=== frame_pixel_streamer ===
===== config.mk =====
export PLATFORM = sky130hd
export DESIGN_NAME = frame_pixel_streamer
export DESIGN_NICKNAME = d
export VERILOG_FILES = /design/src/rtl/frame_pixel_streamer.sv
export SDC_FILE = /design/constraint.sdc
export NUM_CORES = 1
export LEC_CHECK = 0
export ABC_AREA = 1
export ABC_CLOCK_PERIOD_IN_PS = 2500
export CORE_MARGIN = 4
export CORE_UTILIZATION = 40
export DETAILED_ROUTE_END_ITERATION = 7
export PLACE_DENSITY_LB_ADDON = 0.12
export SETUP_SLACK_MARGIN = 0.1
export SLEW_MARGIN = 10
export SYNTH_ARGS = -nofsm -noshare
export SYNTH_HDL_FRONTEND = slang
export SYNTH_SLANG_ARGS = --single-unit
export TNS_END_PERCENT = 20

===== constraint.sdc =====
create_clock -name clk -period 2.5 [get_ports clk]
set_clock_uncertainty 0.05 [all_clocks]
set_input_delay 0.625 -clock clk [delete_from_list [all_inputs] [get_ports clk]]
set_output_delay 0.625 -clock clk [all_outputs]
set_load 0.02 [all_outputs]

===== src/rtl/frame_pixel_streamer.sv =====
// Raster-order scanner for a synchronous-read frame buffer. Issues one read
// per cycle (unless paused), optionally idles LINE_GAP cycles between lines,
// and presents the returned pixel with its registered x/y coordinates.
module frame_pixel_streamer #(
  parameter int IMG_WIDTH  = 320,
  parameter int IMG_HEIGHT = 240,
  parameter int X_W        = 9,
  parameter int Y_W        = 8,
  parameter int ADDR_W     = 17,
  parameter int LINE_GAP   = 0
) (
  input  logic              clk,
  input  logic              rst_n,
  input  logic              start,
  input  logic              pause,
  output logic              mem_rd_en,
  output logic [ADDR_W-1:0] mem_addr,
  input  logic [7:0]        mem_rdata,
  output logic [7:0]        pixel_out,
  output logic [X_W-1:0]    x_pos,
  output logic [Y_W-1:0]    y_pos,
  output logic              valid_out,
  output logic              busy,
  output logic              frame_done
);

  localparam int GAP_W = (LINE_GAP > 1) ? $clog2(LINE_GAP) : 1;
  localparam logic [X_W-1:0]   X_LAST   = X_W'(IMG_WIDTH - 1);
  localparam logic [Y_W-1:0]   Y_LAST   = Y_W'(IMG_HEIGHT - 1);
  localparam logic [GAP_W-1:0] GAP_INIT = GAP_W'((LINE_GAP > 0) ? LINE_GAP - 1 : 0);

  typedef enum logic [1:0] {IDLE, READ, GAP, DRAIN} state_t;

  state_t              state_q, state_d;
  logic [X_W-1:0]      x_q, x_d;
  logic [Y_W-1:0]      y_q, y_d;
  logic [ADDR_W-1:0]   addr_q, addr_d;
  logic [GAP_W-1:0]    gap_q, gap_d;
  logic                busy_q, busy_d;
  logic                rd_en_q, rd_en_d;
  logic [ADDR_W-1:0]   mem_addr_q, mem_addr_d;
  logic [X_W-1:0]      rd_x_q, rd_x_d;
  logic [Y_W-1:0]      rd_y_q, rd_y_d;
  logic                rd_last_q, rd_last_d;
  logic [X_W-1:0]      x_pos_q;
  logic [Y_W-1:0]      y_pos_q;
  logic                valid_q;
  logic                frame_done_q;

  logic                issue;
  logic [X_W-1:0]      cur_x;
  logic [Y_W-1:0]      cur_y;
  logic [ADDR_W-1:0]   cur_addr;

  // Next-state and read-issue logic. The first read is issued straight from
  // IDLE (with counters forced to zero) so mem_rd_en rises the cycle after start.
  always_comb begin
    state_d    = state_q;
    x_d        = x_q;
    y_d        = y_q;
    addr_d     = addr_q;
    gap_d      = gap_q;
    busy_d     = busy_q;
    rd_en_d    = 1'b0;
    mem_addr_d = mem_addr_q;
    rd_x_d     = rd_x_q;
    rd_y_d     = rd_y_q;
    rd_last_d  = 1'b0;
    issue      = 1'b0;
    cur_x      = x_q;
    cur_y      = y_q;
    cur_addr   = addr_q;

    if (frame_done_q) busy_d = 1'b0;

    case (state_q)
      IDLE: begin
        if (start && !busy_q) begin
          busy_d   = 1'b1;
          state_d  = READ;
          cur_x    = '0;
          cur_y    = '0;
          cur_addr = '0;
          x_d      = '0;
          y_d      = '0;
          addr_d   = '0;
          issue    = !pause;
        end
      end
      READ:  issue = !pause;
      GAP: begin
        if (gap_q == '0) state_d = READ;
        else             gap_d   = gap_q - 1'b1;
      end
      DRAIN: state_d = IDLE;
      default: state_d = IDLE;
    endcase

    if (issue) begin
      rd_en_d    = 1'b1;
      mem_addr_d = cur_addr;
      rd_x_d     = cur_x;
      rd_y_d     = cur_y;
      addr_d     = cur_addr + 1'b1;
      if (cur_x == X_LAST) begin
        x_d = '0;
        if (cur_y == Y_LAST) begin
          rd_last_d = 1'b1;
          state_d   = DRAIN;
        end else begin
          y_d = cur_y + 1'b1;
          if (LINE_GAP > 0) begin
            state_d = GAP;
            gap_d   = GAP_INIT;
          end else begin
            state_d = READ;
          end
        end
      end else begin
        x_d     = cur_x + 1'b1;
        state_d = READ;
      end
    end
  end

  // FSM, counters and read-request registers.
  always_ff @(posedge clk or negedge rst_n) begin
    if (!rst_n) begin
      state_q    <= IDLE;
      x_q        <= '0;
      y_q        <= '0;
      addr_q     <= '0;
      gap_q      <= '0;
      busy_q     <= 1'b0;
      rd_en_q    <= 1'b0;
      mem_addr_q <= '0;
      rd_x_q     <= '0;
      rd_y_q     <= '0;
      rd_last_q  <= 1'b0;
    end else begin
      state_q    <= state_d;
      x_q        <= x_d;
      y_q        <= y_d;
      addr_q     <= addr_d;
      gap_q      <= gap_d;
      busy_q     <= busy_d;
      rd_en_q    <= rd_en_d;
      mem_addr_q <= mem_addr_d;
      rd_x_q     <= rd_x_d;
      rd_y_q     <= rd_y_d;
      rd_last_q  <= rd_last_d;
    end
  end

  // Output stage: coordinates follow their read by one cycle, aligned with the RAM data.
  always_ff @(posedge clk or negedge rst_n) begin
    if (!rst_n) begin
      x_pos_q      <= '0;
      y_pos_q      <= '0;
      valid_q      <= 1'b0;
      frame_done_q <= 1'b0;
    end else begin
      valid_q      <= rd_en_q;
      frame_done_q <= rd_en_q & rd_last_q;
      if (rd_en_q) begin
        x_pos_q <= rd_x_q;
        y_pos_q <= rd_y_q;
      end
    end
  end

  assign mem_rd_en  = rd_en_q;
  assign mem_addr   = mem_addr_q;
  assign pixel_out  = mem_rdata;
  assign x_pos      = x_pos_q;
  assign y_pos      = y_pos_q;
  assign valid_out  = valid_q;
  assign busy       = busy_q;
  assign frame_done = frame_done_q;

endmodule


=== uart_tx_arbiter ===
<file path="src/rtl/uart_pkg.sv">
// Shared definitions for the UART transmit path: arbiter state encoding,
// default watchdog limit and the bit period shared with uart_tx.
package uart_pkg;

  typedef enum logic [1:0] {
    ST_IDLE = 2'b00,
    ST_WAIT = 2'b01,
    ST_HOLD = 2'b10
  } state_t;

  localparam logic [15:0] TIMEOUT_DEFAULT = 16'd50000;

  // 50 MHz / 115200 baud; uart_tx uses the same value so frame timing matches.
  localparam int CLOCK_BIT = 434;

endpackage

</file>
<file path="src/rtl/uart_tx_arbiter_rr_pick.sv">
// Combinational round-robin picker: first set bit of req scanning from ptr
// upward, wrapping at NUM_REQ.
module rr_pick #(
  parameter int NUM_REQ = 4,
  parameter int GW      = 2
) (
  input  logic [NUM_REQ-1:0] req,
  input  logic [GW-1:0]      ptr,
  output logic               any,
  output logic [GW-1:0]      idx
);

  logic [GW-1:0] cand;

  // NOTE: every output of a combinational block gets a default on entry, so no
  // path through the block can leave a value unassigned and infer a latch.
  always_comb begin
    any  = 1'b0;
    idx  = '0;
    cand = '0;
    for (int k = 0; k < NUM_REQ; k++) begin
      cand = GW'((int'(ptr) + k) % NUM_REQ);
      if (!any && req[cand]) begin
        any = 1'b1;
        idx = cand;
      end
    end
  end

endmodule

</file>
<file path="src/rtl/uart_tx_arbiter.sv">
// Round-robin arbiter sharing one uart_tx among NUM_REQ byte producers, with
// burst locking via req_last and a watchdog on the done handshake.
module uart_tx_arbiter
  import uart_pkg::*;
#(
  parameter int          NUM_REQ = 4,
  parameter int          GW      = 2,
  parameter logic [15:0] TIMEOUT = TIMEOUT_DEFAULT
) (
  input  logic                 clock,
  input  logic                 resetn,
  input  logic [NUM_REQ-1:0]   req_valid,
  input  logic [NUM_REQ-1:0]   req_last,
  input  logic [8*NUM_REQ-1:0] req_data,
  output logic [NUM_REQ-1:0]   req_ready,
  output logic [7:0]           tx_writedata,
  output logic                 tx_enable,
  input  logic                 tx_done,
  output logic                 busy,
  output logic [GW-1:0]        grant_id,
  output logic                 timeout_err
);

  state_t             state, state_n;
  logic [GW-1:0]      rr_ptr, rr_ptr_n;
  logic [GW-1:0]      grant_n, pick_idx, pick_ptr, next_owner;
  logic               lock, lock_n;
  logic [15:0]        wdog, wdog_n;
  logic [NUM_REQ-1:0] ready_n, pick_req, owner_mask;
  logic [7:0]         wdata_n;
  logic               enable_n, terr_n, pick_any, accept, expire;

  // While a burst is locked only the owner may be picked.
  assign owner_mask = NUM_REQ'(1) << grant_id;
  assign pick_req   = (state == ST_HOLD) ? (req_valid & owner_mask) : req_valid;
  assign pick_ptr   = (state == ST_HOLD) ? grant_id : rr_ptr;
  assign next_owner = (grant_id == GW'(NUM_REQ - 1)) ? '0 : grant_id + GW'(1);
  assign expire     = (wdog == TIMEOUT - 16'd1);
  assign accept     = pick_any && ((state == ST_IDLE) || (state == ST_HOLD));

  rr_pick #(
    .NUM_REQ (NUM_REQ),
    .GW      (GW)
  ) u_pick (
    .req (pick_req),
    .ptr (pick_ptr),
    .any (pick_any),
    .idx (pick_idx)
  );

  always_comb begin
    state_n  = state;
    rr_ptr_n = rr_ptr;
    lock_n   = lock;
    wdog_n   = wdog;
    ready_n  = '0;
    enable_n = 1'b0;
    wdata_n  = tx_writedata;
    grant_n  = grant_id;
    terr_n   = 1'b0;

    case (state)
      ST_IDLE: state_n = ST_IDLE;
      ST_WAIT: begin
        wdog_n = wdog + 16'd1;
        // tx_done takes priority over a watchdog expiry in the same cycle.
        if (tx_done) begin
          if (lock) begin
            state_n = ST_HOLD;
            wdog_n  = '0;
          end else begin
            state_n  = ST_IDLE;
            rr_ptr_n = next_owner;
          end
        end else if (expire) begin
          state_n  = ST_IDLE;
          terr_n   = 1'b1;
          lock_n   = 1'b0;
          rr_ptr_n = next_owner;
        end
      end
      ST_HOLD: begin
        wdog_n = wdog + 16'd1;
        if (!pick_any && expire) begin
          state_n  = ST_IDLE;
          terr_n   = 1'b1;
          lock_n   = 1'b0;
          rr_ptr_n = next_owner;
        end
      end
      default: state_n = ST_IDLE;
    endcase

    if (accept) begin
      state_n           = ST_WAIT;
      wdata_n           = req_data[{pick_idx, 3'b000} +: 8];
      enable_n          = 1'b1;
      ready_n[pick_idx] = 1'b1;
      grant_n           = pick_idx;
      lock_n            = ~req_last[pick_idx];
      wdog_n            = '0;
    end
  end

  // NOTE: sequential state uses non-blocking assignments so every register
  // samples the pre-edge values, independent of statement order.
  always_ff @(posedge clock) begin
    if (!resetn) begin
      state        <= ST_IDLE;
      rr_ptr       <= '0;
      lock         <= 1'b0;
      wdog         <= '0;
      req_ready    <= '0;
      tx_writedata <= '0;
      tx_enable    <= 1'b0;
      busy         <= 1'b0;
      grant_id     <= '0;
      timeout_err  <= 1'b0;
    end else begin
      state        <= state_n;
      rr_ptr       <= rr_ptr_n;
      lock         <= lock_n;
      wdog         <= wdog_n;
      req_ready    <= ready_n;
      tx_writedata <= wdata_n;
      tx_enable    <= enable_n;
      busy         <= (state_n != ST_IDLE);
      grant_id     <= grant_n;
      timeout_err  <= terr_n;
    end
  end

endmodule

</file>
<file path="config.mk">
export PLATFORM = sky130hd
export DESIGN_NAME = uart_tx_arbiter
export DESIGN_NICKNAME = d
export VERILOG_FILES = /design/src/rtl/uart_pkg.sv /design/src/rtl/uart_tx_arbiter_rr_pick.sv /design/src/rtl/uart_tx_arbiter.sv
export SDC_FILE = /design/constraint.sdc
export NUM_CORES = 1
export LEC_CHECK = 0
export ABC_CLOCK_PERIOD_IN_PS = 6000
export CORE_MARGIN = 1.5
export CORE_UTILIZATION = 25
export DETAILED_ROUTE_END_ITERATION = 10
export GPL_ROUTABILITY_DRIVEN = 0
export PLACE_DENSITY = 0.47
export REMOVE_ABC_BUFFERS = 1
export SYNTH_ARGS = -nofsm -noshare
export SYNTH_HDL_FRONTEND = slang
export SYNTH_HIERARCHICAL = 1
export SYNTH_SLANG_ARGS = --single-unit
</file>
<file path="constraint.sdc">
create_clock -name clock -period 6 [get_ports clock]
set_input_delay 0.6 -clock clock [delete_from_list [all_inputs] [get_ports clock]]
set_output_delay 0.6 -clock clock [all_outputs]
set_load 0.01 [all_outputs]
</file>
**uart_tx_arbiter: clock network drawn from the DEF**

Bar = 20 um.
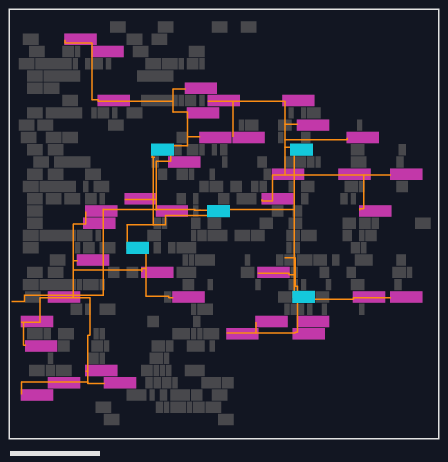
[orange] clock wires | length: 545 um
[magenta] flip-flops | count: 38
[cyan] clock-net drivers | count: 5
routed clock nets: 6
clk latency late pin: 0.30 ns
share of total power in the clock network: 0.320
P_clk: 186 uW
worst clock skew: 0.01008 ns

==> results.py, uart_tx_arbiter <==
# Synthesis and PnR figures
metrics = {
    "final_layout": {
        "lay_top_count": "clkdlybuf4s50_1",
        "comb_area_frac": 0.4239,
        "comb_cells": 168,
        "drive_gt1_frac": 0.1020,
    },
    "clocking": {
        "root_buffer": "clkbuf_8",
        "cts_hold_buf": 0,
    },
    "power_and_ir_drop": {
        "switching_share": 0.2614,
        "peakVddDrop_mv": 0.07423,
        "seqPwrFrac": 0.467,
        "maxPowerGroup": "registers",
        "p_leak_nw": 0.9781,
    },
    "die": {
        "die_w_um": 94.89,
        "io-pin-count": 60,
    },
    "routing": {
        "avgViaCountPerCell": 4.772,
        "routed.top_layer": "met4",
        "drc": 0,
        "first_iter_violations": 34,
        "met2_length_um": 2562,
    },
    "synth": {
        "synth-xor-area-share": 0.04149,
        "synthArstFlopShare": 0,
        "ys_warn_count": 6,
    },
    "global_routing": {
        "met1_usage": 0.1488,
        "antenna_found_initial": 0,
    },
    "status": {
        "status": "finished clean",
    },
    "job": {
        "maxCapViolations": 0,
        "warning_count": 30,
    },
    "sta": {
        "setup_viol": 0,
    },
    "placed_design": {
        "placed_cell_area_mm2": 0.002800,
        "hpwl_um": 4040,
    },
    "worst_setup_path": {
        "r2r_start": "state[0]",
    },
}
**frame_pixel_streamer: clock network drawn from the DEF**

Bar = 20 um.
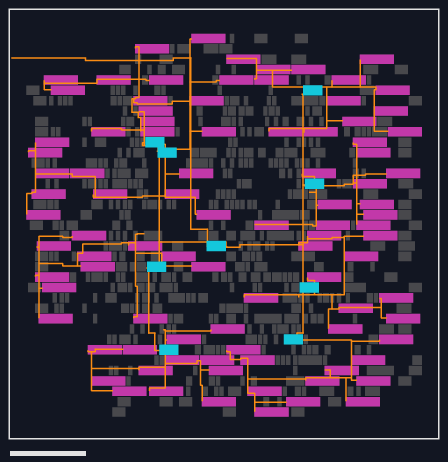
[magenta] flip-flops | count: 92
[orange] clock wires | length: 1,150 um
[cyan] clock-net drivers | count: 9
flops lie: widely spread
routed clock nets: 10

==> results.py, frame_pixel_streamer <==
# Synthesis and PnR figures
metrics = {
    "status": {
        "status": "finished clean",
    },
    "die": {
        "coreArea_mm2": 0.01046,
        "dieArea_mm2": 0.01258,
    },
    "synth": {
        "yosys-top-cells-count": "nand2_1 (150), dfrtp_1 (92), inv_1 (50)",
        "synth-xor-area-share": 0.03200,
        "fp_nets": 501,
        "top_cells_by_area": "dfrtp_1 (53%), nand2_1 (13%), inv_1 (4.3%)",
    },
    "power_and_ir_drop": {
        "internal-power_mw": 2.910,
        "p_clk_frac": 0.214,
    },
    "global_routing": {
        "antenna_found_initial": 0,
        "met1_usage": 0.2149,
    },
    "worst_setup_path": {
        "cp-start-kind": "register",
    },
    "sta": {
        "max_slew_margin": 0.7155,
        "finalWorstSetupSlack_ns": 0.4173,
    },
    "clocking": {
        "cts_hold_buf": 1,
    },
    "placed_design": {
        "hpwl_um": 6354,
    },
}

==> notes/layouts.md <==
Pictures saved along the way, in no particular order.

Clock routing.
shot_01.png
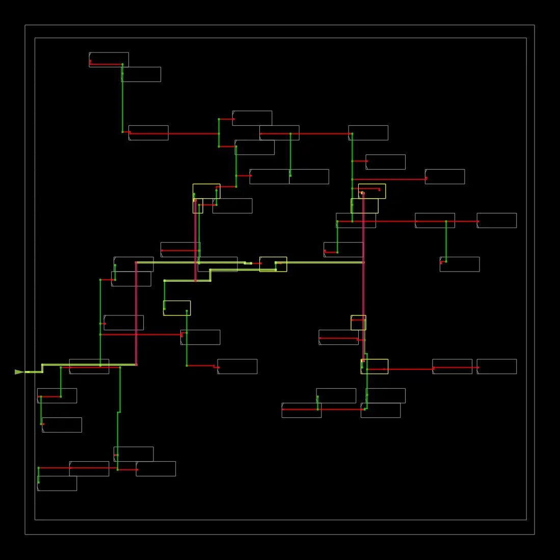
shot_02.png
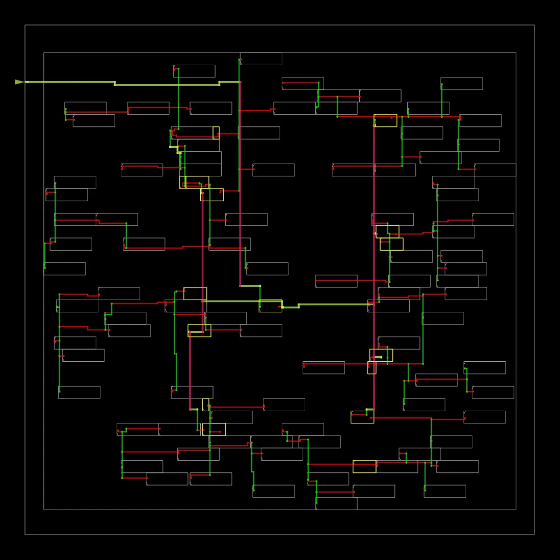
The one with the most sequential cells is shot_02.png.
The one with the most clock buffers is shot_02.png.
shot_02.png -> frame_pixel_streamer
shot_01.png -> uart_tx_arbiter


=== binary_search_engine ===
**binary_search_engine: register map, names as in the netlist**

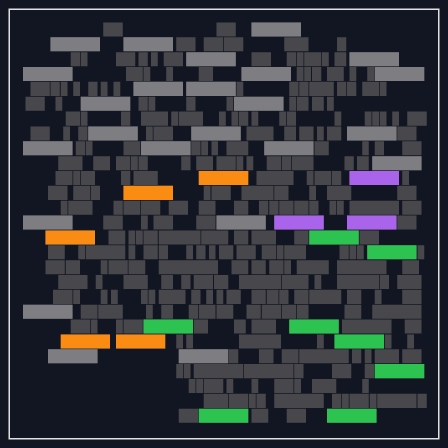

$ cat src/rtl/bsearch_pkg.sv
// ============================================================
// bsearch_pkg : state encoding and probe-counter sizing for the search engine
// Rev 1.0
// ============================================================
`default_nettype none

package bsearch_pkg;

  typedef enum logic [2:0] {
    ST_IDLE    = 3'd0,
    ST_ISSUE   = 3'd1,
    ST_WAIT    = 3'd2,
    ST_COMPARE = 3'd3,
    ST_DONE    = 3'd4
  } state_e;

  // A search never needs more than addr_w+1 compares, so the counter holds 0..addr_w+1
  function automatic int probe_w(input int addr_w);
    return $clog2(addr_w + 2);
  endfunction

endpackage

`default_nettype wire

$ cat src/rtl/bsearch_ctrl.sv
// ============================================================
// bsearch_ctrl : sequencing FSM issuing probes and handling the done handshake
// Rev 1.0
// ============================================================
`default_nettype none

module bsearch_ctrl
  import bsearch_pkg::*;
#(
  parameter int RD_LAT = 1
) (
  input  logic clk,
  input  logic reset,
  input  logic start,
  input  logic hit,
  input  logic last,
  output logic load,
  output logic issue,
  output logic compare,
  output logic busy,
  output logic done
);

  localparam logic [2:0] LAST_WAIT = 3'(RD_LAT - 1);

  state_e     state_q, state_d;
  logic [2:0] wait_cnt_q, wait_cnt_d;
  logic       done_q, done_d;

  always_ff @(posedge clk or negedge reset) begin
    if (!reset) begin
      state_q    <= ST_IDLE;
      wait_cnt_q <= 3'd0;
      done_q     <= 1'b0;
    end else begin
      state_q    <= state_d;
      wait_cnt_q <= wait_cnt_d;
      done_q     <= done_d;
    end
  end

  always_comb begin
    state_d    = state_q;
    wait_cnt_d = wait_cnt_q;
    done_d     = 1'b0;
    load       = 1'b0;
    issue      = 1'b0;
    compare    = 1'b0;
    case (state_q)
      ST_IDLE: begin
        if (start) begin
          load    = 1'b1;
          state_d = ST_ISSUE;
        end
      end
      ST_ISSUE: begin
        issue      = 1'b1;
        wait_cnt_d = 3'd0;
        state_d    = ST_WAIT;
      end
      ST_WAIT: begin
        if (wait_cnt_q == LAST_WAIT) begin
          state_d = ST_COMPARE;
        end else begin
          wait_cnt_d = wait_cnt_q + 3'd1;
        end
      end
      ST_COMPARE: begin
        compare = 1'b1;
        state_d = (hit || last) ? ST_DONE : ST_ISSUE;
      end
      ST_DONE: begin
        // done rises one cycle into DONE and is always shown at least once
        done_d = start || !done_q;
        if (!start && done_q) begin
          state_d = ST_IDLE;
        end
      end
      default: state_d = ST_IDLE;
    endcase
  end

  assign busy = (state_q == ST_ISSUE) || (state_q == ST_WAIT) || (state_q == ST_COMPARE);
  assign done = done_q;

endmodule

`default_nettype wire

$ cat src/rtl/binary_search_engine.sv
// ============================================================
// binary_search_engine : binary search of a target in an external sorted RAM
// Rev 1.0
// ============================================================
`default_nettype none

module binary_search_engine
  import bsearch_pkg::*;
#(
  parameter int ADDR_W = 5,
  parameter int DATA_W = 8,
  parameter int RD_LAT = 1
) (
  input  logic                         clk,
  input  logic                         reset,
  input  logic                         start,
  input  logic [DATA_W-1:0]            target,
  input  logic                         descend,
  output logic [ADDR_W-1:0]            rd_addr,
  input  logic [DATA_W-1:0]            rd_data,
  output logic                         busy,
  output logic                         done,
  output logic                         found,
  output logic [ADDR_W-1:0]            result_addr,
  output logic [probe_w(ADDR_W)-1:0]   probes
);

  localparam int               PROBE_W  = probe_w(ADDR_W);
  localparam logic [ADDR_W-1:0] ADDR_ONE = ADDR_W'(1);

  logic [ADDR_W-1:0]  low_q, low_d;
  logic [ADDR_W-1:0]  high_q, high_d;
  logic [ADDR_W-1:0]  rd_addr_q, rd_addr_d;
  logic [DATA_W-1:0]  target_q, target_d;
  logic               descend_q, descend_d;
  logic [PROBE_W-1:0] probes_q, probes_d;
  logic               found_q, found_d;
  logic [ADDR_W-1:0]  result_addr_q, result_addr_d;

  logic               load, issue, compare;
  logic [ADDR_W:0]    bound_sum;
  logic [ADDR_W-1:0]  mid_next;
  logic               hit, go_low, last;

  // The extra sum bit keeps low+high from wrapping when both sit near the top
  assign bound_sum = {1'b0, low_q} + {1'b0, high_q};
  assign mid_next  = ADDR_W'(bound_sum >> 1);

  // rd_addr_q holds mid for the whole probe
  assign hit    = (rd_data == target_q);
  assign go_low = (rd_data > target_q) ^ descend_q;
  assign last   = go_low ? (rd_addr_q == low_q) : (rd_addr_q == high_q);

  bsearch_ctrl #(
    .RD_LAT (RD_LAT)
  ) u_ctrl (
    .clk     (clk),
    .reset   (reset),
    .start   (start),
    .hit     (hit),
    .last    (last),
    .load    (load),
    .issue   (issue),
    .compare (compare),
    .busy    (busy),
    .done    (done)
  );

  always_ff @(posedge clk or negedge reset) begin
    if (!reset) begin
      low_q         <= '0;
      high_q        <= '0;
      rd_addr_q     <= '0;
      target_q      <= '0;
      descend_q     <= 1'b0;
      probes_q      <= '0;
      found_q       <= 1'b0;
      result_addr_q <= '0;
    end else begin
      low_q         <= low_d;
      high_q        <= high_d;
      rd_addr_q     <= rd_addr_d;
      target_q      <= target_d;
      descend_q     <= descend_d;
      probes_q      <= probes_d;
      found_q       <= found_d;
      result_addr_q <= result_addr_d;
    end
  end

  always_comb begin
    low_d         = low_q;
    high_d        = high_q;
    rd_addr_d     = rd_addr_q;
    target_d      = target_q;
    descend_d     = descend_q;
    probes_d      = probes_q;
    found_d       = found_q;
    result_addr_d = result_addr_q;
    if (load) begin
      target_d      = target;
      descend_d     = descend;
      low_d         = '0;
      high_d        = '1;
      probes_d      = '0;
      found_d       = 1'b0;
      result_addr_d = '0;
    end
    if (issue) begin
      rd_addr_d = mid_next;
    end
    if (compare) begin
      probes_d = probes_q + PROBE_W'(1);
      if (hit) begin
        found_d       = 1'b1;
        result_addr_d = rd_addr_q;
      end else if (!last) begin
        // last guards both updates, so mid-1 and mid+1 cannot wrap
        if (go_low) begin
          high_d = rd_addr_q - ADDR_ONE;
        end else begin
          low_d = rd_addr_q + ADDR_ONE;
        end
      end
    end
  end

  assign rd_addr     = rd_addr_q;
  assign found       = found_q;
  assign result_addr = result_addr_q;
  assign probes      = probes_q;

endmodule

`default_nettype wire

$ cat config.mk
export PLATFORM = sky130hd
export DESIGN_NAME = binary_search_engine
export DESIGN_NICKNAME = d
export VERILOG_FILES = /design/src/rtl/bsearch_pkg.sv /design/src/rtl/bsearch_ctrl.sv /design/src/rtl/binary_search_engine.sv
export SDC_FILE = /design/constraint.sdc
export NUM_CORES = 1
export LEC_CHECK = 0
export CORE_MARGIN = 2
export CORE_UTILIZATION = 45
export DETAILED_ROUTE_END_ITERATION = 8
export GPL_TIMING_DRIVEN = 0
export PLACE_DENSITY_LB_ADDON = 0.12
export SLEW_MARGIN = 20
export SYNTH_ARGS = -nofsm -noshare
export SYNTH_HDL_FRONTEND = slang
export SYNTH_SLANG_ARGS = --single-unit
$ cat constraint.sdc
create_clock -name clk -period 3.48 [get_ports clk]
set_input_delay 0.87 -clock clk [delete_from_list [all_inputs] [get_ports clk]]
set_output_delay 0.87 -clock clk [all_outputs]
set_load 0.02 [all_outputs]
=== vec_sequencer ===
## config.mk

```make
export PLATFORM = sky130hd
export DESIGN_NAME = vec_sequencer
export DESIGN_NICKNAME = d
export VERILOG_FILES = /design/src/rtl/expr_equiv_checker_pkg.sv /design/src/rtl/expr_equiv_checker_vec_sequencer.sv
export SDC_FILE = /design/constraint.sdc
export NUM_CORES = 1
export LEC_CHECK = 0
export CAP_MARGIN = 10
export CORE_AREA = 2 2 39 41
export CTS_BUF_LIST = sky130_fd_sc_hd__clkbuf_4
export CTS_CLUSTER_DIAMETER = 100
export DETAILED_ROUTE_END_ITERATION = 12
export DIE_AREA = 0 0 41 43
export PLACE_DENSITY = 0.37
export SLEW_MARGIN = 40
export SYNTH_ARGS = -nofsm -noshare
export SYNTH_HDL_FRONTEND = slang
export SYNTH_SLANG_ARGS = --single-unit
```

## constraint.sdc

```tcl
create_clock -name clk -period 1.2 [get_ports clk]
set_input_delay 0.12 -clock clk [delete_from_list [all_inputs] [get_ports clk]]
set_output_delay 0.12 -clock clk [all_outputs]
set_load 0.01 [all_outputs]
```

## src/rtl/expr_equiv_checker_pkg.sv

```systemverilog
// eqchk_pkg: shared FSM state type and default parameters for expr_equiv_checker.
package eqchk_pkg;
    typedef enum logic [1:0] {IDLE, SETTLE, SAMPLE, DONE} state_t;
    localparam int N_IN_DEF   = 2;
    localparam int SETTLE_DEF = 1;
endpackage

```

## src/rtl/expr_equiv_checker_vec_sequencer.sv

```systemverilog
// vec_sequencer: walks the input vector and times the settle window before each sample.
import eqchk_pkg::*;
module vec_sequencer #(
    parameter int N_IN   = N_IN_DEF,
    parameter int SETTLE = SETTLE_DEF
) (
    input  logic            clk,
    input  logic            reset,
    input  logic            load,
    input  logic            settling,
    input  logic            sampling,
    output logic [N_IN-1:0] x_vec,
    output logic            sample_pulse,
    output logic            last_vec
);
    localparam int CW = SETTLE > 1 ? $clog2(SETTLE) : 1;
    logic [CW-1:0] cnt;
    assign sample_pulse = settling && cnt == '0;
    assign last_vec     = &x_vec;
    // The last vector is never incremented, so x_vec holds its final value into DONE.
    always_ff @(posedge clk) begin
        if (reset) begin
            x_vec <= '0;
            cnt   <= '0;
        end else if (load) begin
            x_vec <= '0;
            cnt   <= CW'(SETTLE - 1);
        end else if (settling && cnt != '0) begin
            cnt <= cnt - 1'b1;
        end else if (sampling && !last_vec) begin
            x_vec <= x_vec + 1'b1;
            cnt   <= CW'(SETTLE - 1);
        end
    end
endmodule

```

**binary_search_engine: clock network drawn from the DEF**

Bar = 20 um.
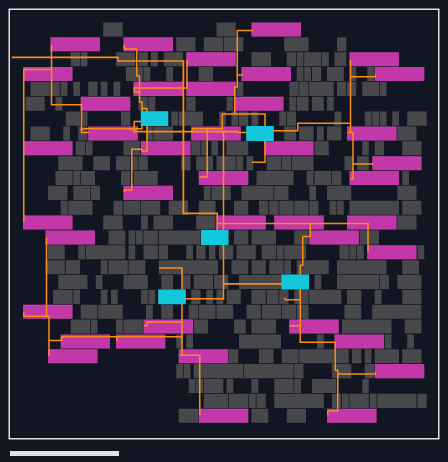
[cyan] clock-net drivers | count: 5
[magenta] flip-flops | count: 40
[orange] clock wires | length: 580 um
routed clock nets: 6
worst clock skew: 0.006980 ns
share of total power in the clock network: 0.128

Notes on 'register map, names as in the netlist' of binary_search_engine above:
| color | netlist name | flops |
|---|---|---|
| purple | `probes` | 3 |
| orange | `high_q` | 5 |
| green | `target_q` | 8 |
not colored: 24
Seq area share: 0.3000
fin util: 0.6135
register area: 0.001001 mm2
sequential power: 737 uW

==> results.py, binary_search_engine <==
# Synthesis and PnR figures
metrics = {
    "power_and_ir_drop": {
        "seqPwrFrac": 0.247,
        "p_sw_mw": 1.277,
        "p_leak_nw": 1.453,
        "pg_comb_mw": 1.86,
    },
    "global_routing": {
        "top_usage_layer": "met2",
        "track_usage": 0.2023,
    },
    "sta": {
        "period_needed_ns": 3.395,
        "fin_tns_setup_ns": 0,
        "finalWorstSetupSlack_ns": 0.08467,
        "finalCritPeriodShare": 0.9757,
    },
    "synth": {
        "synth_top_area_share": 0.4022,
        "fp_nets": 307,
        "ys_cells": 269,
        "flop_cell": "dfrtp_1",
        "synth_seq_share": 0.4022,
    },
    "status": {
        "status": "finished clean",
    },
    "placed_design": {
        "place_congestion": 0.8317,
        "hpwl_um": 3950,
    },
    "worst_setup_path": {
        "required_ns": 3.66,
        "ff2ff_setup_slack_ns": 0.53,
        "cp_slowest_cell": "clkdlybuf4s50_1",
        "crit_type": "input port to register",
    },
    "clocking": {
        "clk_path_buf_depth": 2,
        "cts.sinks": 40,
    },
    "die": {
        "die_w_um": 78.37,
        "dieArea_mm2": 0.006141,
    },
    "final_layout": {
        "comb_cells": 199,
        "diodes": 0,
    },
}
**vec_sequencer: clock network drawn from the DEF**

Bar = 10 um.
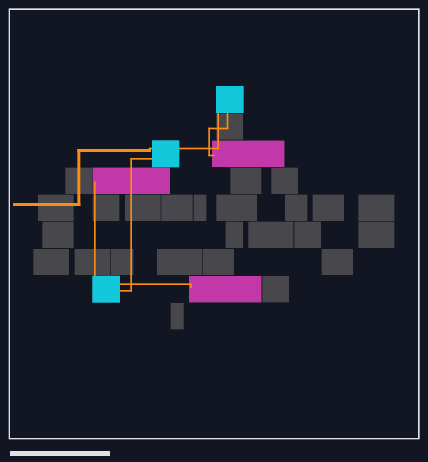
[magenta] flip-flops | count: 3
[cyan] clock-net drivers | count: 3
[orange] clock wires | length: 76.0 um
routed clock nets: 4
P_clk: 199 uW
worst clock skew: 0.003128 ns
share of total power in the clock network: 0.576
clk latency late pin: 0.23 ns

==> results.py, vec_sequencer <==
# Synthesis and PnR figures
metrics = {
    "status": {
        "status": "finished clean",
    },
    "final_layout": {
        "largest_reg_flops": 2,
        "seq_cells": 3,
        "flop_area_um2": 61.31,
        "nonClkBufAreaFrac": 0.3062,
    },
    "worst_setup_path": {
        "worstPathCellList": "and2b_1, dlygate4sd2_1",
        "crit_cells": 2,
        "cp-start-kind": "register",
    },
    "clocking": {
        "cts.sinks": 3,
        "cts-resized-gates": 4,
    },
    "placed_design": {
        "place_congestion": 0.5632,
        "placed_cell_area_um2": 295.3,
    },
    "sta": {
        "max_freq_mhz": 878.8,
        "period_needed_ns": 1.138,
        "finalCritPeriodShare": 0.9482,
        "fin_tns_setup_ns": 0,
    },
    "global_routing": {
        "grt_util_met3": 0.06283,
        "met1_usage": 0.06731,
        "grt_pass1_vias": 161,
    },
    "synth": {
        "mux_share": 0,
        "synthArstFlopShare": 0,
        "ys_cells": 17,
    },
    "routing": {
        "wirelength_um": 361,
    },
}

## Gallery

Cells colored by class.
image #1
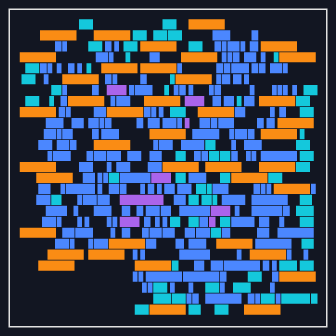
image #2
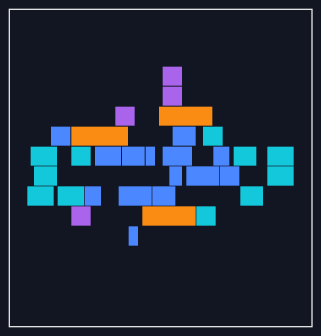
For binary_search_engine, see image #1.
For vec_sequencer, see image #2.
Of these, highest utilization: image #1
Of these, most sequential cells: image #1


=== lock_supervisor ===
**lock_supervisor: clock routing**

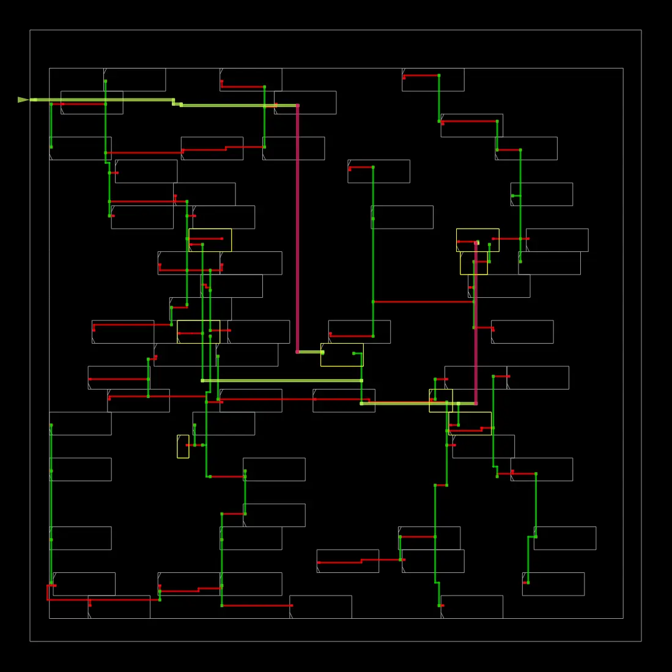

`config.mk`:
```
export PLATFORM = sky130hd
export DESIGN_NAME = lock_supervisor
export DESIGN_NICKNAME = d
export VERILOG_FILES = /design/src/rtl/lock_supervisor_pkg.sv /design/src/rtl/sync_2ff.sv /design/src/rtl/lock_supervisor.sv
export SDC_FILE = /design/constraint.sdc
export NUM_CORES = 1
export LEC_CHECK = 0
export CAP_MARGIN = 20
export CORE_MARGIN = 2
export CORE_UTILIZATION = 53
export DETAILED_ROUTE_END_ITERATION = 10
export PLACE_DENSITY = 0.74
export SLEW_MARGIN = 5
export SYNTH_ARGS = -nofsm -noshare
export SYNTH_HDL_FRONTEND = slang
export SYNTH_SLANG_ARGS = --single-unit
```
`constraint.sdc`:
```
create_clock -name clk -period 2.5 [get_ports clk]
set_input_delay 0.25 -clock clk [delete_from_list [all_inputs] [get_ports clk]]
set_output_delay 0.25 -clock clk [all_outputs]
set_load 0.03 [all_outputs]
```
`src/rtl/lock_supervisor_pkg.sv`:
```
// lock_supervisor_pkg
// Shared definitions for the PLL lock supervisor: FSM state encodings,
// default parameter values and a counter-width helper.
package lock_supervisor_pkg;

  // FSM state encodings (also driven out on the state port)
  localparam logic [1:0] ST_WAIT = 2'b00;
  localparam logic [1:0] ST_STAB = 2'b01;
  localparam logic [1:0] ST_RUN  = 2'b10;
  localparam logic [1:0] ST_LOST = 2'b11;

  // Default parameter values
  localparam int STABLE_CYCLES_DEF = 1024;
  localparam int LOST_HOLD_DEF     = 256;
  localparam int FAST_BIT_DEF      = 20;
  localparam int SLOW_BIT_DEF      = 23;

  localparam int BLINK_W = 24;

  // Width of a counter that must hold 0..n-1; never narrower than 1 bit so
  // that a parameter of 1 still yields a legal vector.
  function automatic int cnt_width(input int n);
    return (n <= 2) ? 1 : $clog2(n);
  endfunction

endpackage

```
`src/rtl/sync_2ff.sv`:
```
// sync_2ff
// Two-flop synchroniser for a single asynchronous level signal.
// Ports:
//   clk - destination clock
//   rst - synchronous active-high reset, clears both flops
//   d   - asynchronous input
//   q   - synchronised output (two clk cycles of latency)
module sync_2ff (
  input  logic clk,
  input  logic rst,
  input  logic d,
  output logic q
);

  logic s1_q, s1_d;
  logic s2_q, s2_d;

  always_comb begin
    s1_d = d;
    s2_d = s1_q;
  end

  always_ff @(posedge clk) begin
    if (rst) begin
      s1_q <= 1'b0;
      s2_q <= 1'b0;
    end else begin
      s1_q <= s1_d;
      s2_q <= s2_d;
    end
  end

  assign q = s2_q;

endmodule

```
`src/rtl/lock_supervisor.sv`:
```
// lock_supervisor
// Sits between the PLL and user logic. Qualifies the PLL lock flag for
// STABLE_CYCLES consecutive cycles before releasing the downstream reset,
// holds reset for LOST_HOLD cycles after any lock loss, counts losses and
// drives a status LED (off / fast blink / slow blink / on).
// Ports:
//   clk        - PLL output clock, the only clock
//   rst        - synchronous active-high reset
//   pll_locked - raw PLL lock flag, asynchronous to clk
//   sys_rst    - registered active-high reset for downstream logic
//   led        - status LED, active-high
//   state      - current FSM state (WAIT/STAB/RUN/LOST)
//   loss_cnt   - saturating count of RUN->LOST transitions
module lock_supervisor
  import lock_supervisor_pkg::*;
#(
  parameter int STABLE_CYCLES = STABLE_CYCLES_DEF,
  parameter int LOST_HOLD     = LOST_HOLD_DEF,
  parameter int FAST_BIT      = FAST_BIT_DEF,
  parameter int SLOW_BIT      = SLOW_BIT_DEF
) (
  input  logic       clk,
  input  logic       rst,
  input  logic       pll_locked,
  output logic       sys_rst,
  output logic       led,
  output logic [1:0] state,
  output logic [7:0] loss_cnt
);

  localparam int STAB_W = cnt_width(STABLE_CYCLES);
  localparam int HOLD_W = cnt_width(LOST_HOLD);
  localparam logic [STAB_W-1:0] STAB_LAST = STAB_W'(STABLE_CYCLES - 1);
  localparam logic [HOLD_W-1:0] HOLD_LAST = HOLD_W'(LOST_HOLD - 1);

  logic lk;

  logic [1:0]         state_q,    state_d;
  logic [STAB_W-1:0]  stab_cnt_q, stab_cnt_d;
  logic [HOLD_W-1:0]  hold_cnt_q, hold_cnt_d;
  logic [7:0]         loss_cnt_q, loss_cnt_d;
  logic [BLINK_W-1:0] blink_q,    blink_d;
  logic               sys_rst_q,  sys_rst_d;
  logic               led_q,      led_d;

  sync_2ff u_lock_sync (
    .clk (clk),
    .rst (rst),
    .d   (pll_locked),
    .q   (lk)
  );

  always_comb begin
    state_d    = state_q;
    stab_cnt_d = stab_cnt_q;
    hold_cnt_d = hold_cnt_q;
    loss_cnt_d = loss_cnt_q;
    blink_d    = blink_q + 1'b1;

    case (state_q)
      ST_WAIT: begin
        if (lk) begin
          state_d    = ST_STAB;
          stab_cnt_d = '0;
        end
      end
      ST_STAB: begin
        // Any lk drop, even one cycle, restarts qualification from scratch.
        if (!lk) begin
          state_d = ST_WAIT;
        end else if (stab_cnt_q == STAB_LAST) begin
          state_d = ST_RUN;
        end else begin
          stab_cnt_d = stab_cnt_q + 1'b1;
        end
      end
      ST_RUN: begin
        if (!lk) begin
          state_d    = ST_LOST;
          hold_cnt_d = '0;
          if (loss_cnt_q != 8'hFF) begin
            loss_cnt_d = loss_cnt_q + 8'd1;
          end
        end
      end
      ST_LOST: begin
        // lk is deliberately ignored: the hold time is unconditional.
        if (hold_cnt_q == HOLD_LAST) begin
          state_d = ST_WAIT;
        end else begin
          hold_cnt_d = hold_cnt_q + 1'b1;
        end
      end
      default: state_d = ST_WAIT;
    endcase

    // Outputs are registered from next-state so they move on the same edge
    // as the state register.
    sys_rst_d = (state_d != ST_RUN);

    case (state_d)
      ST_STAB: led_d = blink_d[FAST_BIT];
      ST_RUN:  led_d = blink_d[SLOW_BIT];
      ST_LOST: led_d = 1'b1;
      default: led_d = 1'b0;
    endcase
  end

  always_ff @(posedge clk) begin
    if (rst) begin
      state_q    <= ST_WAIT;
      stab_cnt_q <= '0;
      hold_cnt_q <= '0;
      loss_cnt_q <= '0;
      blink_q    <= '0;
      sys_rst_q  <= 1'b1;
      led_q      <= 1'b0;
    end else begin
      state_q    <= state_d;
      stab_cnt_q <= stab_cnt_d;
      hold_cnt_q <= hold_cnt_d;
      loss_cnt_q <= loss_cnt_d;
      blink_q    <= blink_d;
      sys_rst_q  <= sys_rst_d;
      led_q      <= led_d;
    end
  end

  assign state    = state_q;
  assign loss_cnt = loss_cnt_q;
  assign sys_rst  = sys_rst_q;
  assign led      = led_q;

endmodule

```
=== ws_matmul_engine ===
`config.mk`:
```
export PLATFORM = sky130hd
export DESIGN_NAME = ws_matmul_engine
export DESIGN_NICKNAME = d
export VERILOG_FILES = /design/src/rtl/ws_matmul_pkg.sv /design/src/rtl/ws_matmul_engine_pe.sv /design/src/rtl/ws_matmul_engine.sv
export SDC_FILE = /design/constraint.sdc
export NUM_CORES = 2
export LEC_CHECK = 0
export ABC_AREA = 1
export CELL_PAD_IN_SITES_DETAIL_PLACEMENT = 1
export CELL_PAD_IN_SITES_GLOBAL_PLACEMENT = 1
export CORE_MARGIN = 3
export CORE_UTILIZATION = 50
export DETAILED_ROUTE_END_ITERATION = 8
export GPL_TIMING_DRIVEN = 1
export HOLD_SLACK_MARGIN = 0.02
export PLACE_DENSITY_LB_ADDON = 0.1
export SLEW_MARGIN = 10
export SYNTH_ARGS = -nofsm -noshare
export SYNTH_HDL_FRONTEND = slang
export SYNTH_SLANG_ARGS = --single-unit
```
`constraint.sdc`:
```
create_clock -name clk -period 5.52 [get_ports clk]
set_clock_uncertainty 0.15 [all_clocks]
set_input_delay 1.104 -clock clk [delete_from_list [all_inputs] [get_ports clk]]
set_output_delay 1.104 -clock clk [all_outputs]
set_load 0.02 [all_outputs]
```
`src/rtl/ws_matmul_pkg.sv`:
```
// Shared definitions for the weight-stationary matmul engine: FSM state codes and
// the saturating adder used when the engine is built with WS_MATMUL_SAT_EN.
package ws_matmul_pkg;

  typedef logic [1:0] state_t;

  localparam state_t ST_IDLE    = 2'd0;
  localparam state_t ST_LOAD    = 2'd1;
  localparam state_t ST_COMPUTE = 2'd2;
  localparam state_t ST_DRAIN   = 2'd3;

  // Returns {clip, sum} with the sum clamped to a signed w-bit range (w <= 63).
  function automatic logic [64:0] sat_add(input logic signed [63:0] a,
                                          input logic signed [63:0] b,
                                          input int w);
    logic signed [64:0] s;
    logic signed [64:0] hi;
    logic signed [64:0] lo;
    s  = 65'(a) + 65'(b);
    hi = (65'sd1 <<< (w - 1)) - 65'sd1;
    lo = -hi - 65'sd1;
    if (s > hi) return {1'b1, hi[63:0]};
    if (s < lo) return {1'b1, lo[63:0]};
    return {1'b0, s[63:0]};
  endfunction

endpackage

```
`src/rtl/ws_matmul_engine_pe.sv`:
```
// Single processing element: stationary weight, activation passed right, partial sum
// passed down. Saturating add when WS_MATMUL_SAT_EN is defined, wrapping otherwise.
module ws_pe
  import ws_matmul_pkg::*;
#(
  parameter int DATA_W = 8,
  parameter int ACC_W  = 16
) (
  input  logic                     clk,
  input  logic                     reset,
  input  logic                     en,
  input  logic                     wt_load,
  input  logic signed [DATA_W-1:0] wt_in,
  output logic signed [DATA_W-1:0] wt_out,
  input  logic signed [DATA_W-1:0] a_in,
  output logic signed [DATA_W-1:0] a_out,
  input  logic signed [ACC_W-1:0]  psum_in,
  output logic signed [ACC_W-1:0]  psum_out,
  output logic                     clip
);

  logic signed [2*DATA_W-1:0] prod;
  logic signed [ACC_W-1:0]    prod_ext;
  logic signed [ACC_W-1:0]    sum;

  assign prod     = a_in * wt_out;
  assign prod_ext = ACC_W'(prod);

`ifdef WS_MATMUL_SAT_EN
  logic [64:0] sat_res;
  assign sat_res = sat_add(64'(psum_in), 64'(prod_ext), ACC_W);
  assign sum     = sat_res[ACC_W-1:0];
  assign clip    = sat_res[64];
`else
  assign sum  = psum_in + prod_ext;
  assign clip = 1'b0;
`endif

  always_ff @(posedge clk or negedge reset) begin
    if (!reset) begin
      wt_out   <= '0;
      a_out    <= '0;
      psum_out <= '0;
    end else begin
      if (wt_load) wt_out <= wt_in;
      if (en) begin
        a_out    <= a_in;
        psum_out <= sum;
      end
    end
  end

endmodule

```
`src/rtl/ws_matmul_engine.sv`:
```
// Weight-stationary ROWS x COLS systolic matmul with input skew, output de-skew and
// full backpressure. Optional saturation: define WS_MATMUL_SAT_EN.
module ws_matmul_engine
  import ws_matmul_pkg::*;
#(
  parameter int ROWS   = 4,
  parameter int COLS   = 4,
  parameter int DATA_W = 8,
  parameter int ACC_W  = 16
) (
  input  logic                   clk,
  input  logic                   reset,
  input  logic                   wt_valid,
  output logic                   wt_ready,
  input  logic [COLS*DATA_W-1:0] wt_row,
  input  logic                   act_valid,
  output logic                   act_ready,
  input  logic [ROWS*DATA_W-1:0] act_vec,
  input  logic                   act_last,
  output logic                   out_valid,
  input  logic                   out_ready,
  output logic [COLS*ACC_W-1:0]  out_vec,
  output logic                   out_last,
  output logic                   busy,
  output logic                   ovf
);

  localparam int DEPTH = ROWS + COLS;
  localparam int CNT_W = $clog2(ROWS + 1);

  state_t             state;
  logic [CNT_W-1:0]   beat_cnt;
  logic               en, wt_fire, act_fire;
  logic [DEPTH-1:0]   vld_pipe, last_pipe;
  logic [ROWS*COLS-1:0] clip_bits;
  logic [COLS*ACC_W-1:0] col_flat;

  logic signed [DATA_W-1:0] a_left [ROWS];
  logic signed [DATA_W-1:0] a_bus  [ROWS][COLS];
  logic signed [DATA_W-1:0] w_bus  [ROWS][COLS];
  logic signed [ACC_W-1:0]  p_bus  [ROWS][COLS];

  assign en        = ~(out_valid & ~out_ready);
  assign wt_ready  = reset & ((state == ST_IDLE) | (state == ST_LOAD));
  assign act_ready = reset & (state == ST_COMPUTE) & en;
  assign wt_fire   = wt_valid & wt_ready;
  assign act_fire  = act_valid & act_ready;
  assign busy      = (state != ST_IDLE);

  always_ff @(posedge clk or negedge reset) begin
    if (!reset) begin
      state    <= ST_IDLE;
      beat_cnt <= '0;
    end else begin
      case (state)
        ST_IDLE: if (wt_fire) begin
          state    <= (ROWS == 1) ? ST_COMPUTE : ST_LOAD;
          beat_cnt <= CNT_W'(1);
        end
        ST_LOAD: if (wt_fire) begin
          if (beat_cnt == CNT_W'(ROWS - 1)) state <= ST_COMPUTE;
          beat_cnt <= beat_cnt + CNT_W'(1);
        end
        ST_COMPUTE: if (act_fire && act_last) state <= ST_DRAIN;
        default: if (vld_pipe == '0 && (!out_valid || out_ready)) state <= ST_IDLE;
      endcase
    end
  end

  // Sticky clip flag; a fresh weight load starts a new observation window.
  always_ff @(posedge clk or negedge reset) begin
    if (!reset)                         ovf <= 1'b0;
    else if (state == ST_IDLE && wt_fire) ovf <= 1'b0;
    else if (en && |clip_bits)          ovf <= 1'b1;
  end

  // Input skew: row r sees its element r cycles later; bubbles inject zeros.
  for (genvar r = 0; r < ROWS; r++) begin : g_skew
    logic signed [DATA_W-1:0] sk [r+1];
    always_ff @(posedge clk or negedge reset) begin
      if (!reset) begin
        for (int k = 0; k <= r; k++) sk[k] <= '0;
      end else if (en) begin
        sk[0] <= act_fire ? act_vec[r*DATA_W +: DATA_W] : '0;
        for (int k = 1; k <= r; k++) sk[k] <= sk[k-1];
      end
    end
    assign a_left[r] = sk[r];
  end

  for (genvar r = 0; r < ROWS; r++) begin : g_row
    for (genvar c = 0; c < COLS; c++) begin : g_col
      logic signed [DATA_W-1:0] a_in, w_in;
      logic signed [ACC_W-1:0]  p_in;
      if (c == 0) begin : g_a0
        assign a_in = a_left[r];
      end else begin : g_an
        assign a_in = a_bus[r][c-1];
      end
      if (r == 0) begin : g_top
        assign w_in = wt_row[c*DATA_W +: DATA_W];
        assign p_in = '0;
      end else begin : g_inner
        assign w_in = w_bus[r-1][c];
        assign p_in = p_bus[r-1][c];
      end
      ws_pe #(.DATA_W(DATA_W), .ACC_W(ACC_W)) u_pe (
        .clk     (clk),
        .reset   (reset),
        .en      (en),
        .wt_load (wt_fire),
        .wt_in   (w_in),
        .wt_out  (w_bus[r][c]),
        .a_in    (a_in),
        .a_out   (a_bus[r][c]),
        .psum_in (p_in),
        .psum_out(p_bus[r][c]),
        .clip    (clip_bits[r*COLS+c])
      );
    end
  end

  // Output de-skew: column c waits COLS-1-c cycles so all columns line up.
  for (genvar c = 0; c < COLS; c++) begin : g_deskew
    localparam int N = COLS - 1 - c;
    if (N == 0) begin : g_direct
      assign col_flat[c*ACC_W +: ACC_W] = p_bus[ROWS-1][c];
    end else begin : g_delay
      logic signed [ACC_W-1:0] ds [N];
      always_ff @(posedge clk or negedge reset) begin
        if (!reset) begin
          for (int k = 0; k < N; k++) ds[k] <= '0;
        end else if (en) begin
          ds[0] <= p_bus[ROWS-1][c];
          for (int k = 1; k < N; k++) ds[k] <= ds[k-1];
        end
      end
      assign col_flat[c*ACC_W +: ACC_W] = ds[N-1];
    end
  end

  always_ff @(posedge clk or negedge reset) begin
    if (!reset) begin
      vld_pipe  <= '0;
      last_pipe <= '0;
      out_valid <= 1'b0;
      out_last  <= 1'b0;
      out_vec   <= '0;
    end else if (en) begin
      vld_pipe  <= {vld_pipe[DEPTH-2:0], act_fire};
      last_pipe <= {last_pipe[DEPTH-2:0], act_fire & act_last};
      out_valid <= vld_pipe[DEPTH-1];
      out_last  <= last_pipe[DEPTH-1];
      out_vec   <= col_flat;
    end
  end

endmodule

```
=== facto_core ===
<file path="src/rtl/facto_pkg.sv">
// Shared constants for the factorial accelerator: register offsets, FSM states, status bits.
// Latency: n/a (constants only).
// Backpressure: n/a.
package facto_pkg;

  // Register offsets from the block base address
  localparam logic [15:0] OFF_OPSTART  = 16'h0000;
  localparam logic [15:0] OFF_OPCLEAR  = 16'h0008;
  localparam logic [15:0] OFF_OPDONE   = 16'h0010;
  localparam logic [15:0] OFF_INTREN   = 16'h0018;
  localparam logic [15:0] OFF_OPERAND  = 16'h0020;
  localparam logic [15:0] OFF_RESULT_H = 16'h0028;
  localparam logic [15:0] OFF_RESULT_L = 16'h0030;

  // Control FSM states
  localparam logic [2:0] ST_IDLE = 3'd0;
  localparam logic [2:0] ST_INIT = 3'd1;
  localparam logic [2:0] ST_MUL  = 3'd2;
  localparam logic [2:0] ST_DEC  = 3'd3;
  localparam logic [2:0] ST_DONE = 3'd4;

  // Bit positions inside the opdone status register
  localparam int STAT_DONE = 0;
  localparam int STAT_BUSY = 1;
  localparam int STAT_OVF  = 2;

endpackage

</file>
<file path="src/rtl/facto_mul_iter.sv">
// Iterative 128x64 shift-add multiplier, product truncated to 128 bits.
// Latency: start sampled on one edge, done pulses 64 edges later; product holds until next start.
// Backpressure: none; a new start simply restarts it (also used to abandon a run). FACTO_OVF_FLAG_EN adds an overflow output.
module facto_mul_iter (
  input  logic         clk,
  input  logic         reset_n,
  input  logic         start,
  input  logic [127:0] multiplicand,
  input  logic [63:0]  multiplier,
  output logic         done,
  output logic [127:0] product
`ifdef FACTO_OVF_FLAG_EN
  ,
  output logic         ovf
`endif
);

  logic [127:0] mcand;
  logic [63:0]  mplier;
  logic [5:0]   cnt;
  logic         running;

`ifdef FACTO_OVF_FLAG_EN
  // lost: a set bit of the multiplicand has been shifted past bit 127, so any
  // later partial product would itself be >= 2^128.
  logic         lost;
  logic [128:0] sum;
  assign sum = {1'b0, product} + {1'b0, mcand};
`endif

  // One multiplier bit per cycle, LSB first; done is a single-cycle pulse
  always_ff @(posedge clk) begin
    if (reset_n) begin
      mcand   <= '0;
      mplier  <= '0;
      cnt     <= '0;
      running <= 1'b0;
      done    <= 1'b0;
      product <= '0;
`ifdef FACTO_OVF_FLAG_EN
      ovf     <= 1'b0;
      lost    <= 1'b0;
`endif
    end else if (start) begin
      mcand   <= multiplicand;
      mplier  <= multiplier;
      cnt     <= '0;
      running <= 1'b1;
      done    <= 1'b0;
      product <= '0;
`ifdef FACTO_OVF_FLAG_EN
      ovf     <= 1'b0;
      lost    <= 1'b0;
`endif
    end else if (running) begin
      if (mplier[0]) product <= product + mcand;
      mcand   <= mcand << 1;
      mplier  <= mplier >> 1;
      cnt     <= cnt + 6'd1;
      running <= (cnt != 6'd63);
      done    <= (cnt == 6'd63);
`ifdef FACTO_OVF_FLAG_EN
      if (mplier[0] && (sum[128] || lost)) ovf <= 1'b1;
      if (mcand[127]) lost <= 1'b1;
`endif
    end else begin
      done <= 1'b0;
    end
  end

endmodule

</file>
<file path="src/rtl/facto_core.sv">
// Memory-mapped factorial accelerator: operand! into a 128-bit result, level interrupt on completion.
// Latency: done 2 cycles after start for operand <= 1, else 66*(operand-1)+2 cycles; reads are combinational.
// Backpressure: none; bus accesses always complete, operand/intrEn writes dropped while busy. FACTO_OVF_FLAG_EN adds sticky opdone[2].
module facto_core
  import facto_pkg::*;
#(
  parameter int                DATA_W    = 64,
  parameter int                ADDR_W    = 16,
  parameter logic [ADDR_W-1:0] BASE_ADDR = 16'h7000
) (
  input  logic              clk,
  input  logic              reset_n,
  input  logic              s_sel,
  input  logic              s_wr,
  input  logic [ADDR_W-1:0] s_addr,
  input  logic [DATA_W-1:0] s_din,
  output logic [DATA_W-1:0] s_dout,
  output logic              interrupt
);

  localparam logic [ADDR_W-1:0] A_OPSTART  = BASE_ADDR + ADDR_W'(OFF_OPSTART);
  localparam logic [ADDR_W-1:0] A_OPCLEAR  = BASE_ADDR + ADDR_W'(OFF_OPCLEAR);
  localparam logic [ADDR_W-1:0] A_OPDONE   = BASE_ADDR + ADDR_W'(OFF_OPDONE);
  localparam logic [ADDR_W-1:0] A_INTREN   = BASE_ADDR + ADDR_W'(OFF_INTREN);
  localparam logic [ADDR_W-1:0] A_OPERAND  = BASE_ADDR + ADDR_W'(OFF_OPERAND);
  localparam logic [ADDR_W-1:0] A_RESULT_H = BASE_ADDR + ADDR_W'(OFF_RESULT_H);
  localparam logic [ADDR_W-1:0] A_RESULT_L = BASE_ADDR + ADDR_W'(OFF_RESULT_L);

  logic [2:0]   state;
  logic         opstart;
  logic         intr_en;
  logic [63:0]  operand;
  logic [63:0]  n;
  logic [63:0]  n_dec;
  logic [127:0] result;
  logic [63:0]  status;
  logic         busy;
  logic         wr_en;
  logic         clear_req;
  logic         mul_start;
  logic         mul_done;
  logic [127:0] mul_mcand;
  logic [63:0]  mul_mplier;
  logic [127:0] mul_product;
`ifdef FACTO_OVF_FLAG_EN
  logic         mul_ovf;
  logic         ovf_flag;
`endif

  assign wr_en     = s_sel & s_wr;
  // opclear has no storage: it acts on the write edge and always reads back 0
  assign clear_req = wr_en && (s_addr == A_OPCLEAR) && s_din[0];
  assign busy      = (state == ST_INIT) || (state == ST_MUL) || (state == ST_DEC);
  assign interrupt = intr_en & status[STAT_DONE];

  // Launch the next multiply straight from the values being loaded this cycle
  always_comb begin
    n_dec      = n - 64'd1;
    mul_start  = 1'b0;
    mul_mcand  = mul_product;
    mul_mplier = n_dec;
    if (state == ST_INIT) begin
      mul_mcand  = 128'd1;
      mul_mplier = operand;
      mul_start  = (operand > 64'd1) && !clear_req;
    end else if (state == ST_DEC) begin
      mul_start  = (n_dec > 64'd1) && !clear_req;
    end
  end

  facto_mul_iter u_mul (
    .clk          (clk),
    .reset_n      (reset_n),
    .start        (mul_start),
    .multiplicand (mul_mcand),
    .multiplier   (mul_mplier),
    .done         (mul_done),
    .product      (mul_product)
`ifdef FACTO_OVF_FLAG_EN
    ,
    .ovf          (mul_ovf)
`endif
  );

  // Configuration registers; frozen while a computation is in flight, kept across opclear
  always_ff @(posedge clk) begin
    if (reset_n) begin
      operand <= '0;
      intr_en <= 1'b0;
    end else if (wr_en && !busy) begin
      if (s_addr == A_OPERAND) operand <= s_din;
      if (s_addr == A_INTREN)  intr_en <= s_din[0];
    end
  end

  // Control FSM and result; opclear beats any start and aborts a running multiply
  always_ff @(posedge clk) begin
    if (reset_n) begin
      state   <= ST_IDLE;
      opstart <= 1'b0;
      n       <= '0;
      result  <= '0;
`ifdef FACTO_OVF_FLAG_EN
      ovf_flag <= 1'b0;
`endif
    end else if (clear_req) begin
      state   <= ST_IDLE;
      opstart <= 1'b0;
      result  <= '0;
`ifdef FACTO_OVF_FLAG_EN
      ovf_flag <= 1'b0;
`endif
    end else begin
      if (wr_en && (s_addr == A_OPSTART)) opstart <= s_din[0];
      case (state)
        ST_IDLE: if (opstart) state <= ST_INIT;
        ST_INIT: begin
          result <= 128'd1;
          n      <= operand;
          state  <= (operand > 64'd1) ? ST_MUL : ST_DONE;
        end
        ST_MUL:  if (mul_done) state <= ST_DEC;
        ST_DEC: begin
          result <= mul_product;
          n      <= n_dec;
          state  <= (n_dec > 64'd1) ? ST_MUL : ST_DONE;
`ifdef FACTO_OVF_FLAG_EN
          if (mul_ovf) ovf_flag <= 1'b1;
`endif
        end
        ST_DONE: state <= ST_DONE;
        default: state <= ST_IDLE;
      endcase
    end
  end

  // Assemble the opdone status word
  always_comb begin
    status            = '0;
    status[STAT_DONE] = (state == ST_DONE);
    status[STAT_BUSY] = busy;
`ifdef FACTO_OVF_FLAG_EN
    status[STAT_OVF]  = ovf_flag;
`else
    status[STAT_OVF]  = 1'b0;
`endif
  end

  // Combinational read mux; unselected, writes and unmapped addresses return 0
  always_comb begin
    s_dout = '0;
    if (s_sel && !s_wr) begin
      case (s_addr)
        A_OPSTART:  s_dout = {63'd0, opstart};
        A_OPDONE:   s_dout = status;
        A_INTREN:   s_dout = {63'd0, intr_en};
        A_OPERAND:  s_dout = operand;
        A_RESULT_H: s_dout = result[127:64];
        A_RESULT_L: s_dout = result[63:0];
        default:    s_dout = '0;
      endcase
    end
  end

endmodule

</file>
<file path="config.mk">
export PLATFORM = sky130hd
export DESIGN_NAME = facto_core
export DESIGN_NICKNAME = d
export VERILOG_FILES = /design/src/rtl/facto_pkg.sv /design/src/rtl/facto_mul_iter.sv /design/src/rtl/facto_core.sv
export SDC_FILE = /design/constraint.sdc
export NUM_CORES = 2
export LEC_CHECK = 0
export CAP_MARGIN = 20
export CORE_MARGIN = 2
export CORE_UTILIZATION = 45
export CTS_CLUSTER_DIAMETER = 200
export DETAILED_ROUTE_END_ITERATION = 10
export PLACE_DENSITY = 0.59
export SYNTH_ARGS = -nofsm -noshare
export SYNTH_HDL_FRONTEND = slang
export SYNTH_SLANG_ARGS = --single-unit
</file>
<file path="constraint.sdc">
create_clock -name clk -period 11.5 [get_ports clk]
set_clock_uncertainty 0.2 [all_clocks]
set_input_delay 2.3 -clock clk [delete_from_list [all_inputs] [get_ports clk]]
set_output_delay 2.3 -clock clk [all_outputs]
set_load 0.02 [all_outputs]
</file>
=== program_loader_param ===
==> src/rtl/program_loader_param.sv <==
// Boot-time program loader. Decodes a framed byte stream from the RX FIFO
// (big-endian length header, big-endian data words, optional 8-bit sum
// trailer). Each data word is written to instruction memory. When the image
// is accepted the block hands execution to the CPU via in_execution. A
// restart request reloads without a global reset.
module program_loader_param #(
    parameter int WORD_WIDTH  = 32,
    parameter int ADDR_WIDTH  = 16,
    parameter int COUNT_BYTES = 4,
    parameter bit CHECKSUM_EN = 1'b1
) (
    input  logic                  clk,
    input  logic                  reset,
    input  logic                  input_enable,
    input  logic [7:0]            received_data,
    input  logic                  restart,
    output logic                  in_execution,
    output logic                  write_enable,
    output logic [ADDR_WIDTH-1:0] write_address,
    output logic [WORD_WIDTH-1:0] write_data,
    output logic                  error,
    output logic [ADDR_WIDTH:0]   words_loaded
);

    localparam int CNT_W          = 8 * COUNT_BYTES;
    localparam int BYTES_PER_WORD = WORD_WIDTH / 8;
    // Wide enough to hold both the header value and 2^ADDR_WIDTH without loss.
    localparam int CMP_W = ((CNT_W > ADDR_WIDTH + 1) ? CNT_W : ADDR_WIDTH + 1) + 1;
    localparam logic [CMP_W-1:0]    MAX_WORDS = CMP_W'(1) << ADDR_WIDTH;
    localparam logic [ADDR_WIDTH:0] ONE_WORD  = 1;

    typedef enum logic [2:0] {
        ST_LOAD_COUNT,
        ST_LOAD_DATA,
        ST_LOAD_SUM,
        ST_EXEC,
        ST_ERROR
    } state_e;

    // Where the loader goes once the last data word (or an empty image) is in.
    localparam state_e ST_AFTER_DATA = CHECKSUM_EN ? ST_LOAD_SUM : ST_EXEC;

    state_e                  state_q, state_d;
    logic [CNT_W-1:0]        count_q, count_d;
    logic [3:0]              byte_idx_q, byte_idx_d;
    logic [ADDR_WIDTH:0]     word_idx_q, word_idx_d;
    logic [7:0]              sum_q, sum_d;
    logic [WORD_WIDTH-1:0]   word_q, word_d;
    logic                    we_q, we_d;
    logic [ADDR_WIDTH-1:0]   addr_q, addr_d;
    logic [WORD_WIDTH-1:0]   data_q, data_d;
    logic                    in_exec_q, in_exec_d;
    logic                    error_q, error_d;

    // Shared decode of the incoming byte against the current framing position.
    logic [CNT_W-1:0]      count_shift;
    logic [WORD_WIDTH-1:0] word_shift;
    logic [ADDR_WIDTH:0]   word_idx_inc;
    logic                  count_last, word_last;
    logic                  count_too_big, count_zero, image_done;

    assign count_shift   = (count_q << 8) | CNT_W'(received_data);
    assign word_shift    = (word_q << 8) | WORD_WIDTH'(received_data);
    assign word_idx_inc  = word_idx_q + ONE_WORD;
    assign count_last    = (byte_idx_q == 4'(COUNT_BYTES - 1));
    assign word_last     = (byte_idx_q == 4'(BYTES_PER_WORD - 1));
    assign count_too_big = (CMP_W'(count_shift) > MAX_WORDS);
    assign count_zero    = (count_shift == '0);
    assign image_done    = (CMP_W'(word_idx_inc) == CMP_W'(count_q));

    // State register.
    always_ff @(posedge clk or posedge reset) begin
        // NOTE: sequential state uses non-blocking assignments so every
        // register samples pre-edge values regardless of block ordering.
        if (reset) begin
            state_q <= ST_LOAD_COUNT;
        end else begin
            state_q <= state_d;
        end
    end

    // Next-state logic: framing progress; restart overrides everything.
    always_comb begin
        // NOTE: default first, so no path through the case leaves state_d
        // unassigned and infers a latch.
        state_d = state_q;
        if (restart) begin
            state_d = ST_LOAD_COUNT;
        end else if (input_enable) begin
            case (state_q)
                ST_LOAD_COUNT: begin
                    if (count_last) begin
                        if (count_too_big) begin
                            state_d = ST_ERROR;
                        end else if (count_zero) begin
                            state_d = ST_AFTER_DATA;
                        end else begin
                            state_d = ST_LOAD_DATA;
                        end
                    end
                end
                ST_LOAD_DATA: begin
                    if (word_last && image_done) begin
                        state_d = ST_AFTER_DATA;
                    end
                end
                ST_LOAD_SUM: begin
                    state_d = (received_data == sum_q) ? ST_EXEC : ST_ERROR;
                end
                default: state_d = state_q;
            endcase
        end
    end

    // Output/datapath logic: byte assembly, checksum, write scheduling, flags.
    always_comb begin
        count_d    = count_q;
        byte_idx_d = byte_idx_q;
        word_idx_d = word_idx_q;
        sum_d      = sum_q;
        word_d     = word_q;
        we_d       = 1'b0;
        addr_d     = addr_q;
        data_d     = data_q;
        in_exec_d  = (state_q == ST_EXEC) && !restart;
        error_d    = (state_q == ST_ERROR) && !restart;
        if (restart) begin
            // The byte presented alongside restart is discarded.
            count_d    = '0;
            byte_idx_d = '0;
            word_idx_d = '0;
            sum_d      = '0;
            word_d     = '0;
        end else if (input_enable) begin
            case (state_q)
                ST_LOAD_COUNT: begin
                    count_d    = count_shift;
                    byte_idx_d = count_last ? 4'd0 : byte_idx_q + 4'd1;
                end
                ST_LOAD_DATA: begin
                    sum_d  = sum_q + received_data;
                    word_d = word_shift;
                    if (word_last) begin
                        byte_idx_d = 4'd0;
                        we_d       = 1'b1;
                        addr_d     = word_idx_q[ADDR_WIDTH-1:0];
                        data_d     = word_shift;
                        word_idx_d = word_idx_inc;
                    end else begin
                        byte_idx_d = byte_idx_q + 4'd1;
                    end
                end
                default: ;
            endcase
        end
    end

    // Datapath and output registers.
    always_ff @(posedge clk or posedge reset) begin
        if (reset) begin
            count_q    <= '0;
            byte_idx_q <= '0;
            word_idx_q <= '0;
            sum_q      <= '0;
            word_q     <= '0;
            we_q       <= 1'b0;
            addr_q     <= '0;
            data_q     <= '0;
            in_exec_q  <= 1'b0;
            error_q    <= 1'b0;
        end else begin
            count_q    <= count_d;
            byte_idx_q <= byte_idx_d;
            word_idx_q <= word_idx_d;
            sum_q      <= sum_d;
            word_q     <= word_d;
            we_q       <= we_d;
            addr_q     <= addr_d;
            data_q     <= data_d;
            in_exec_q  <= in_exec_d;
            error_q    <= error_d;
        end
    end

    // A restart arriving in the strobe cycle cancels that write.
    assign write_enable  = we_q && !restart;
    assign write_address = addr_q;
    assign write_data    = data_q;
    assign in_execution  = in_exec_q;
    assign error         = error_q;
    assign words_loaded  = word_idx_q;

endmodule

==> config.mk <==
export PLATFORM = sky130hd
export DESIGN_NAME = program_loader_param
export DESIGN_NICKNAME = d
export VERILOG_FILES = /design/src/rtl/program_loader_param.sv
export SDC_FILE = /design/constraint.sdc
export NUM_CORES = 1
export LEC_CHECK = 0
export ABC_AREA = 1
export CORE_ASPECT_RATIO = 0.7
export CORE_MARGIN = 5
export CORE_UTILIZATION = 58
export CTS_BUF_LIST = sky130_fd_sc_hd__clkbuf_8
export CTS_CLUSTER_DIAMETER = 150
export DETAILED_ROUTE_END_ITERATION = 6
export GPL_TIMING_DRIVEN = 0
export HOLD_SLACK_MARGIN = 0.03
export PLACE_DENSITY = 0.82
export SYNTH_ARGS = -nofsm -noshare
export SYNTH_HDL_FRONTEND = slang
export SYNTH_SLANG_ARGS = --single-unit
==> constraint.sdc <==
create_clock -name clk -period 6.4 [get_ports clk]
set_input_delay 1.92 -clock clk [delete_from_list [all_inputs] [get_ports clk]]
set_output_delay 1.92 -clock clk [all_outputs]
set_load 0.01 [all_outputs]
**program_loader_param: signal metal coverage by tile**

The die is cut into 28 by 20 equal tiles; dark blue is low, red is high, scaled to the fullest tile. Values are wire area over tile area, all layers added.
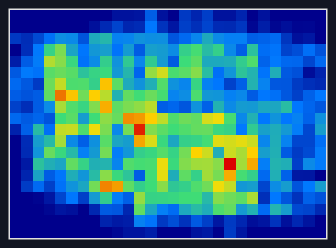
mean over tiles: 0.21
fullest tile: 0.69
nearly empty tiles: 13%

==> results.py, program_loader_param <==
# Synthesis and PnR figures
metrics = {
    "final_layout": {
        "dominant_cells": "registers",
        "stdcell_count": 1053,
        "utilization": 0.7274,
        "nNonClkBuffers": 107,
    },
    "die": {
        "die_y_um": 100.1,
        "die_w_um": 138.7,
    },
    "clocking": {
        "root_buffer": "clkbuf_8",
        "cts_tree": "done",
        "path_clk_slew_ns": 0.08,
        "cts-resized-gates": 0,
    },
    "synth": {
        "yosys-top-cells-count": "nand2_1 (187), dfrtp_1 (139), inv_1 (98)",
        "ys_warn_count": 0,
        "synth_top_cell_by_count": "nand2_1",
    },
    "worst_setup_path": {
        "required_ns": 4.48,
        "crit_start": "restart",
        "r2r_cells": 7,
        "worstPathArrival_ns": 3.20,
        "crit_type": "input port to primary output",
        "cp-endpoint": "write_enable",
        "slowest_delay_ns": 0.51,
    },
    "status": {
        "status": "finished clean",
    },
    "global_routing": {
        "track_usage": 0.2562,
        "overflow": 0,
        "grt_start_max_net_pins": 85,
    },
    "worst_hold_path": {
        "hp-class": "register to register",
    },
    "power_and_ir_drop": {
        "p_comb_frac": 0.237,
        "pg_comb_uw": 545,
    },
    "sta": {
        "rsz0062_at_grt": "false",
        "tightest_slew_ns": 0.7557,
    },
    "routing": {
        "avgViaCountPerCell": 5.691,
    },
}
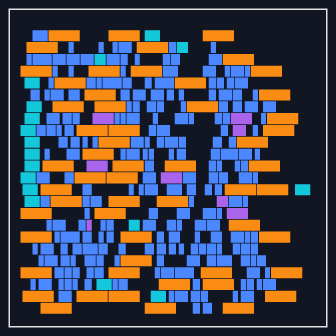
**Above:** lock_supervisor (cells colored by class).
| color | class | cells |
|---|---|---|
| purple | clock drivers and dummy loads | 8 |
| cyan | remaining buffers and delay cells | 17 |
| orange | registers | 56 |
| blue | remaining logic cells | 220 |

Notes on 'clock routing' of lock_supervisor above:
clkbuf count: 6
worst clock skew: 0.008895 ns
clk latency late pin: 0.31 ns
CTS sink cnt: 56
flip-flops: 56

==> results.py, lock_supervisor <==
# Synthesis and PnR figures
metrics = {
    "worst_setup_path": {
        "ff2ff_setup_slack_ns": 0.62,
        "r2r_cells": 6,
        "required_ns": 2.70,
    },
    "power_and_ir_drop": {
        "p_per_area_mw_per_mm2": 519.5,
    },
    "synth": {
        "ys_warn_count": 0,
        "yosysUniqueCellTypes": 41,
        "logic_family": "simple AND/OR/NAND/NOR gates",
        "synth_top_area_share": 0.4503,
        "syn_area_mm2": 0.002490,
    },
    "final_layout": {
        "nNonClkBuffers": 17,
        "comb_area_frac": 0.4747,
        "largest_reg_flops": 24,
    },
    "sta": {
        "tightest_slew_ns": 0.6178,
    },
    "placed_design": {
        "hpwl_um": 3106,
    },
    "global_routing": {
        "antenna_found_initial": 0,
    },
    "status": {
        "status": "finished clean",
    },
}
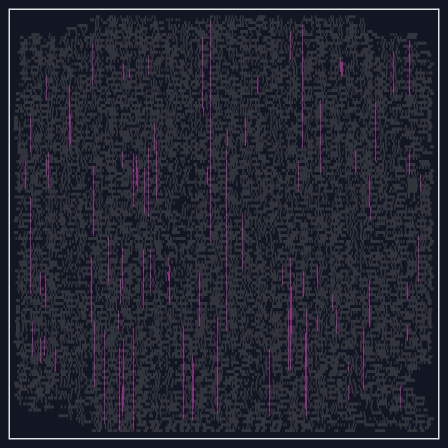
**Above:** ws_matmul_engine (signal wires on met4).
main direction: vertical
share of all routed wire: 2.0%
nets with wire on the layer: 62
wire length on this layer: 3,780 um
WL final: 186,300 um
vias after detailed routing: 55,790

==> results.py, ws_matmul_engine <==
# Synthesis and PnR figures
metrics = {
    "worst_hold_path": {
        "hp-class": "input port to asynchronous set/reset pin",
    },
    "die": {
        "coreArea_mm2": 0.1485,
        "dieArea_mm2": 0.1551,
        "rows": 141,
    },
    "clocking": {
        "clk_path_buf_depth": 3,
        "cts-resized-gates": 0,
        "cts_hold_buf": 0,
    },
    "placed_design": {
        "portBuffers": 138,
        "place_inst": 10950,
        "hpwl_um": 148500,
    },
    "worst_setup_path": {
        "r2r_cells": 17,
    },
    "status": {
        "status": "finished clean",
    },
    "final_layout": {
        "stdcell_count": 11110,
        "seq_cells": 743,
    },
    "power_and_ir_drop": {
        "internal-power_mw": 24.56,
        "p_comb_frac": 0.670,
        "p_leak_nw": 47.30,
        "totalPowerFinal_mw": 50.69,
        "seq_power_mw": 10.5,
        "p_sw_mw": 26.13,
    },
    "job": {
        "maxCapViolations": 0,
    },
    "sta": {
        "finalCritPeriodShare": 0.9168,
        "rsz0062_at_grt": "false",
        "max_freq_mhz": 197.6,
        "period_needed_ns": 5.061,
    },
    "synth": {
        "mux_share": 0,
        "yosys_area_mm2": 0.07519,
    },
    "global_routing": {
        "grt_pass1_vias": 62790,
    },
}
**facto_core: signal metal coverage by tile**

The die is cut into 28 by 28 equal tiles; dark blue is low, red is high, scaled to the fullest tile. Values are wire area over tile area, all layers added.
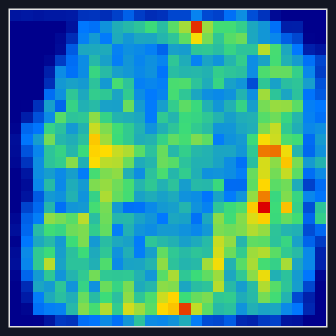
emptiest ninth of the die: top left
fullest tile: 0.68
mean over tiles: 0.25
nearly empty tiles: 7.7%
tiles over half the peak: 22%
WL final: 117,700 um
Tot GR Track Use: 0.2949

==> results.py, facto_core <==
# Synthesis and PnR figures
metrics = {
    "global_routing": {
        "top_usage_layer": "met2",
    },
    "status": {
        "status": "finished clean",
    },
    "sta": {
        "holdWs_ns": 0.2709,
        "hold_viol": 0,
        "period_needed_ns": 8.519,
    },
    "final_layout": {
        "inverters": 57,
    },
    "routing": {
        "avgViaCountPerCell": 6.021,
    },
    "worst_setup_path": {
        "crit_type": "input port to primary output",
        "crit_cells": 9,
    },
    "synth": {
        "synth-xor-area-share": 0.04337,
        "mux_share": 0.06251,
        "ys_warn_count": 0,
        "ys_cells": 4410,
    },
    "power_and_ir_drop": {
        "internal-power_mw": 3.364,
    },
    "job": {
        "maxCapViolations": 0,
    },
}

=== ecm_share_arbiter_flat ===
**ecm_share_arbiter_flat: cells colored by class**

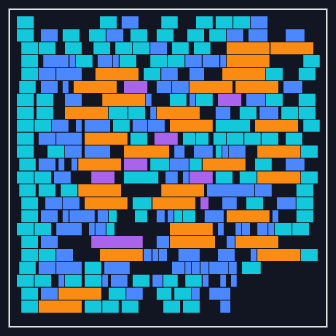

===== config.mk =====
export PLATFORM = sky130hd
export DESIGN_NAME = ecm_share_arbiter_flat
export DESIGN_NICKNAME = d
export VERILOG_FILES = /design/src/rtl/ecm_share_arbiter_if.sv /design/src/rtl/ecm_share_arbiter.sv /design/src/flat_wrapper.sv
export SDC_FILE = /design/constraint.sdc
export NUM_CORES = 1
export LEC_CHECK = 0
export CORE_UTILIZATION = 42
export CTS_BUF_LIST = sky130_fd_sc_hd__clkbuf_4 sky130_fd_sc_hd__clkbuf_8
export DETAILED_ROUTE_END_ITERATION = 10
export GPL_TIMING_DRIVEN = 0
export PLACE_DENSITY = 0.88
export SLEW_MARGIN = 20
export SYNTH_ARGS = -nofsm -noshare
export SYNTH_HDL_FRONTEND = slang
export SYNTH_SLANG_ARGS = --single-unit

===== constraint.sdc =====
create_clock -name clk -period 2.6 [get_ports clk]
set_input_delay 0.26 -clock clk [delete_from_list [all_inputs] [get_ports clk]]
set_output_delay 0.26 -clock clk [all_outputs]
set_load 0.02 [all_outputs]

===== src/rtl/ecm_share_arbiter_if.sv =====
// ecm_share_arbiter_if: request, shared-multiplier and response bus of ecm_share_arbiter
// req_*  : per-requester valid/ready with packed operands (requester i at slice i)
// ecm_*  : registered operands to / combinational result from the shared multiplier
// rsp_*  : single tagged response channel
// slave  : arbiter side; master: requesters, multiplier and response consumer side
interface ecm_share_arbiter_if #(
    parameter int NUM_REQ = 4,
    parameter int MANT_W  = 6,
    parameter int OUT_W   = 7,
    parameter int SEL_W   = 3,
    parameter int ID_W    = 2
);
    logic [NUM_REQ-1:0]        req_valid;
    logic [NUM_REQ-1:0]        req_ready;
    logic [NUM_REQ*MANT_W-1:0] req_mA;
    logic [NUM_REQ*MANT_W-1:0] req_mB;
    logic [NUM_REQ*SEL_W-1:0]  req_sel;
    logic [MANT_W-1:0]         ecm_mA;
    logic [MANT_W-1:0]         ecm_mB;
    logic [SEL_W-1:0]          ecm_sel;
    logic [OUT_W-1:0]          ecm_manti;
    logic                      rsp_valid;
    logic                      rsp_ready;
    logic [ID_W-1:0]           rsp_id;
    logic [OUT_W-1:0]          rsp_manti;
    modport slave (
        input  req_valid, req_mA, req_mB, req_sel, ecm_manti, rsp_ready,
        output req_ready, ecm_mA, ecm_mB, ecm_sel, rsp_valid, rsp_id, rsp_manti
    );
    modport master (
        output req_valid, req_mA, req_mB, req_sel, ecm_manti, rsp_ready,
        input  req_ready, ecm_mA, ecm_mB, ecm_sel, rsp_valid, rsp_id, rsp_manti
    );
endinterface


===== src/rtl/ecm_share_arbiter.sv =====
// ecm_share_arbiter: round-robin sharing of one combinational error-correction multiplier
// clk, rst : clock and asynchronous active-high reset
// bus      : ecm_share_arbiter_if.slave (requests, shared multiplier, response)
// ECM_SEL_OVERRIDE_EN adds cfg_sel_force/cfg_sel_val, which replace the granted sel at accept
module ecm_share_arbiter #(
    parameter int NUM_REQ = 4,
    parameter int MANT_W  = 6,
    parameter int OUT_W   = 7,
    parameter int SEL_W   = 3,
    parameter int ID_W    = 2
) (
    input logic clk,
    input logic rst,
`ifdef ECM_SEL_OVERRIDE_EN
    input logic             cfg_sel_force,
    input logic [SEL_W-1:0] cfg_sel_val,
`endif
    ecm_share_arbiter_if.slave bus
);
    typedef enum logic [1:0] {IDLE, EVAL, RESP} state_t;
    state_t          state, state_nx;
    logic [ID_W-1:0] rr_ptr, pend_id, grant, idx;
    logic            any_valid, accept_win, accept;
    logic [SEL_W-1:0] sel_in;
    // descending scan so the nearest requester after rr_ptr is written last and wins
    always_comb begin
        grant = '0;
        any_valid = 1'b0;
        idx = '0;
        for (int k = NUM_REQ; k >= 1; k--) begin
            idx = ID_W'((int'(rr_ptr) + k) % NUM_REQ);
            if (bus.req_valid[idx]) begin
                grant = idx;
                any_valid = 1'b1;
            end
        end
    end
    // rsp_valid is always set in RESP, so the handshake reduces to rsp_ready
    assign accept_win    = !rst && (state == IDLE || (state == RESP && bus.rsp_ready));
    assign accept        = accept_win && any_valid;
    assign bus.req_ready = accept ? NUM_REQ'(1) << grant : '0;
`ifdef ECM_SEL_OVERRIDE_EN
    assign sel_in = cfg_sel_force ? cfg_sel_val : bus.req_sel[grant*SEL_W +: SEL_W];
`else
    assign sel_in = bus.req_sel[grant*SEL_W +: SEL_W];
`endif
    always_comb begin
        state_nx = accept ? EVAL
                 : (state == EVAL) ? RESP
                 : (state == RESP && !bus.rsp_ready) ? RESP
                 : IDLE;
    end
    always_ff @(posedge clk or posedge rst) begin
        if (rst) begin
            state         <= IDLE;
            rr_ptr        <= ID_W'(NUM_REQ - 1);
            pend_id       <= '0;
            bus.ecm_mA    <= '0;
            bus.ecm_mB    <= '0;
            bus.ecm_sel   <= '0;
            bus.rsp_valid <= 1'b0;
            bus.rsp_id    <= '0;
            bus.rsp_manti <= '0;
        end else begin
            state <= state_nx;
            if (accept) begin
                bus.ecm_mA  <= bus.req_mA[grant*MANT_W +: MANT_W];
                bus.ecm_mB  <= bus.req_mB[grant*MANT_W +: MANT_W];
                bus.ecm_sel <= sel_in;
                pend_id     <= grant;
                rr_ptr      <= grant;
            end
            if (state == EVAL) begin
                bus.rsp_valid <= 1'b1;
                bus.rsp_id    <= pend_id;
                bus.rsp_manti <= bus.ecm_manti;
            end else if (state == RESP && bus.rsp_ready) begin
                bus.rsp_valid <= 1'b0;
            end
        end
    end
endmodule


===== src/flat_wrapper.sv =====
// flat-port wrapper written by rule: the top's interface ports become plain ports
module ecm_share_arbiter_flat 
#(
    parameter int NUM_REQ = 4,
    parameter int MANT_W  = 6,
    parameter int OUT_W   = 7,
    parameter int SEL_W   = 3,
    parameter int ID_W    = 2
)
  (clk, rst, bus_req_valid, bus_req_mA, bus_req_mB, bus_req_sel, bus_ecm_manti, bus_rsp_ready, bus_req_ready, bus_ecm_mA, bus_ecm_mB, bus_ecm_sel, bus_rsp_valid, bus_rsp_id, bus_rsp_manti);
  ecm_share_arbiter_if #(.NUM_REQ(NUM_REQ), .MANT_W(MANT_W), .OUT_W(OUT_W), .SEL_W(SEL_W), .ID_W(ID_W)) bus_i ();
  input logic clk;
  input logic rst;
  input wire logic [$bits(bus_i.req_valid)-1:0] bus_req_valid;
  input wire logic [$bits(bus_i.req_mA)-1:0] bus_req_mA;
  input wire logic [$bits(bus_i.req_mB)-1:0] bus_req_mB;
  input wire logic [$bits(bus_i.req_sel)-1:0] bus_req_sel;
  input wire logic [$bits(bus_i.ecm_manti)-1:0] bus_ecm_manti;
  input wire logic [$bits(bus_i.rsp_ready)-1:0] bus_rsp_ready;
  output wire logic [$bits(bus_i.req_ready)-1:0] bus_req_ready;
  output wire logic [$bits(bus_i.ecm_mA)-1:0] bus_ecm_mA;
  output wire logic [$bits(bus_i.ecm_mB)-1:0] bus_ecm_mB;
  output wire logic [$bits(bus_i.ecm_sel)-1:0] bus_ecm_sel;
  output wire logic [$bits(bus_i.rsp_valid)-1:0] bus_rsp_valid;
  output wire logic [$bits(bus_i.rsp_id)-1:0] bus_rsp_id;
  output wire logic [$bits(bus_i.rsp_manti)-1:0] bus_rsp_manti;
  assign bus_i.req_valid = bus_req_valid;
  assign bus_i.req_mA = bus_req_mA;
  assign bus_i.req_mB = bus_req_mB;
  assign bus_i.req_sel = bus_req_sel;
  assign bus_i.ecm_manti = bus_ecm_manti;
  assign bus_i.rsp_ready = bus_rsp_ready;
  assign bus_req_ready = bus_i.req_ready;
  assign bus_ecm_mA = bus_i.ecm_mA;
  assign bus_ecm_mB = bus_i.ecm_mB;
  assign bus_ecm_sel = bus_i.ecm_sel;
  assign bus_rsp_valid = bus_i.rsp_valid;
  assign bus_rsp_id = bus_i.rsp_id;
  assign bus_rsp_manti = bus_i.rsp_manti;
  ecm_share_arbiter #(.NUM_REQ(NUM_REQ), .MANT_W(MANT_W), .OUT_W(OUT_W), .SEL_W(SEL_W), .ID_W(ID_W)) u_core (.clk(clk), .rst(rst), .bus(bus_i));
endmodule

=== nbcac_20di_decode_arbiter ===
$ cat config.mk
export PLATFORM = sky130hd
export DESIGN_NAME = nbcac_20di_decode_arbiter
export DESIGN_NICKNAME = d
export VERILOG_FILES = /design/src/rtl/nbcac_20di_decode_arbiter.sv
export SDC_FILE = /design/constraint.sdc
export NUM_CORES = 1
export LEC_CHECK = 0
export ABC_CLOCK_PERIOD_IN_PS = 4700
export CORE_UTILIZATION = 48
export DETAILED_ROUTE_END_ITERATION = 10
export GPL_ROUTABILITY_DRIVEN = 1
export PLACE_DENSITY = 0.81
export SYNTH_ARGS = -nofsm -noshare
export SYNTH_HDL_FRONTEND = slang
export SYNTH_SLANG_ARGS = --single-unit
$ cat constraint.sdc
create_clock -name clk -period 4.7 [get_ports clk]
set_clock_uncertainty 0.15 [all_clocks]
set_input_delay 0.705 -clock clk [delete_from_list [all_inputs] [get_ports clk]]
set_output_delay 0.705 -clock clk [all_outputs]
set_load 0.05 [all_outputs]
$ cat src/rtl/nbcac_20di_decode_arbiter.sv
// nbcac_20di_decode_arbiter: round-robin sharing of one NBCAC 29-to-20 decoder among NCH channels
module nbcac_20di_decoder_core (
    input  logic [28:0] code,
    output logic [19:0] value
);
    localparam logic [19:0] W [0:28] = '{
        20'd1,      20'd635622, 20'd392836, 20'd242786, 20'd150050, 20'd92736,
        20'd57314,  20'd35422,  20'd21892,  20'd13530,  20'd8362,   20'd5168,
        20'd3194,   20'd1974,   20'd1220,   20'd754,    20'd466,    20'd288,
        20'd178,    20'd110,    20'd68,     20'd42,     20'd26,     20'd16,
        20'd10,     20'd6,      20'd4,      20'd2,      20'd2
    };
    // weighted sum of set codeword bits, wrapping mod 2^20
    always_comb begin
        value = '0;
        for (int k = 0; k < 29; k++)
            value = value + (code[k] ? W[k] : 20'd0);
    end
endmodule

module nbcac_20di_decode_arbiter #(
    parameter int NCH = 4,
    parameter int IDW = 2
) (
    input  logic              clk,
    input  logic              rst,
    input  logic [NCH-1:0]    req_valid,
    output logic [NCH-1:0]    req_ready,
    input  logic [NCH*29-1:0] req_data,
    output logic              out_valid,
    input  logic              out_ready,
    output logic [19:0]       out_data,
    output logic [IDW-1:0]    out_id
);
    logic           s1_valid, s1_en, s2_en, found, grant;
    logic [28:0]    s1_data, cw;
    logic [IDW-1:0] s1_id, ptr, g;
    logic [19:0]    dec;

    assign s2_en = !out_valid || out_ready;
    assign s1_en = !s1_valid || s2_en;
    assign grant = found && s1_en && !rst;
    assign req_ready = grant ? (NCH'(1) << g) : '0;

    // lowest valid index at or above ptr wins, otherwise wrap to lowest valid index
    always_comb begin
        found = 1'b0;
        g = '0;
        cw = '0;
        for (int j = NCH - 1; j >= 0; j--)
            if (req_valid[j]) begin
                found = 1'b1;
                g = IDW'(j);
            end
        for (int j = NCH - 1; j >= 0; j--)
            if (req_valid[j] && IDW'(j) >= ptr)
                g = IDW'(j);
        for (int j = 0; j < NCH; j++)
            if (IDW'(j) == g)
                cw = req_data[29*j +: 29];
    end

    nbcac_20di_decoder_core u_core (
        .code  (s1_data),
        .value (dec)
    );

    // capture stage: latch the granted codeword and move the pointer past the winner
    always_ff @(posedge clk or posedge rst) begin
        if (rst) begin
            s1_valid <= 1'b0;
            s1_data  <= '0;
            s1_id    <= '0;
            ptr      <= '0;
        end else if (s1_en) begin
            s1_valid <= grant;
            if (grant) begin
                s1_data <= cw;
                s1_id   <= g;
                ptr     <= (g == IDW'(NCH - 1)) ? '0 : g + 1'b1;
            end
        end
    end

    // output stage: decode into the output register unless the consumer is stalling
    always_ff @(posedge clk or posedge rst) begin
        if (rst) begin
            out_valid <= 1'b0;
            out_data  <= '0;
            out_id    <= '0;
        end else if (s2_en) begin
            out_valid <= s1_valid;
            out_data  <= dec;
            out_id    <= s1_id;
        end
    end
endmodule

=== load_store_unit ===
==> src/rtl/load_store_unit_pkg.sv <==
`default_nettype none
// ============================================================================
//  Module      : load_store_unit_pkg
//  Description : Shared definitions for the RV32I load/store unit: funct3
//                codes, FSM state encoding, default data width and a
//                funct3 legality helper.
//  Revision    : 1.0 - initial release
// ============================================================================
package load_store_unit_pkg;

    localparam int XLEN_DEFAULT = 32;

    localparam logic [2:0] F3_B  = 3'b000;
    localparam logic [2:0] F3_H  = 3'b001;
    localparam logic [2:0] F3_W  = 3'b010;
    localparam logic [2:0] F3_BU = 3'b100;
    localparam logic [2:0] F3_HU = 3'b101;

    typedef enum logic [1:0] {
        ST_IDLE   = 2'd0,
        ST_ACCESS = 2'd1,
        ST_RESP   = 2'd2
    } lsu_state_e;

    // Stores only have signed-width encodings; loads add the unsigned variants.
    function automatic logic f3_legal(input logic is_store, input logic [2:0] f3);
        logic legal;
        case (f3)
            F3_B, F3_H, F3_W: legal = 1'b1;
            F3_BU, F3_HU:     legal = ~is_store;
            default:          legal = 1'b0;
        endcase
        return legal;
    endfunction

endpackage
`default_nettype wire

==> src/rtl/load_store_unit_load_extend.sv <==
`default_nettype none
// ============================================================================
//  Module      : load_extend
//  Description : Combinational load lane select plus sign/zero extension.
//                Byte picked by the full offset, halfword by offset[1].
//  Revision    : 1.0 - initial release
// ============================================================================
module load_extend
    import load_store_unit_pkg::*;
#(
    parameter int XLEN = XLEN_DEFAULT
) (
    input  logic [XLEN-1:0] mem_rdata,
    input  logic [1:0]      offset,
    input  logic [2:0]      funct3,
    output logic [XLEN-1:0] result
);

    logic [7:0]  byte_sel;
    logic [15:0] half_sel;

    // Pick the addressed lane, then extend according to the access type.
    always_comb begin
        case (offset)
            2'd0:    byte_sel = mem_rdata[7:0];
            2'd1:    byte_sel = mem_rdata[15:8];
            2'd2:    byte_sel = mem_rdata[23:16];
            default: byte_sel = mem_rdata[31:24];
        endcase
        half_sel = offset[1] ? mem_rdata[31:16] : mem_rdata[15:0];
        case (funct3)
            F3_B:    result = {{(XLEN-8){byte_sel[7]}}, byte_sel};
            F3_BU:   result = {{(XLEN-8){1'b0}}, byte_sel};
            F3_H:    result = {{(XLEN-16){half_sel[15]}}, half_sel};
            F3_HU:   result = {{(XLEN-16){1'b0}}, half_sel};
            F3_W:    result = mem_rdata;
            default: result = '0;
        endcase
    end

endmodule
`default_nettype wire

==> src/rtl/load_store_unit.sv <==
`default_nettype none
// ============================================================================
//  Module      : load_store_unit
//  Description : Memory-access stage of the multi-cycle RV32I core. Accepts
//                one load/store from execute, drives a word-wide req/ack
//                memory, steers store bytes into lanes and returns extended
//                load data. A stuck memory is abandoned after TIMEOUT_CYCLES.
//                Optional macro MISALIGNED_TRAP_EN: misaligned H/W accesses
//                are rejected with resp_err instead of being truncated.
//  Revision    : 1.0 - initial release
// ============================================================================
module load_store_unit
    import load_store_unit_pkg::*;
#(
    parameter int XLEN           = XLEN_DEFAULT,
    parameter int TIMEOUT_CYCLES = 16
) (
    input  logic            clk,
    input  logic            reset,
    input  logic            req_valid,
    output logic            req_ready,
    input  logic            req_is_store,
    input  logic [2:0]      req_funct3,
    input  logic [XLEN-1:0] req_addr,
    input  logic [XLEN-1:0] req_wdata,
    output logic            resp_valid,
    output logic [XLEN-1:0] resp_rdata,
    output logic            resp_err,
    output logic            stall,
    output logic            mem_req,
    output logic            mem_we,
    output logic [XLEN-1:0] mem_addr,
    output logic [3:0]      mem_be,
    output logic [XLEN-1:0] mem_wdata,
    input  logic            mem_ack,
    input  logic [XLEN-1:0] mem_rdata
);

    localparam int              CNT_W         = $clog2(TIMEOUT_CYCLES + 1);
    localparam logic [CNT_W-1:0] TIMEOUT_LIMIT = CNT_W'(TIMEOUT_CYCLES);

    lsu_state_e       state_q, state_d;
    logic [CNT_W-1:0] cnt_q, cnt_d, cnt_next;
    logic [1:0]       off_q, off_d;
    logic [2:0]       funct3_q, funct3_d;
    logic             is_store_q, is_store_d;
    logic             mem_req_q, mem_req_d;
    logic             mem_we_q, mem_we_d;
    logic [XLEN-1:0]  mem_addr_q, mem_addr_d;
    logic [3:0]       mem_be_q, mem_be_d;
    logic [XLEN-1:0]  mem_wdata_q, mem_wdata_d;
    logic             resp_valid_q, resp_valid_d;
    logic [XLEN-1:0]  resp_rdata_q, resp_rdata_d;
    logic             resp_err_q, resp_err_d;

    logic [3:0]       req_be;
    logic [XLEN-1:0]  req_lane_wdata;
    logic             req_misaligned;
    logic [XLEN-1:0]  ext_rdata;

    load_extend #(.XLEN(XLEN)) u_load_extend (
        .mem_rdata (mem_rdata),
        .offset    (off_q),
        .funct3    (funct3_q),
        .result    (ext_rdata)
    );

    // Byte enables and replicated data by access size; halfwords sit on the
    // half-lane chosen by addr[1], so a halfword at offset 3 lands on 1100.
    always_comb begin
        req_be         = 4'b1111;
        req_lane_wdata = req_wdata;
        case (req_funct3[1:0])
            2'b00: begin
                req_be         = 4'b0001 << req_addr[1:0];
                req_lane_wdata = {4{req_wdata[7:0]}};
            end
            2'b01: begin
                req_be         = 4'b0011 << {req_addr[1], 1'b0};
                req_lane_wdata = {2{req_wdata[15:0]}};
            end
            default: ;
        endcase
    end

`ifdef MISALIGNED_TRAP_EN
    assign req_misaligned = ((req_funct3[1:0] == 2'b01) && req_addr[0]) ||
                            ((req_funct3[1:0] == 2'b10) && (req_addr[1:0] != 2'b00));
`else
    assign req_misaligned = 1'b0;
`endif

    // Next-state and registered-output logic for the IDLE/ACCESS/RESP FSM.
    always_comb begin
        state_d      = state_q;
        cnt_d        = cnt_q;
        off_d        = off_q;
        funct3_d     = funct3_q;
        is_store_d   = is_store_q;
        mem_req_d    = mem_req_q;
        mem_we_d     = mem_we_q;
        mem_addr_d   = mem_addr_q;
        mem_be_d     = mem_be_q;
        mem_wdata_d  = mem_wdata_q;
        resp_valid_d = 1'b0;
        resp_rdata_d = '0;
        resp_err_d   = 1'b0;
        cnt_next     = cnt_q + 1'b1;
        case (state_q)
            ST_IDLE: begin
                if (req_valid) begin
                    off_d      = req_addr[1:0];
                    funct3_d   = req_funct3;
                    is_store_d = req_is_store;
                    cnt_d      = '0;
                    if (!f3_legal(req_is_store, req_funct3) || req_misaligned) begin
                        // Rejected requests never reach the memory.
                        state_d      = ST_RESP;
                        resp_valid_d = 1'b1;
                        resp_err_d   = 1'b1;
                    end else begin
                        state_d     = ST_ACCESS;
                        mem_req_d   = 1'b1;
                        mem_we_d    = req_is_store;
                        mem_addr_d  = {req_addr[XLEN-1:2], 2'b00};
                        mem_be_d    = req_be;
                        mem_wdata_d = req_lane_wdata;
                    end
                end
            end
            ST_ACCESS: begin
                if (mem_ack) begin
                    state_d      = ST_RESP;
                    mem_req_d    = 1'b0;
                    mem_we_d     = 1'b0;
                    resp_valid_d = 1'b1;
                    resp_rdata_d = is_store_q ? '0 : ext_rdata;
                end else if (cnt_next == TIMEOUT_LIMIT) begin
                    state_d      = ST_RESP;
                    mem_req_d    = 1'b0;
                    mem_we_d     = 1'b0;
                    resp_valid_d = 1'b1;
                    resp_err_d   = 1'b1;
                end else begin
                    cnt_d = cnt_next;
                end
            end
            ST_RESP: state_d = ST_IDLE;
            default: state_d = ST_IDLE;
        endcase
    end

    // State and output registers with synchronous reset.
    always_ff @(posedge clk) begin
        if (reset) begin
            state_q      <= ST_IDLE;
            cnt_q        <= '0;
            off_q        <= '0;
            funct3_q     <= '0;
            is_store_q   <= 1'b0;
            mem_req_q    <= 1'b0;
            mem_we_q     <= 1'b0;
            mem_addr_q   <= '0;
            mem_be_q     <= '0;
            mem_wdata_q  <= '0;
            resp_valid_q <= 1'b0;
            resp_rdata_q <= '0;
            resp_err_q   <= 1'b0;
        end else begin
            state_q      <= state_d;
            cnt_q        <= cnt_d;
            off_q        <= off_d;
            funct3_q     <= funct3_d;
            is_store_q   <= is_store_d;
            mem_req_q    <= mem_req_d;
            mem_we_q     <= mem_we_d;
            mem_addr_q   <= mem_addr_d;
            mem_be_q     <= mem_be_d;
            mem_wdata_q  <= mem_wdata_d;
            resp_valid_q <= resp_valid_d;
            resp_rdata_q <= resp_rdata_d;
            resp_err_q   <= resp_err_d;
        end
    end

    assign req_ready  = (state_q == ST_IDLE);
    assign stall      = (req_valid & ~req_ready) | (state_q != ST_IDLE);
    assign mem_req    = mem_req_q;
    assign mem_we     = mem_we_q;
    assign mem_addr   = mem_addr_q;
    assign mem_be     = mem_be_q;
    assign mem_wdata  = mem_wdata_q;
    assign resp_valid = resp_valid_q;
    assign resp_rdata = resp_rdata_q;
    assign resp_err   = resp_err_q;

endmodule
`default_nettype wire
==> config.mk <==
export PLATFORM = sky130hd
export DESIGN_NAME = load_store_unit
export DESIGN_NICKNAME = d
export VERILOG_FILES = /design/src/rtl/load_store_unit_pkg.sv /design/src/rtl/load_store_unit_load_extend.sv /design/src/rtl/load_store_unit.sv
export SDC_FILE = /design/constraint.sdc
export NUM_CORES = 1
export LEC_CHECK = 0
export ABC_AREA = 1
export CAP_MARGIN = 20
export CORE_MARGIN = 2
export CORE_UTILIZATION = 38
export DETAILED_ROUTE_END_ITERATION = 8
export HOLD_SLACK_MARGIN = 0.15
export PLACE_DENSITY_LB_ADDON = 0.3
export SYNTH_ARGS = -nofsm -noshare
export SYNTH_HDL_FRONTEND = slang
export SYNTH_SLANG_ARGS = --single-unit
==> constraint.sdc <==
create_clock -name clk -period 1.5 [get_ports clk]
set_input_delay 0.3 -clock clk [delete_from_list [all_inputs] [get_ports clk]]
set_output_delay 0.3 -clock clk [all_outputs]
set_load 0.03 [all_outputs]
=== fetch_miss_ctrl ===
**src/rtl/fetch_miss_ctrl.sv**
```systemverilog
// L1I miss sequencer: translates the miss VA through the L2 TLB, reads the line from the
// L2 cache, and hands it to the L1I as a single-cycle fill while holding IF stalled.
module fetch_miss_ctrl #(
  parameter int VADDR_W = 64,
  parameter int PADDR_W = 56,
  parameter int LINE_W  = 512,
  parameter int TIMEOUT = 1024
) (
  input  logic               i_clk,
  input  logic               i_rst_n,
  input  logic               i_flush,
  input  logic               i_miss,
  input  logic [VADDR_W-1:0] i_miss_vaddr,
  input  logic               i_paging_en,
  output logic               o_stall,
  output logic               o_l2tlb_req,
  output logic [VADDR_W-1:0] o_l2tlb_vaddr,
  input  logic               i_l2tlb_ack,
  input  logic               i_l2tlb_resp,
  input  logic [PADDR_W-13:0] i_l2tlb_ppn,
  input  logic               i_l2tlb_fault,
  output logic               o_l2cache_req,
  output logic [PADDR_W-1:0] o_l2cache_paddr,
  input  logic               i_l2cache_ack,
  input  logic               i_l2cache_resp,
  input  logic [LINE_W-1:0]  i_l2cache_data,
  output logic               o_fill_valid,
  output logic [VADDR_W-1:0] o_fill_vaddr,
  output logic [PADDR_W-1:0] o_fill_paddr,
  output logic [LINE_W-1:0]  o_fill_data,
  output logic [1:0]         o_fill_except
);

  localparam int OFF_W = $clog2(LINE_W / 8);
  localparam int CNT_W = $clog2(TIMEOUT);
  localparam logic [CNT_W-1:0] CNT_LAST = CNT_W'(TIMEOUT - 1);

  typedef enum logic [2:0] {
    IDLE, TLB_REQ, TLB_WAIT, L2_REQ, L2_WAIT, FILL, DRAIN
  } state_t;

  state_t              state_q, state_d;
  logic [CNT_W-1:0]    cnt_q;
  logic [VADDR_W-1:0]  va_q, va_d;
  logic [PADDR_W-1:0]  pa_q, pa_d;
  logic [LINE_W-1:0]   data_q, data_d;
  logic [1:0]          except_q, except_d;
  logic                drain_l2_q, drain_l2_d;
  logic                timeout;
  logic                drain_resp;

  function automatic logic [PADDR_W-1:0] align_pa(input logic [PADDR_W-1:0] pa);
    return {pa[PADDR_W-1:OFF_W], {OFF_W{1'b0}}};
  endfunction

  function automatic logic counting(input state_t s);
    return (s == TLB_WAIT) || (s == L2_WAIT) || (s == DRAIN);
  endfunction

  assign timeout    = (cnt_q == CNT_LAST);
  assign drain_resp = drain_l2_q ? i_l2cache_resp : i_l2tlb_resp;

  always_comb begin
    state_d    = state_q;
    va_d       = va_q;
    pa_d       = pa_q;
    data_d     = data_q;
    except_d   = except_q;
    drain_l2_d = drain_l2_q;
    case (state_q)
      IDLE: begin
        if (i_miss && !i_flush) begin
          va_d = i_miss_vaddr;
          if (i_paging_en) begin
            state_d = TLB_REQ;
          end else begin
            pa_d    = align_pa(i_miss_vaddr[PADDR_W-1:0]);
            state_d = L2_REQ;
          end
        end
      end
      TLB_REQ: begin
        if (i_flush)          state_d = IDLE;
        else if (i_l2tlb_ack) state_d = TLB_WAIT;
      end
      TLB_WAIT: begin
        if (i_l2tlb_resp) begin
          if (i_flush) begin
            state_d = IDLE;
          end else if (i_l2tlb_fault) begin
            except_d = 2'd1;
            data_d   = '0;
            state_d  = FILL;
          end else begin
            pa_d    = align_pa({i_l2tlb_ppn, va_q[11:0]});
            state_d = L2_REQ;
          end
        end else if (i_flush) begin
          drain_l2_d = 1'b0;
          state_d    = DRAIN;
        end else if (timeout) begin
          except_d = 2'd2;
          data_d   = '0;
          state_d  = FILL;
        end
      end
      L2_REQ: begin
        if (i_flush)            state_d = IDLE;
        else if (i_l2cache_ack) state_d = L2_WAIT;
      end
      L2_WAIT: begin
        if (i_l2cache_resp) begin
          if (i_flush) begin
            state_d = IDLE;
          end else begin
            data_d   = i_l2cache_data;
            except_d = 2'd0;
            state_d  = FILL;
          end
        end else if (i_flush) begin
          drain_l2_d = 1'b1;
          state_d    = DRAIN;
        end else if (timeout) begin
          except_d = 2'd2;
          data_d   = '0;
          state_d  = FILL;
        end
      end
      FILL:    state_d = IDLE;
      // The outstanding response (or a timeout) is the only way out; flushes change nothing here.
      DRAIN:   if (drain_resp || timeout) state_d = IDLE;
      default: state_d = IDLE;
    endcase
  end

  always_ff @(posedge i_clk or negedge i_rst_n) begin
    if (!i_rst_n) begin
      state_q    <= IDLE;
      cnt_q      <= '0;
      va_q       <= '0;
      pa_q       <= '0;
      data_q     <= '0;
      except_q   <= '0;
      drain_l2_q <= 1'b0;
    end else begin
      state_q    <= state_d;
      va_q       <= va_d;
      pa_q       <= pa_d;
      data_q     <= data_d;
      except_q   <= except_d;
      drain_l2_q <= drain_l2_d;
      // Counter restarts on entry to any waiting state and saturates at the timeout value.
      if (counting(state_d) && (state_d != state_q)) cnt_q <= '0;
      else if (counting(state_q) && !timeout)         cnt_q <= cnt_q + 1'b1;
    end
  end

  assign o_stall         = (state_q != IDLE) || (i_miss && !i_flush);
  assign o_l2tlb_req     = (state_q == TLB_REQ) && !i_flush;
  assign o_l2tlb_vaddr   = va_q;
  assign o_l2cache_req   = (state_q == L2_REQ) && !i_flush;
  assign o_l2cache_paddr = pa_q;
  assign o_fill_valid    = (state_q == FILL) && !i_flush;
  assign o_fill_vaddr    = {va_q[VADDR_W-1:OFF_W], {OFF_W{1'b0}}};
  assign o_fill_paddr    = pa_q;
  assign o_fill_data     = data_q;
  assign o_fill_except   = except_q;

endmodule
```
**config.mk**
```make
export PLATFORM = sky130hd
export DESIGN_NAME = fetch_miss_ctrl
export DESIGN_NICKNAME = d
export VERILOG_FILES = /design/src/rtl/fetch_miss_ctrl.sv
export SDC_FILE = /design/constraint.sdc
export NUM_CORES = 1
export LEC_CHECK = 0
export ABC_AREA = 1
export CORE_AREA = 2 2 543 545
export CTS_CLUSTER_SIZE = 10
export DETAILED_ROUTE_END_ITERATION = 10
export DIE_AREA = 0 0 545 547
export PLACE_DENSITY = 0.3
export SYNTH_ARGS = -nofsm -noshare
export SYNTH_HDL_FRONTEND = slang
export SYNTH_SLANG_ARGS = --single-unit
```
**constraint.sdc**
```tcl
create_clock -name i_clk -period 2.2 [get_ports i_clk]
set_clock_uncertainty 0.2 [all_clocks]
set_input_delay 0.44 -clock i_clk [delete_from_list [all_inputs] [get_ports i_clk]]
set_output_delay 0.44 -clock i_clk [all_outputs]
set_load 0.02 [all_outputs]
```

==> notes/layouts.md <==
Pictures saved along the way, in no particular order.

Clock network drawn from the DEF.
picture 1
Bar = 200 um.
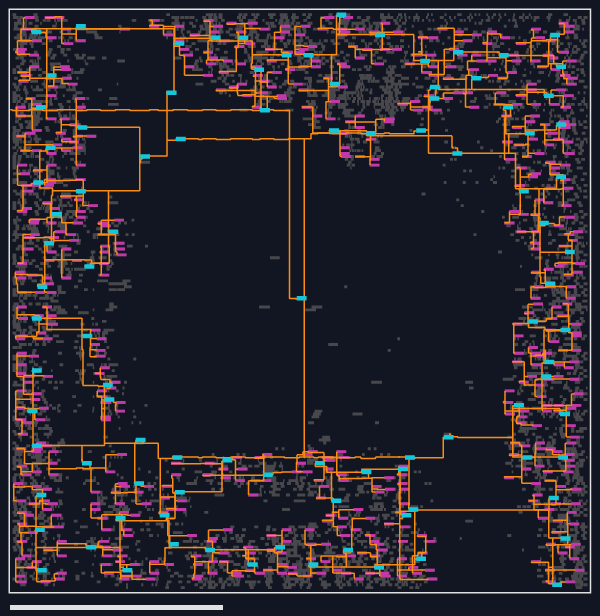
picture 2
Bar = 20 um.
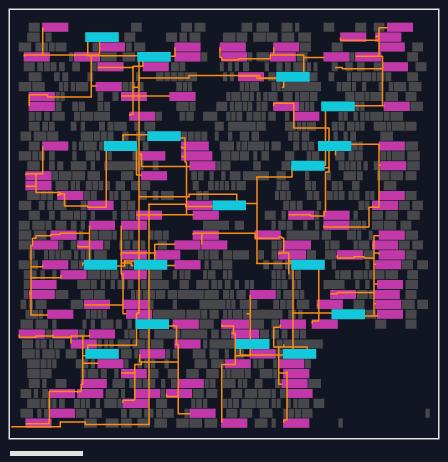
picture 3
Bar = 20 um.
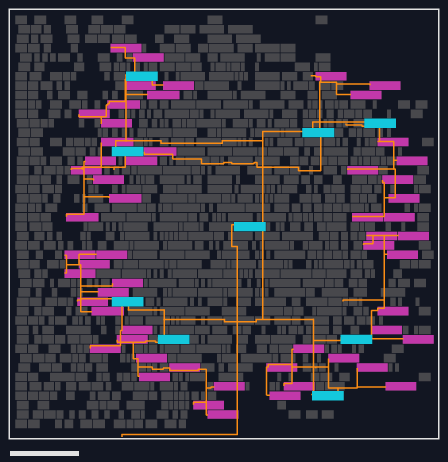
picture 4
Bar = 20 um.
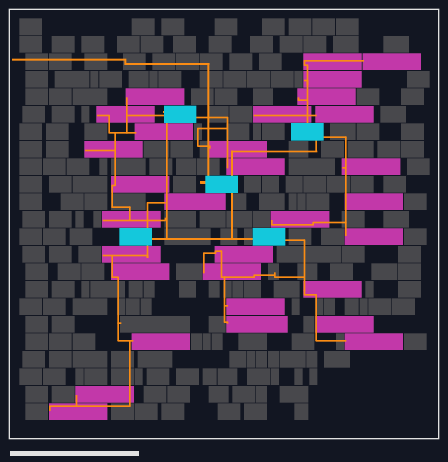
The one with the most sequential cells is picture 1.
- picture 3 = nbcac_20di_decode_arbiter
- picture 2 = load_store_unit
- picture 4 = ecm_share_arbiter_flat
- picture 1 = fetch_miss_ctrl

Key to picture 2:
[magenta] flip-flops | count: 115
[cyan] clock-net drivers | count: 17
[orange] clock wires | length: 1,500 um
flops lie: widely spread
routed clock nets: 18

**load_store_unit: cells colored by class**

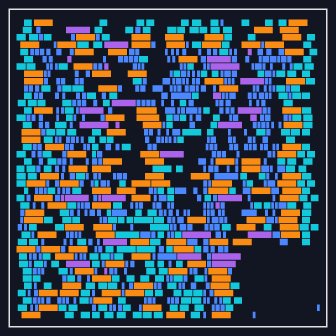
| color | class | cells |
|---|---|---|
| blue | remaining logic cells | 498 |
| purple | clock drivers and dummy loads | 31 |
| orange | registers | 115 |
| cyan | remaining buffers and delay cells | 256 |
Seq area share: 0.2897
# rows: 41

==> results.py, load_store_unit <==
# Synthesis and PnR figures
metrics = {
    "die": {
        "fp_util": 0.3887,
        "die_w_um": 117.6,
        "dieArea_mm2": 0.01383,
        "die_y_um": 117.6,
    },
    "global_routing": {
        "grt_util_met3": 0.09884,
        "antenna_found_initial": 0,
        "met1_usage": 0.2630,
        "grt_pass1_wl_um": 26160,
        "top_usage_layer": "met2",
        "grt_start_max_net_pins": 35,
    },
    "sta": {
        "finalWorstSetupSlack_ns": 0.02865,
    },
    "final_layout": {
        "lay_top_count": "nand2_1",
        "nonClkBufAreaFrac": 0.3041,
        "nClkBuffers": 20,
        "seq_cells": 115,
    },
    "synth": {
        "synth_seq_share": 0.4694,
        "postSynthCellCount": 653,
    },
    "routing": {
        "wirelength_um": 16780,
        "m1WireLength_um": 6769,
        "vias": 5395,
    },
    "clocking": {
        "cts_hold_buf": 0,
    },
    "worst_setup_path": {
        "worstPathCellList": "clkdlybuf4s15_1",
        "cp_slowest_cell": "clkdlybuf4s15_1",
        "ff2ff_setup_slack_ns": 0.05,
        "cp-start-kind": "register",
    },
    "worst_hold_path": {
        "hp-class": "input port to register",
    },
    "status": {
        "status": "finished clean",
    },
}
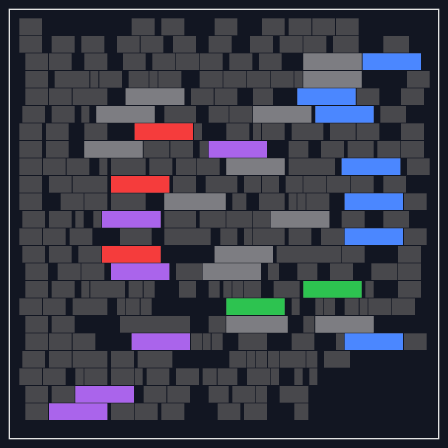
**Above:** ecm_share_arbiter_flat (register map, names as in the netlist).
| color | netlist name | flops |
|---|---|---|
| purple | `u_core.bus.ecm_mB` | 6 |
| red | `u_core.bus.ecm_sel` | 3 |
| blue | `u_core.bus.rsp_manti` | 7 |
| green | `u_core.state` | 2 |
Seq area share: 0.2606
fin util: 0.7466

**ecm_share_arbiter_flat: clock routing**

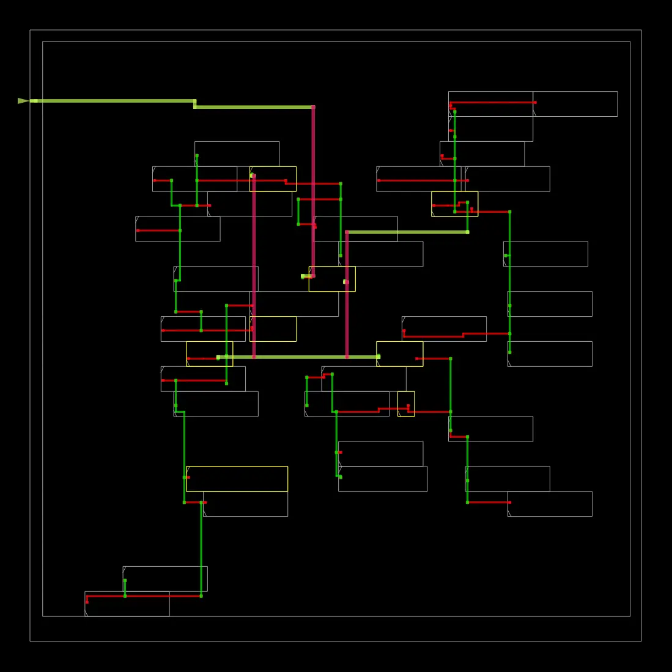
worst clock skew: 0.005696 ns
CTS sink cnt: 31
flip-flops: 31
clkbuf count: 6

## Picture notes: 'cells colored by class' of ecm_share_arbiter_flat
| color | class | cells |
|---|---|---|
| orange | registers | 31 |
| purple | clock drivers and dummy loads | 8 |
| blue | remaining logic cells | 105 |
| cyan | remaining buffers and delay cells | 116 |

==> results.py, ecm_share_arbiter_flat <==
# Synthesis and PnR figures
metrics = {
    "sta": {
        "max_slew_margin": 0.4450,
        "max_freq_mhz": 407.2,
        "rsz0062_at_grt": "false",
        "slew_violations": 0,
        "tightest_slew_ns": 0.8295,
    },
    "final_layout": {
        "syn_to_final_growth_pct": 70.74,
        "lay_top_count": "clkdlybuf4s50_1",
        "largest_reg_flops": 7,
        "clk_share": 0.03938,
        "comb_area_frac": 0.2886,
    },
    "placed_design": {
        "dp_slack_ns": -0.3819,
    },
    "die": {
        "dieArea_mm2": 0.004427,
        "rows": 23,
    },
    "routing": {
        "drc": 0,
        "first_iter_violations": 33,
        "wl_met3_um": 468,
    },
    "synth": {
        "yosys_area_mm2": 0.001749,
        "synthArstFlopShare": 1.000,
        "synth_area_per_cell_um2": 12.06,
        "yosys-top-cells-count": "mux2i_1 (31), dfrtp_1 (29), nor2_1 (20)",
    },
    "worst_setup_path": {
        "r2r_start": "u_core.rr_ptr[1]",
    },
    "clocking": {
        "path_clk_slew_ns": 0.06,
        "htreeDepth": 2,
        "cts_hold_buf": 0,
    },
    "status": {
        "status": "finished clean",
    },
}
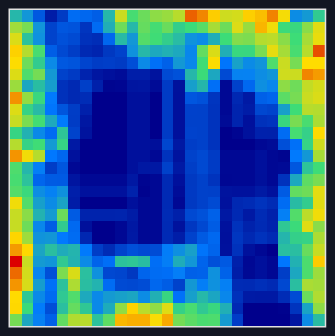
**Above:** fetch_miss_ctrl (signal metal coverage by tile).
The die is cut into 27 by 27 equal tiles; dark blue is low, red is high, scaled to the fullest tile. Values are wire area over tile area, all layers added.
tiles over half the peak: 23%
densest ninth of the die: top right
fullest tile: 0.41
emptiest ninth of the die: middle
vias after detailed routing: 29,320
WL final: 213,300 um
WL per Instance: 23.83 um

==> results.py, fetch_miss_ctrl <==
# Synthesis and PnR figures
metrics = {
    "final_layout": {
        "comb_area_frac": 0.1825,
        "inverters": 232,
        "layout.nets": 5572,
        "design_area_mm2": 0.05954,
    },
    "clocking": {
        "htreeDepth": 3,
        "root_buffer": "clkbuf_16",
        "path_clk_slew_ns": 0.06,
    },
    "job": {
        "maxCapViolations": 0,
    },
    "routing": {
        "avgViaCountPerCell": 3.276,
    },
    "global_routing": {
        "grtUsageMet2": 0.2334,
        "top_usage_layer": "met2",
    },
    "synth": {
        "synthArstFlopShare": 1.000,
        "yosys-top-cells-count": "nor2_1 (666), dfrtp_1 (642), o21ai_0 (409)",
        "mux_share": 0.02681,
        "synth-edff-count": 0,
        "synth-xor-area-share": 0.002606,
    },
    "sta": {
        "finalWorstSetupSlack_ns": -0.4073,
        "setup_viol": 906,
        "period_needed_ns": 2.607,
    },
    "status": {
        "violations": "negative setup slack",
        "status": "complete, but fails checks",
    },
    "worst_setup_path": {
        "r2r_cells": 17,
        "cp-endpoint": "o_l2tlb_req",
        "crit_cells": 6,
    },
    "placed_design": {
        "place_congestion": 0.8187,
    },
    "die": {
        "dieArea_mm2": 0.2981,
    },
    "worst_hold_path": {
        "hp-class": "input port to register",
    },
}
**nbcac_20di_decode_arbiter: clock routing**

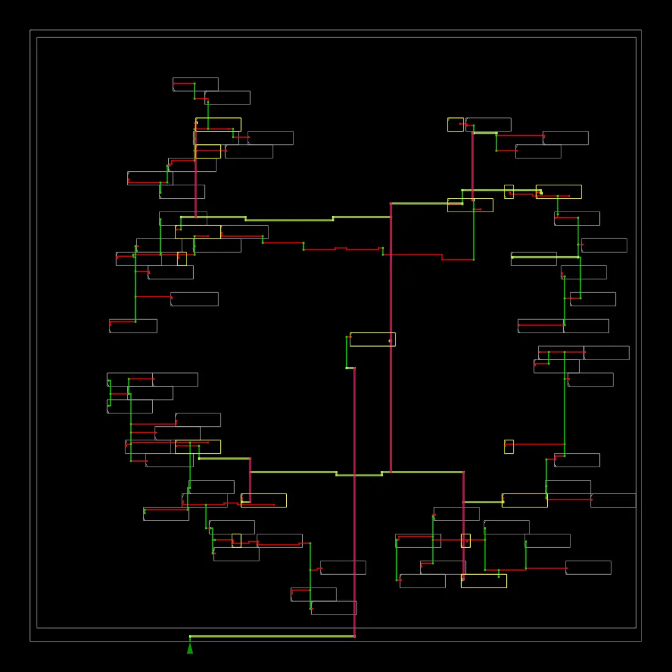
clkbuf count: 10
Num CTS Buffers: 9

**nbcac_20di_decode_arbiter: signal wires on met4**

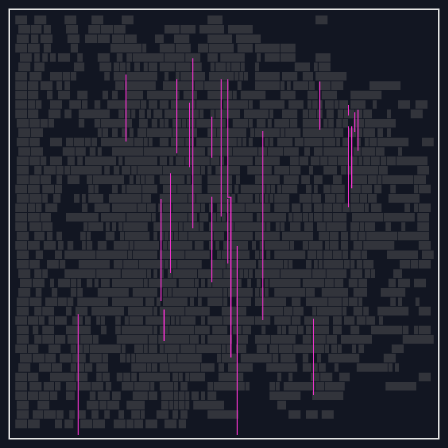
main direction: vertical
nets with wire on the layer: 19
share of all routed wire: 3.0%
longest straight run: 54.4 um

==> results.py, nbcac_20di_decode_arbiter <==
# Synthesis and PnR figures
metrics = {
    "status": {
        "status": "complete, but fails checks",
        "violations": "negative setup slack",
    },
    "sta": {
        "holdWs_ns": 0.3201,
        "setup_viol": 14,
        "finalWorstSetupSlack_ns": -0.2905,
    },
    "synth": {
        "synthAdderAreaFrac": 0.3905,
        "synth_flops": 57,
        "compound_area_frac": 0.1661,
        "synth_area_per_cell_um2": 9.087,
    },
    "worst_setup_path": {
        "crit_cells": 13,
        "crit_family": "adder cells",
        "cp_slowest_cell": "fa_2",
        "cp_num_buf_inv": 0,
        "crit_top_cell": "fa_1",
        "end_kind": "register",
    },
    "final_layout": {
        "diodes": 0,
        "clk_share": 0.02685,
        "final_cell_mix": "clkdlybuf4s50_1 (146), inv_1 (128), fa_1 (88)",
        "seq_cells": 57,
        "fillers": 1089,
        "nonClkBufAreaFrac": 0.2240,
        "comb_area_frac": 0.5297,
    },
    "routing": {
        "avgViaCountPerCell": 5.333,
        "vias": 6368,
    },
    "global_routing": {
        "met1_usage": 0.3502,
    },
    "clocking": {
        "post_cts_buffers": 8,
    },
    "die": {
        "io-pin-count": 150,
    },
}


==> screenshots <==
Signal wires on met4.
panel A
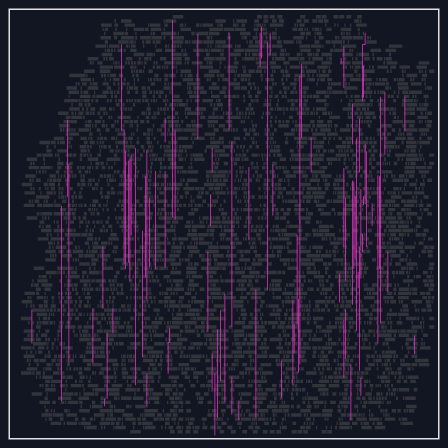
panel B
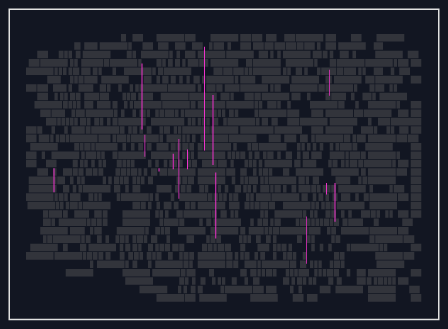
panel C
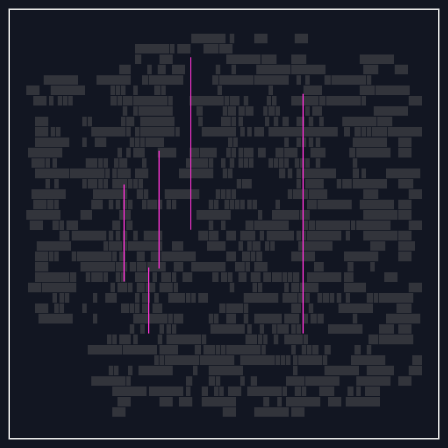
panel D
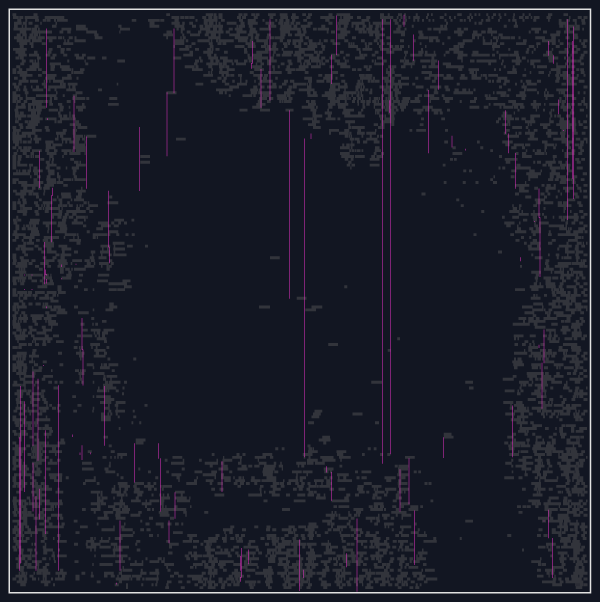
panel E
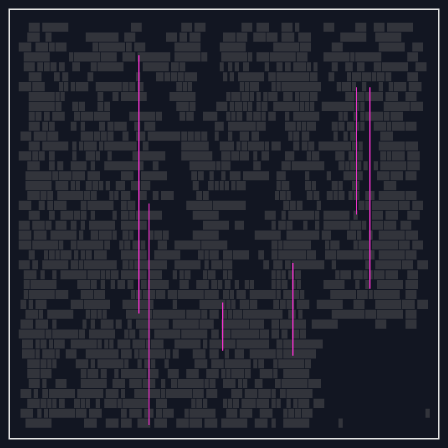
- panel E = load_store_unit
- panel A = facto_core
- panel C = frame_pixel_streamer
- panel B = program_loader_param
- panel D = fetch_miss_ctrl

Key to panel E:
share of all routed wire: 1.5%
nets with wire on the layer: 5


## Gallery

Cells colored by class.
Plate I
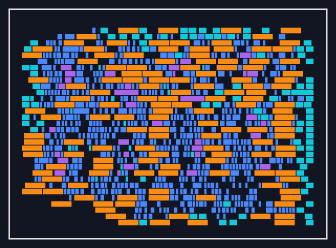
Plate II
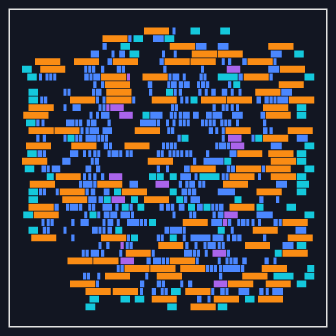
Plate III
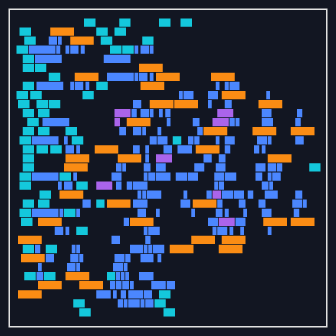
Plate IV
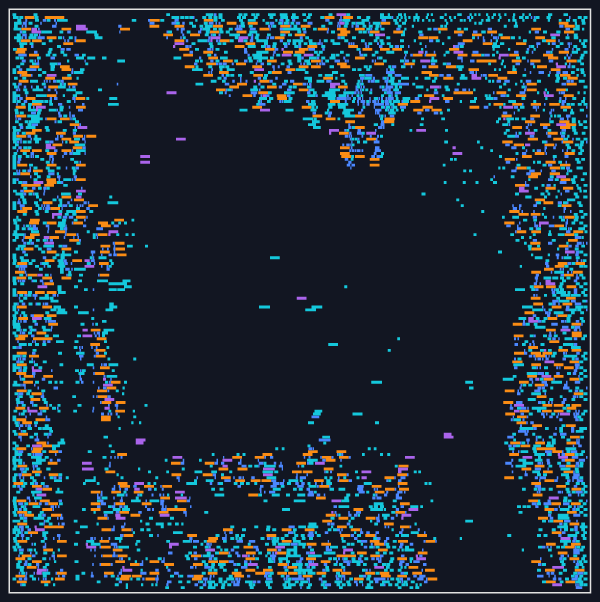
Plate V
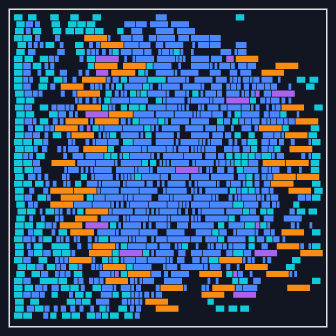
Plate VI
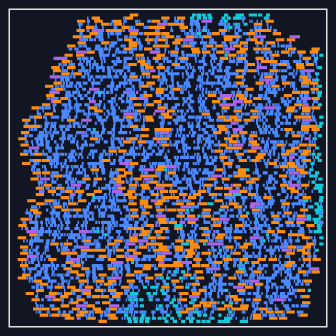
- uart_tx_arbiter = Plate III
- fetch_miss_ctrl = Plate IV
- nbcac_20di_decode_arbiter = Plate V
- frame_pixel_streamer = Plate II
- program_loader_param = Plate I
- facto_core = Plate VI
Of these, lowest utilization: Plate IV

Key to Plate V:
| color | class | cells |
|---|---|---|
| purple | clock drivers and dummy loads | 16 |
| blue | remaining logic cells | 692 |
| orange | registers | 57 |
| cyan | remaining buffers and delay cells | 245 |

Power figures rest on the tool's default switching activity, not on a simulated workload.
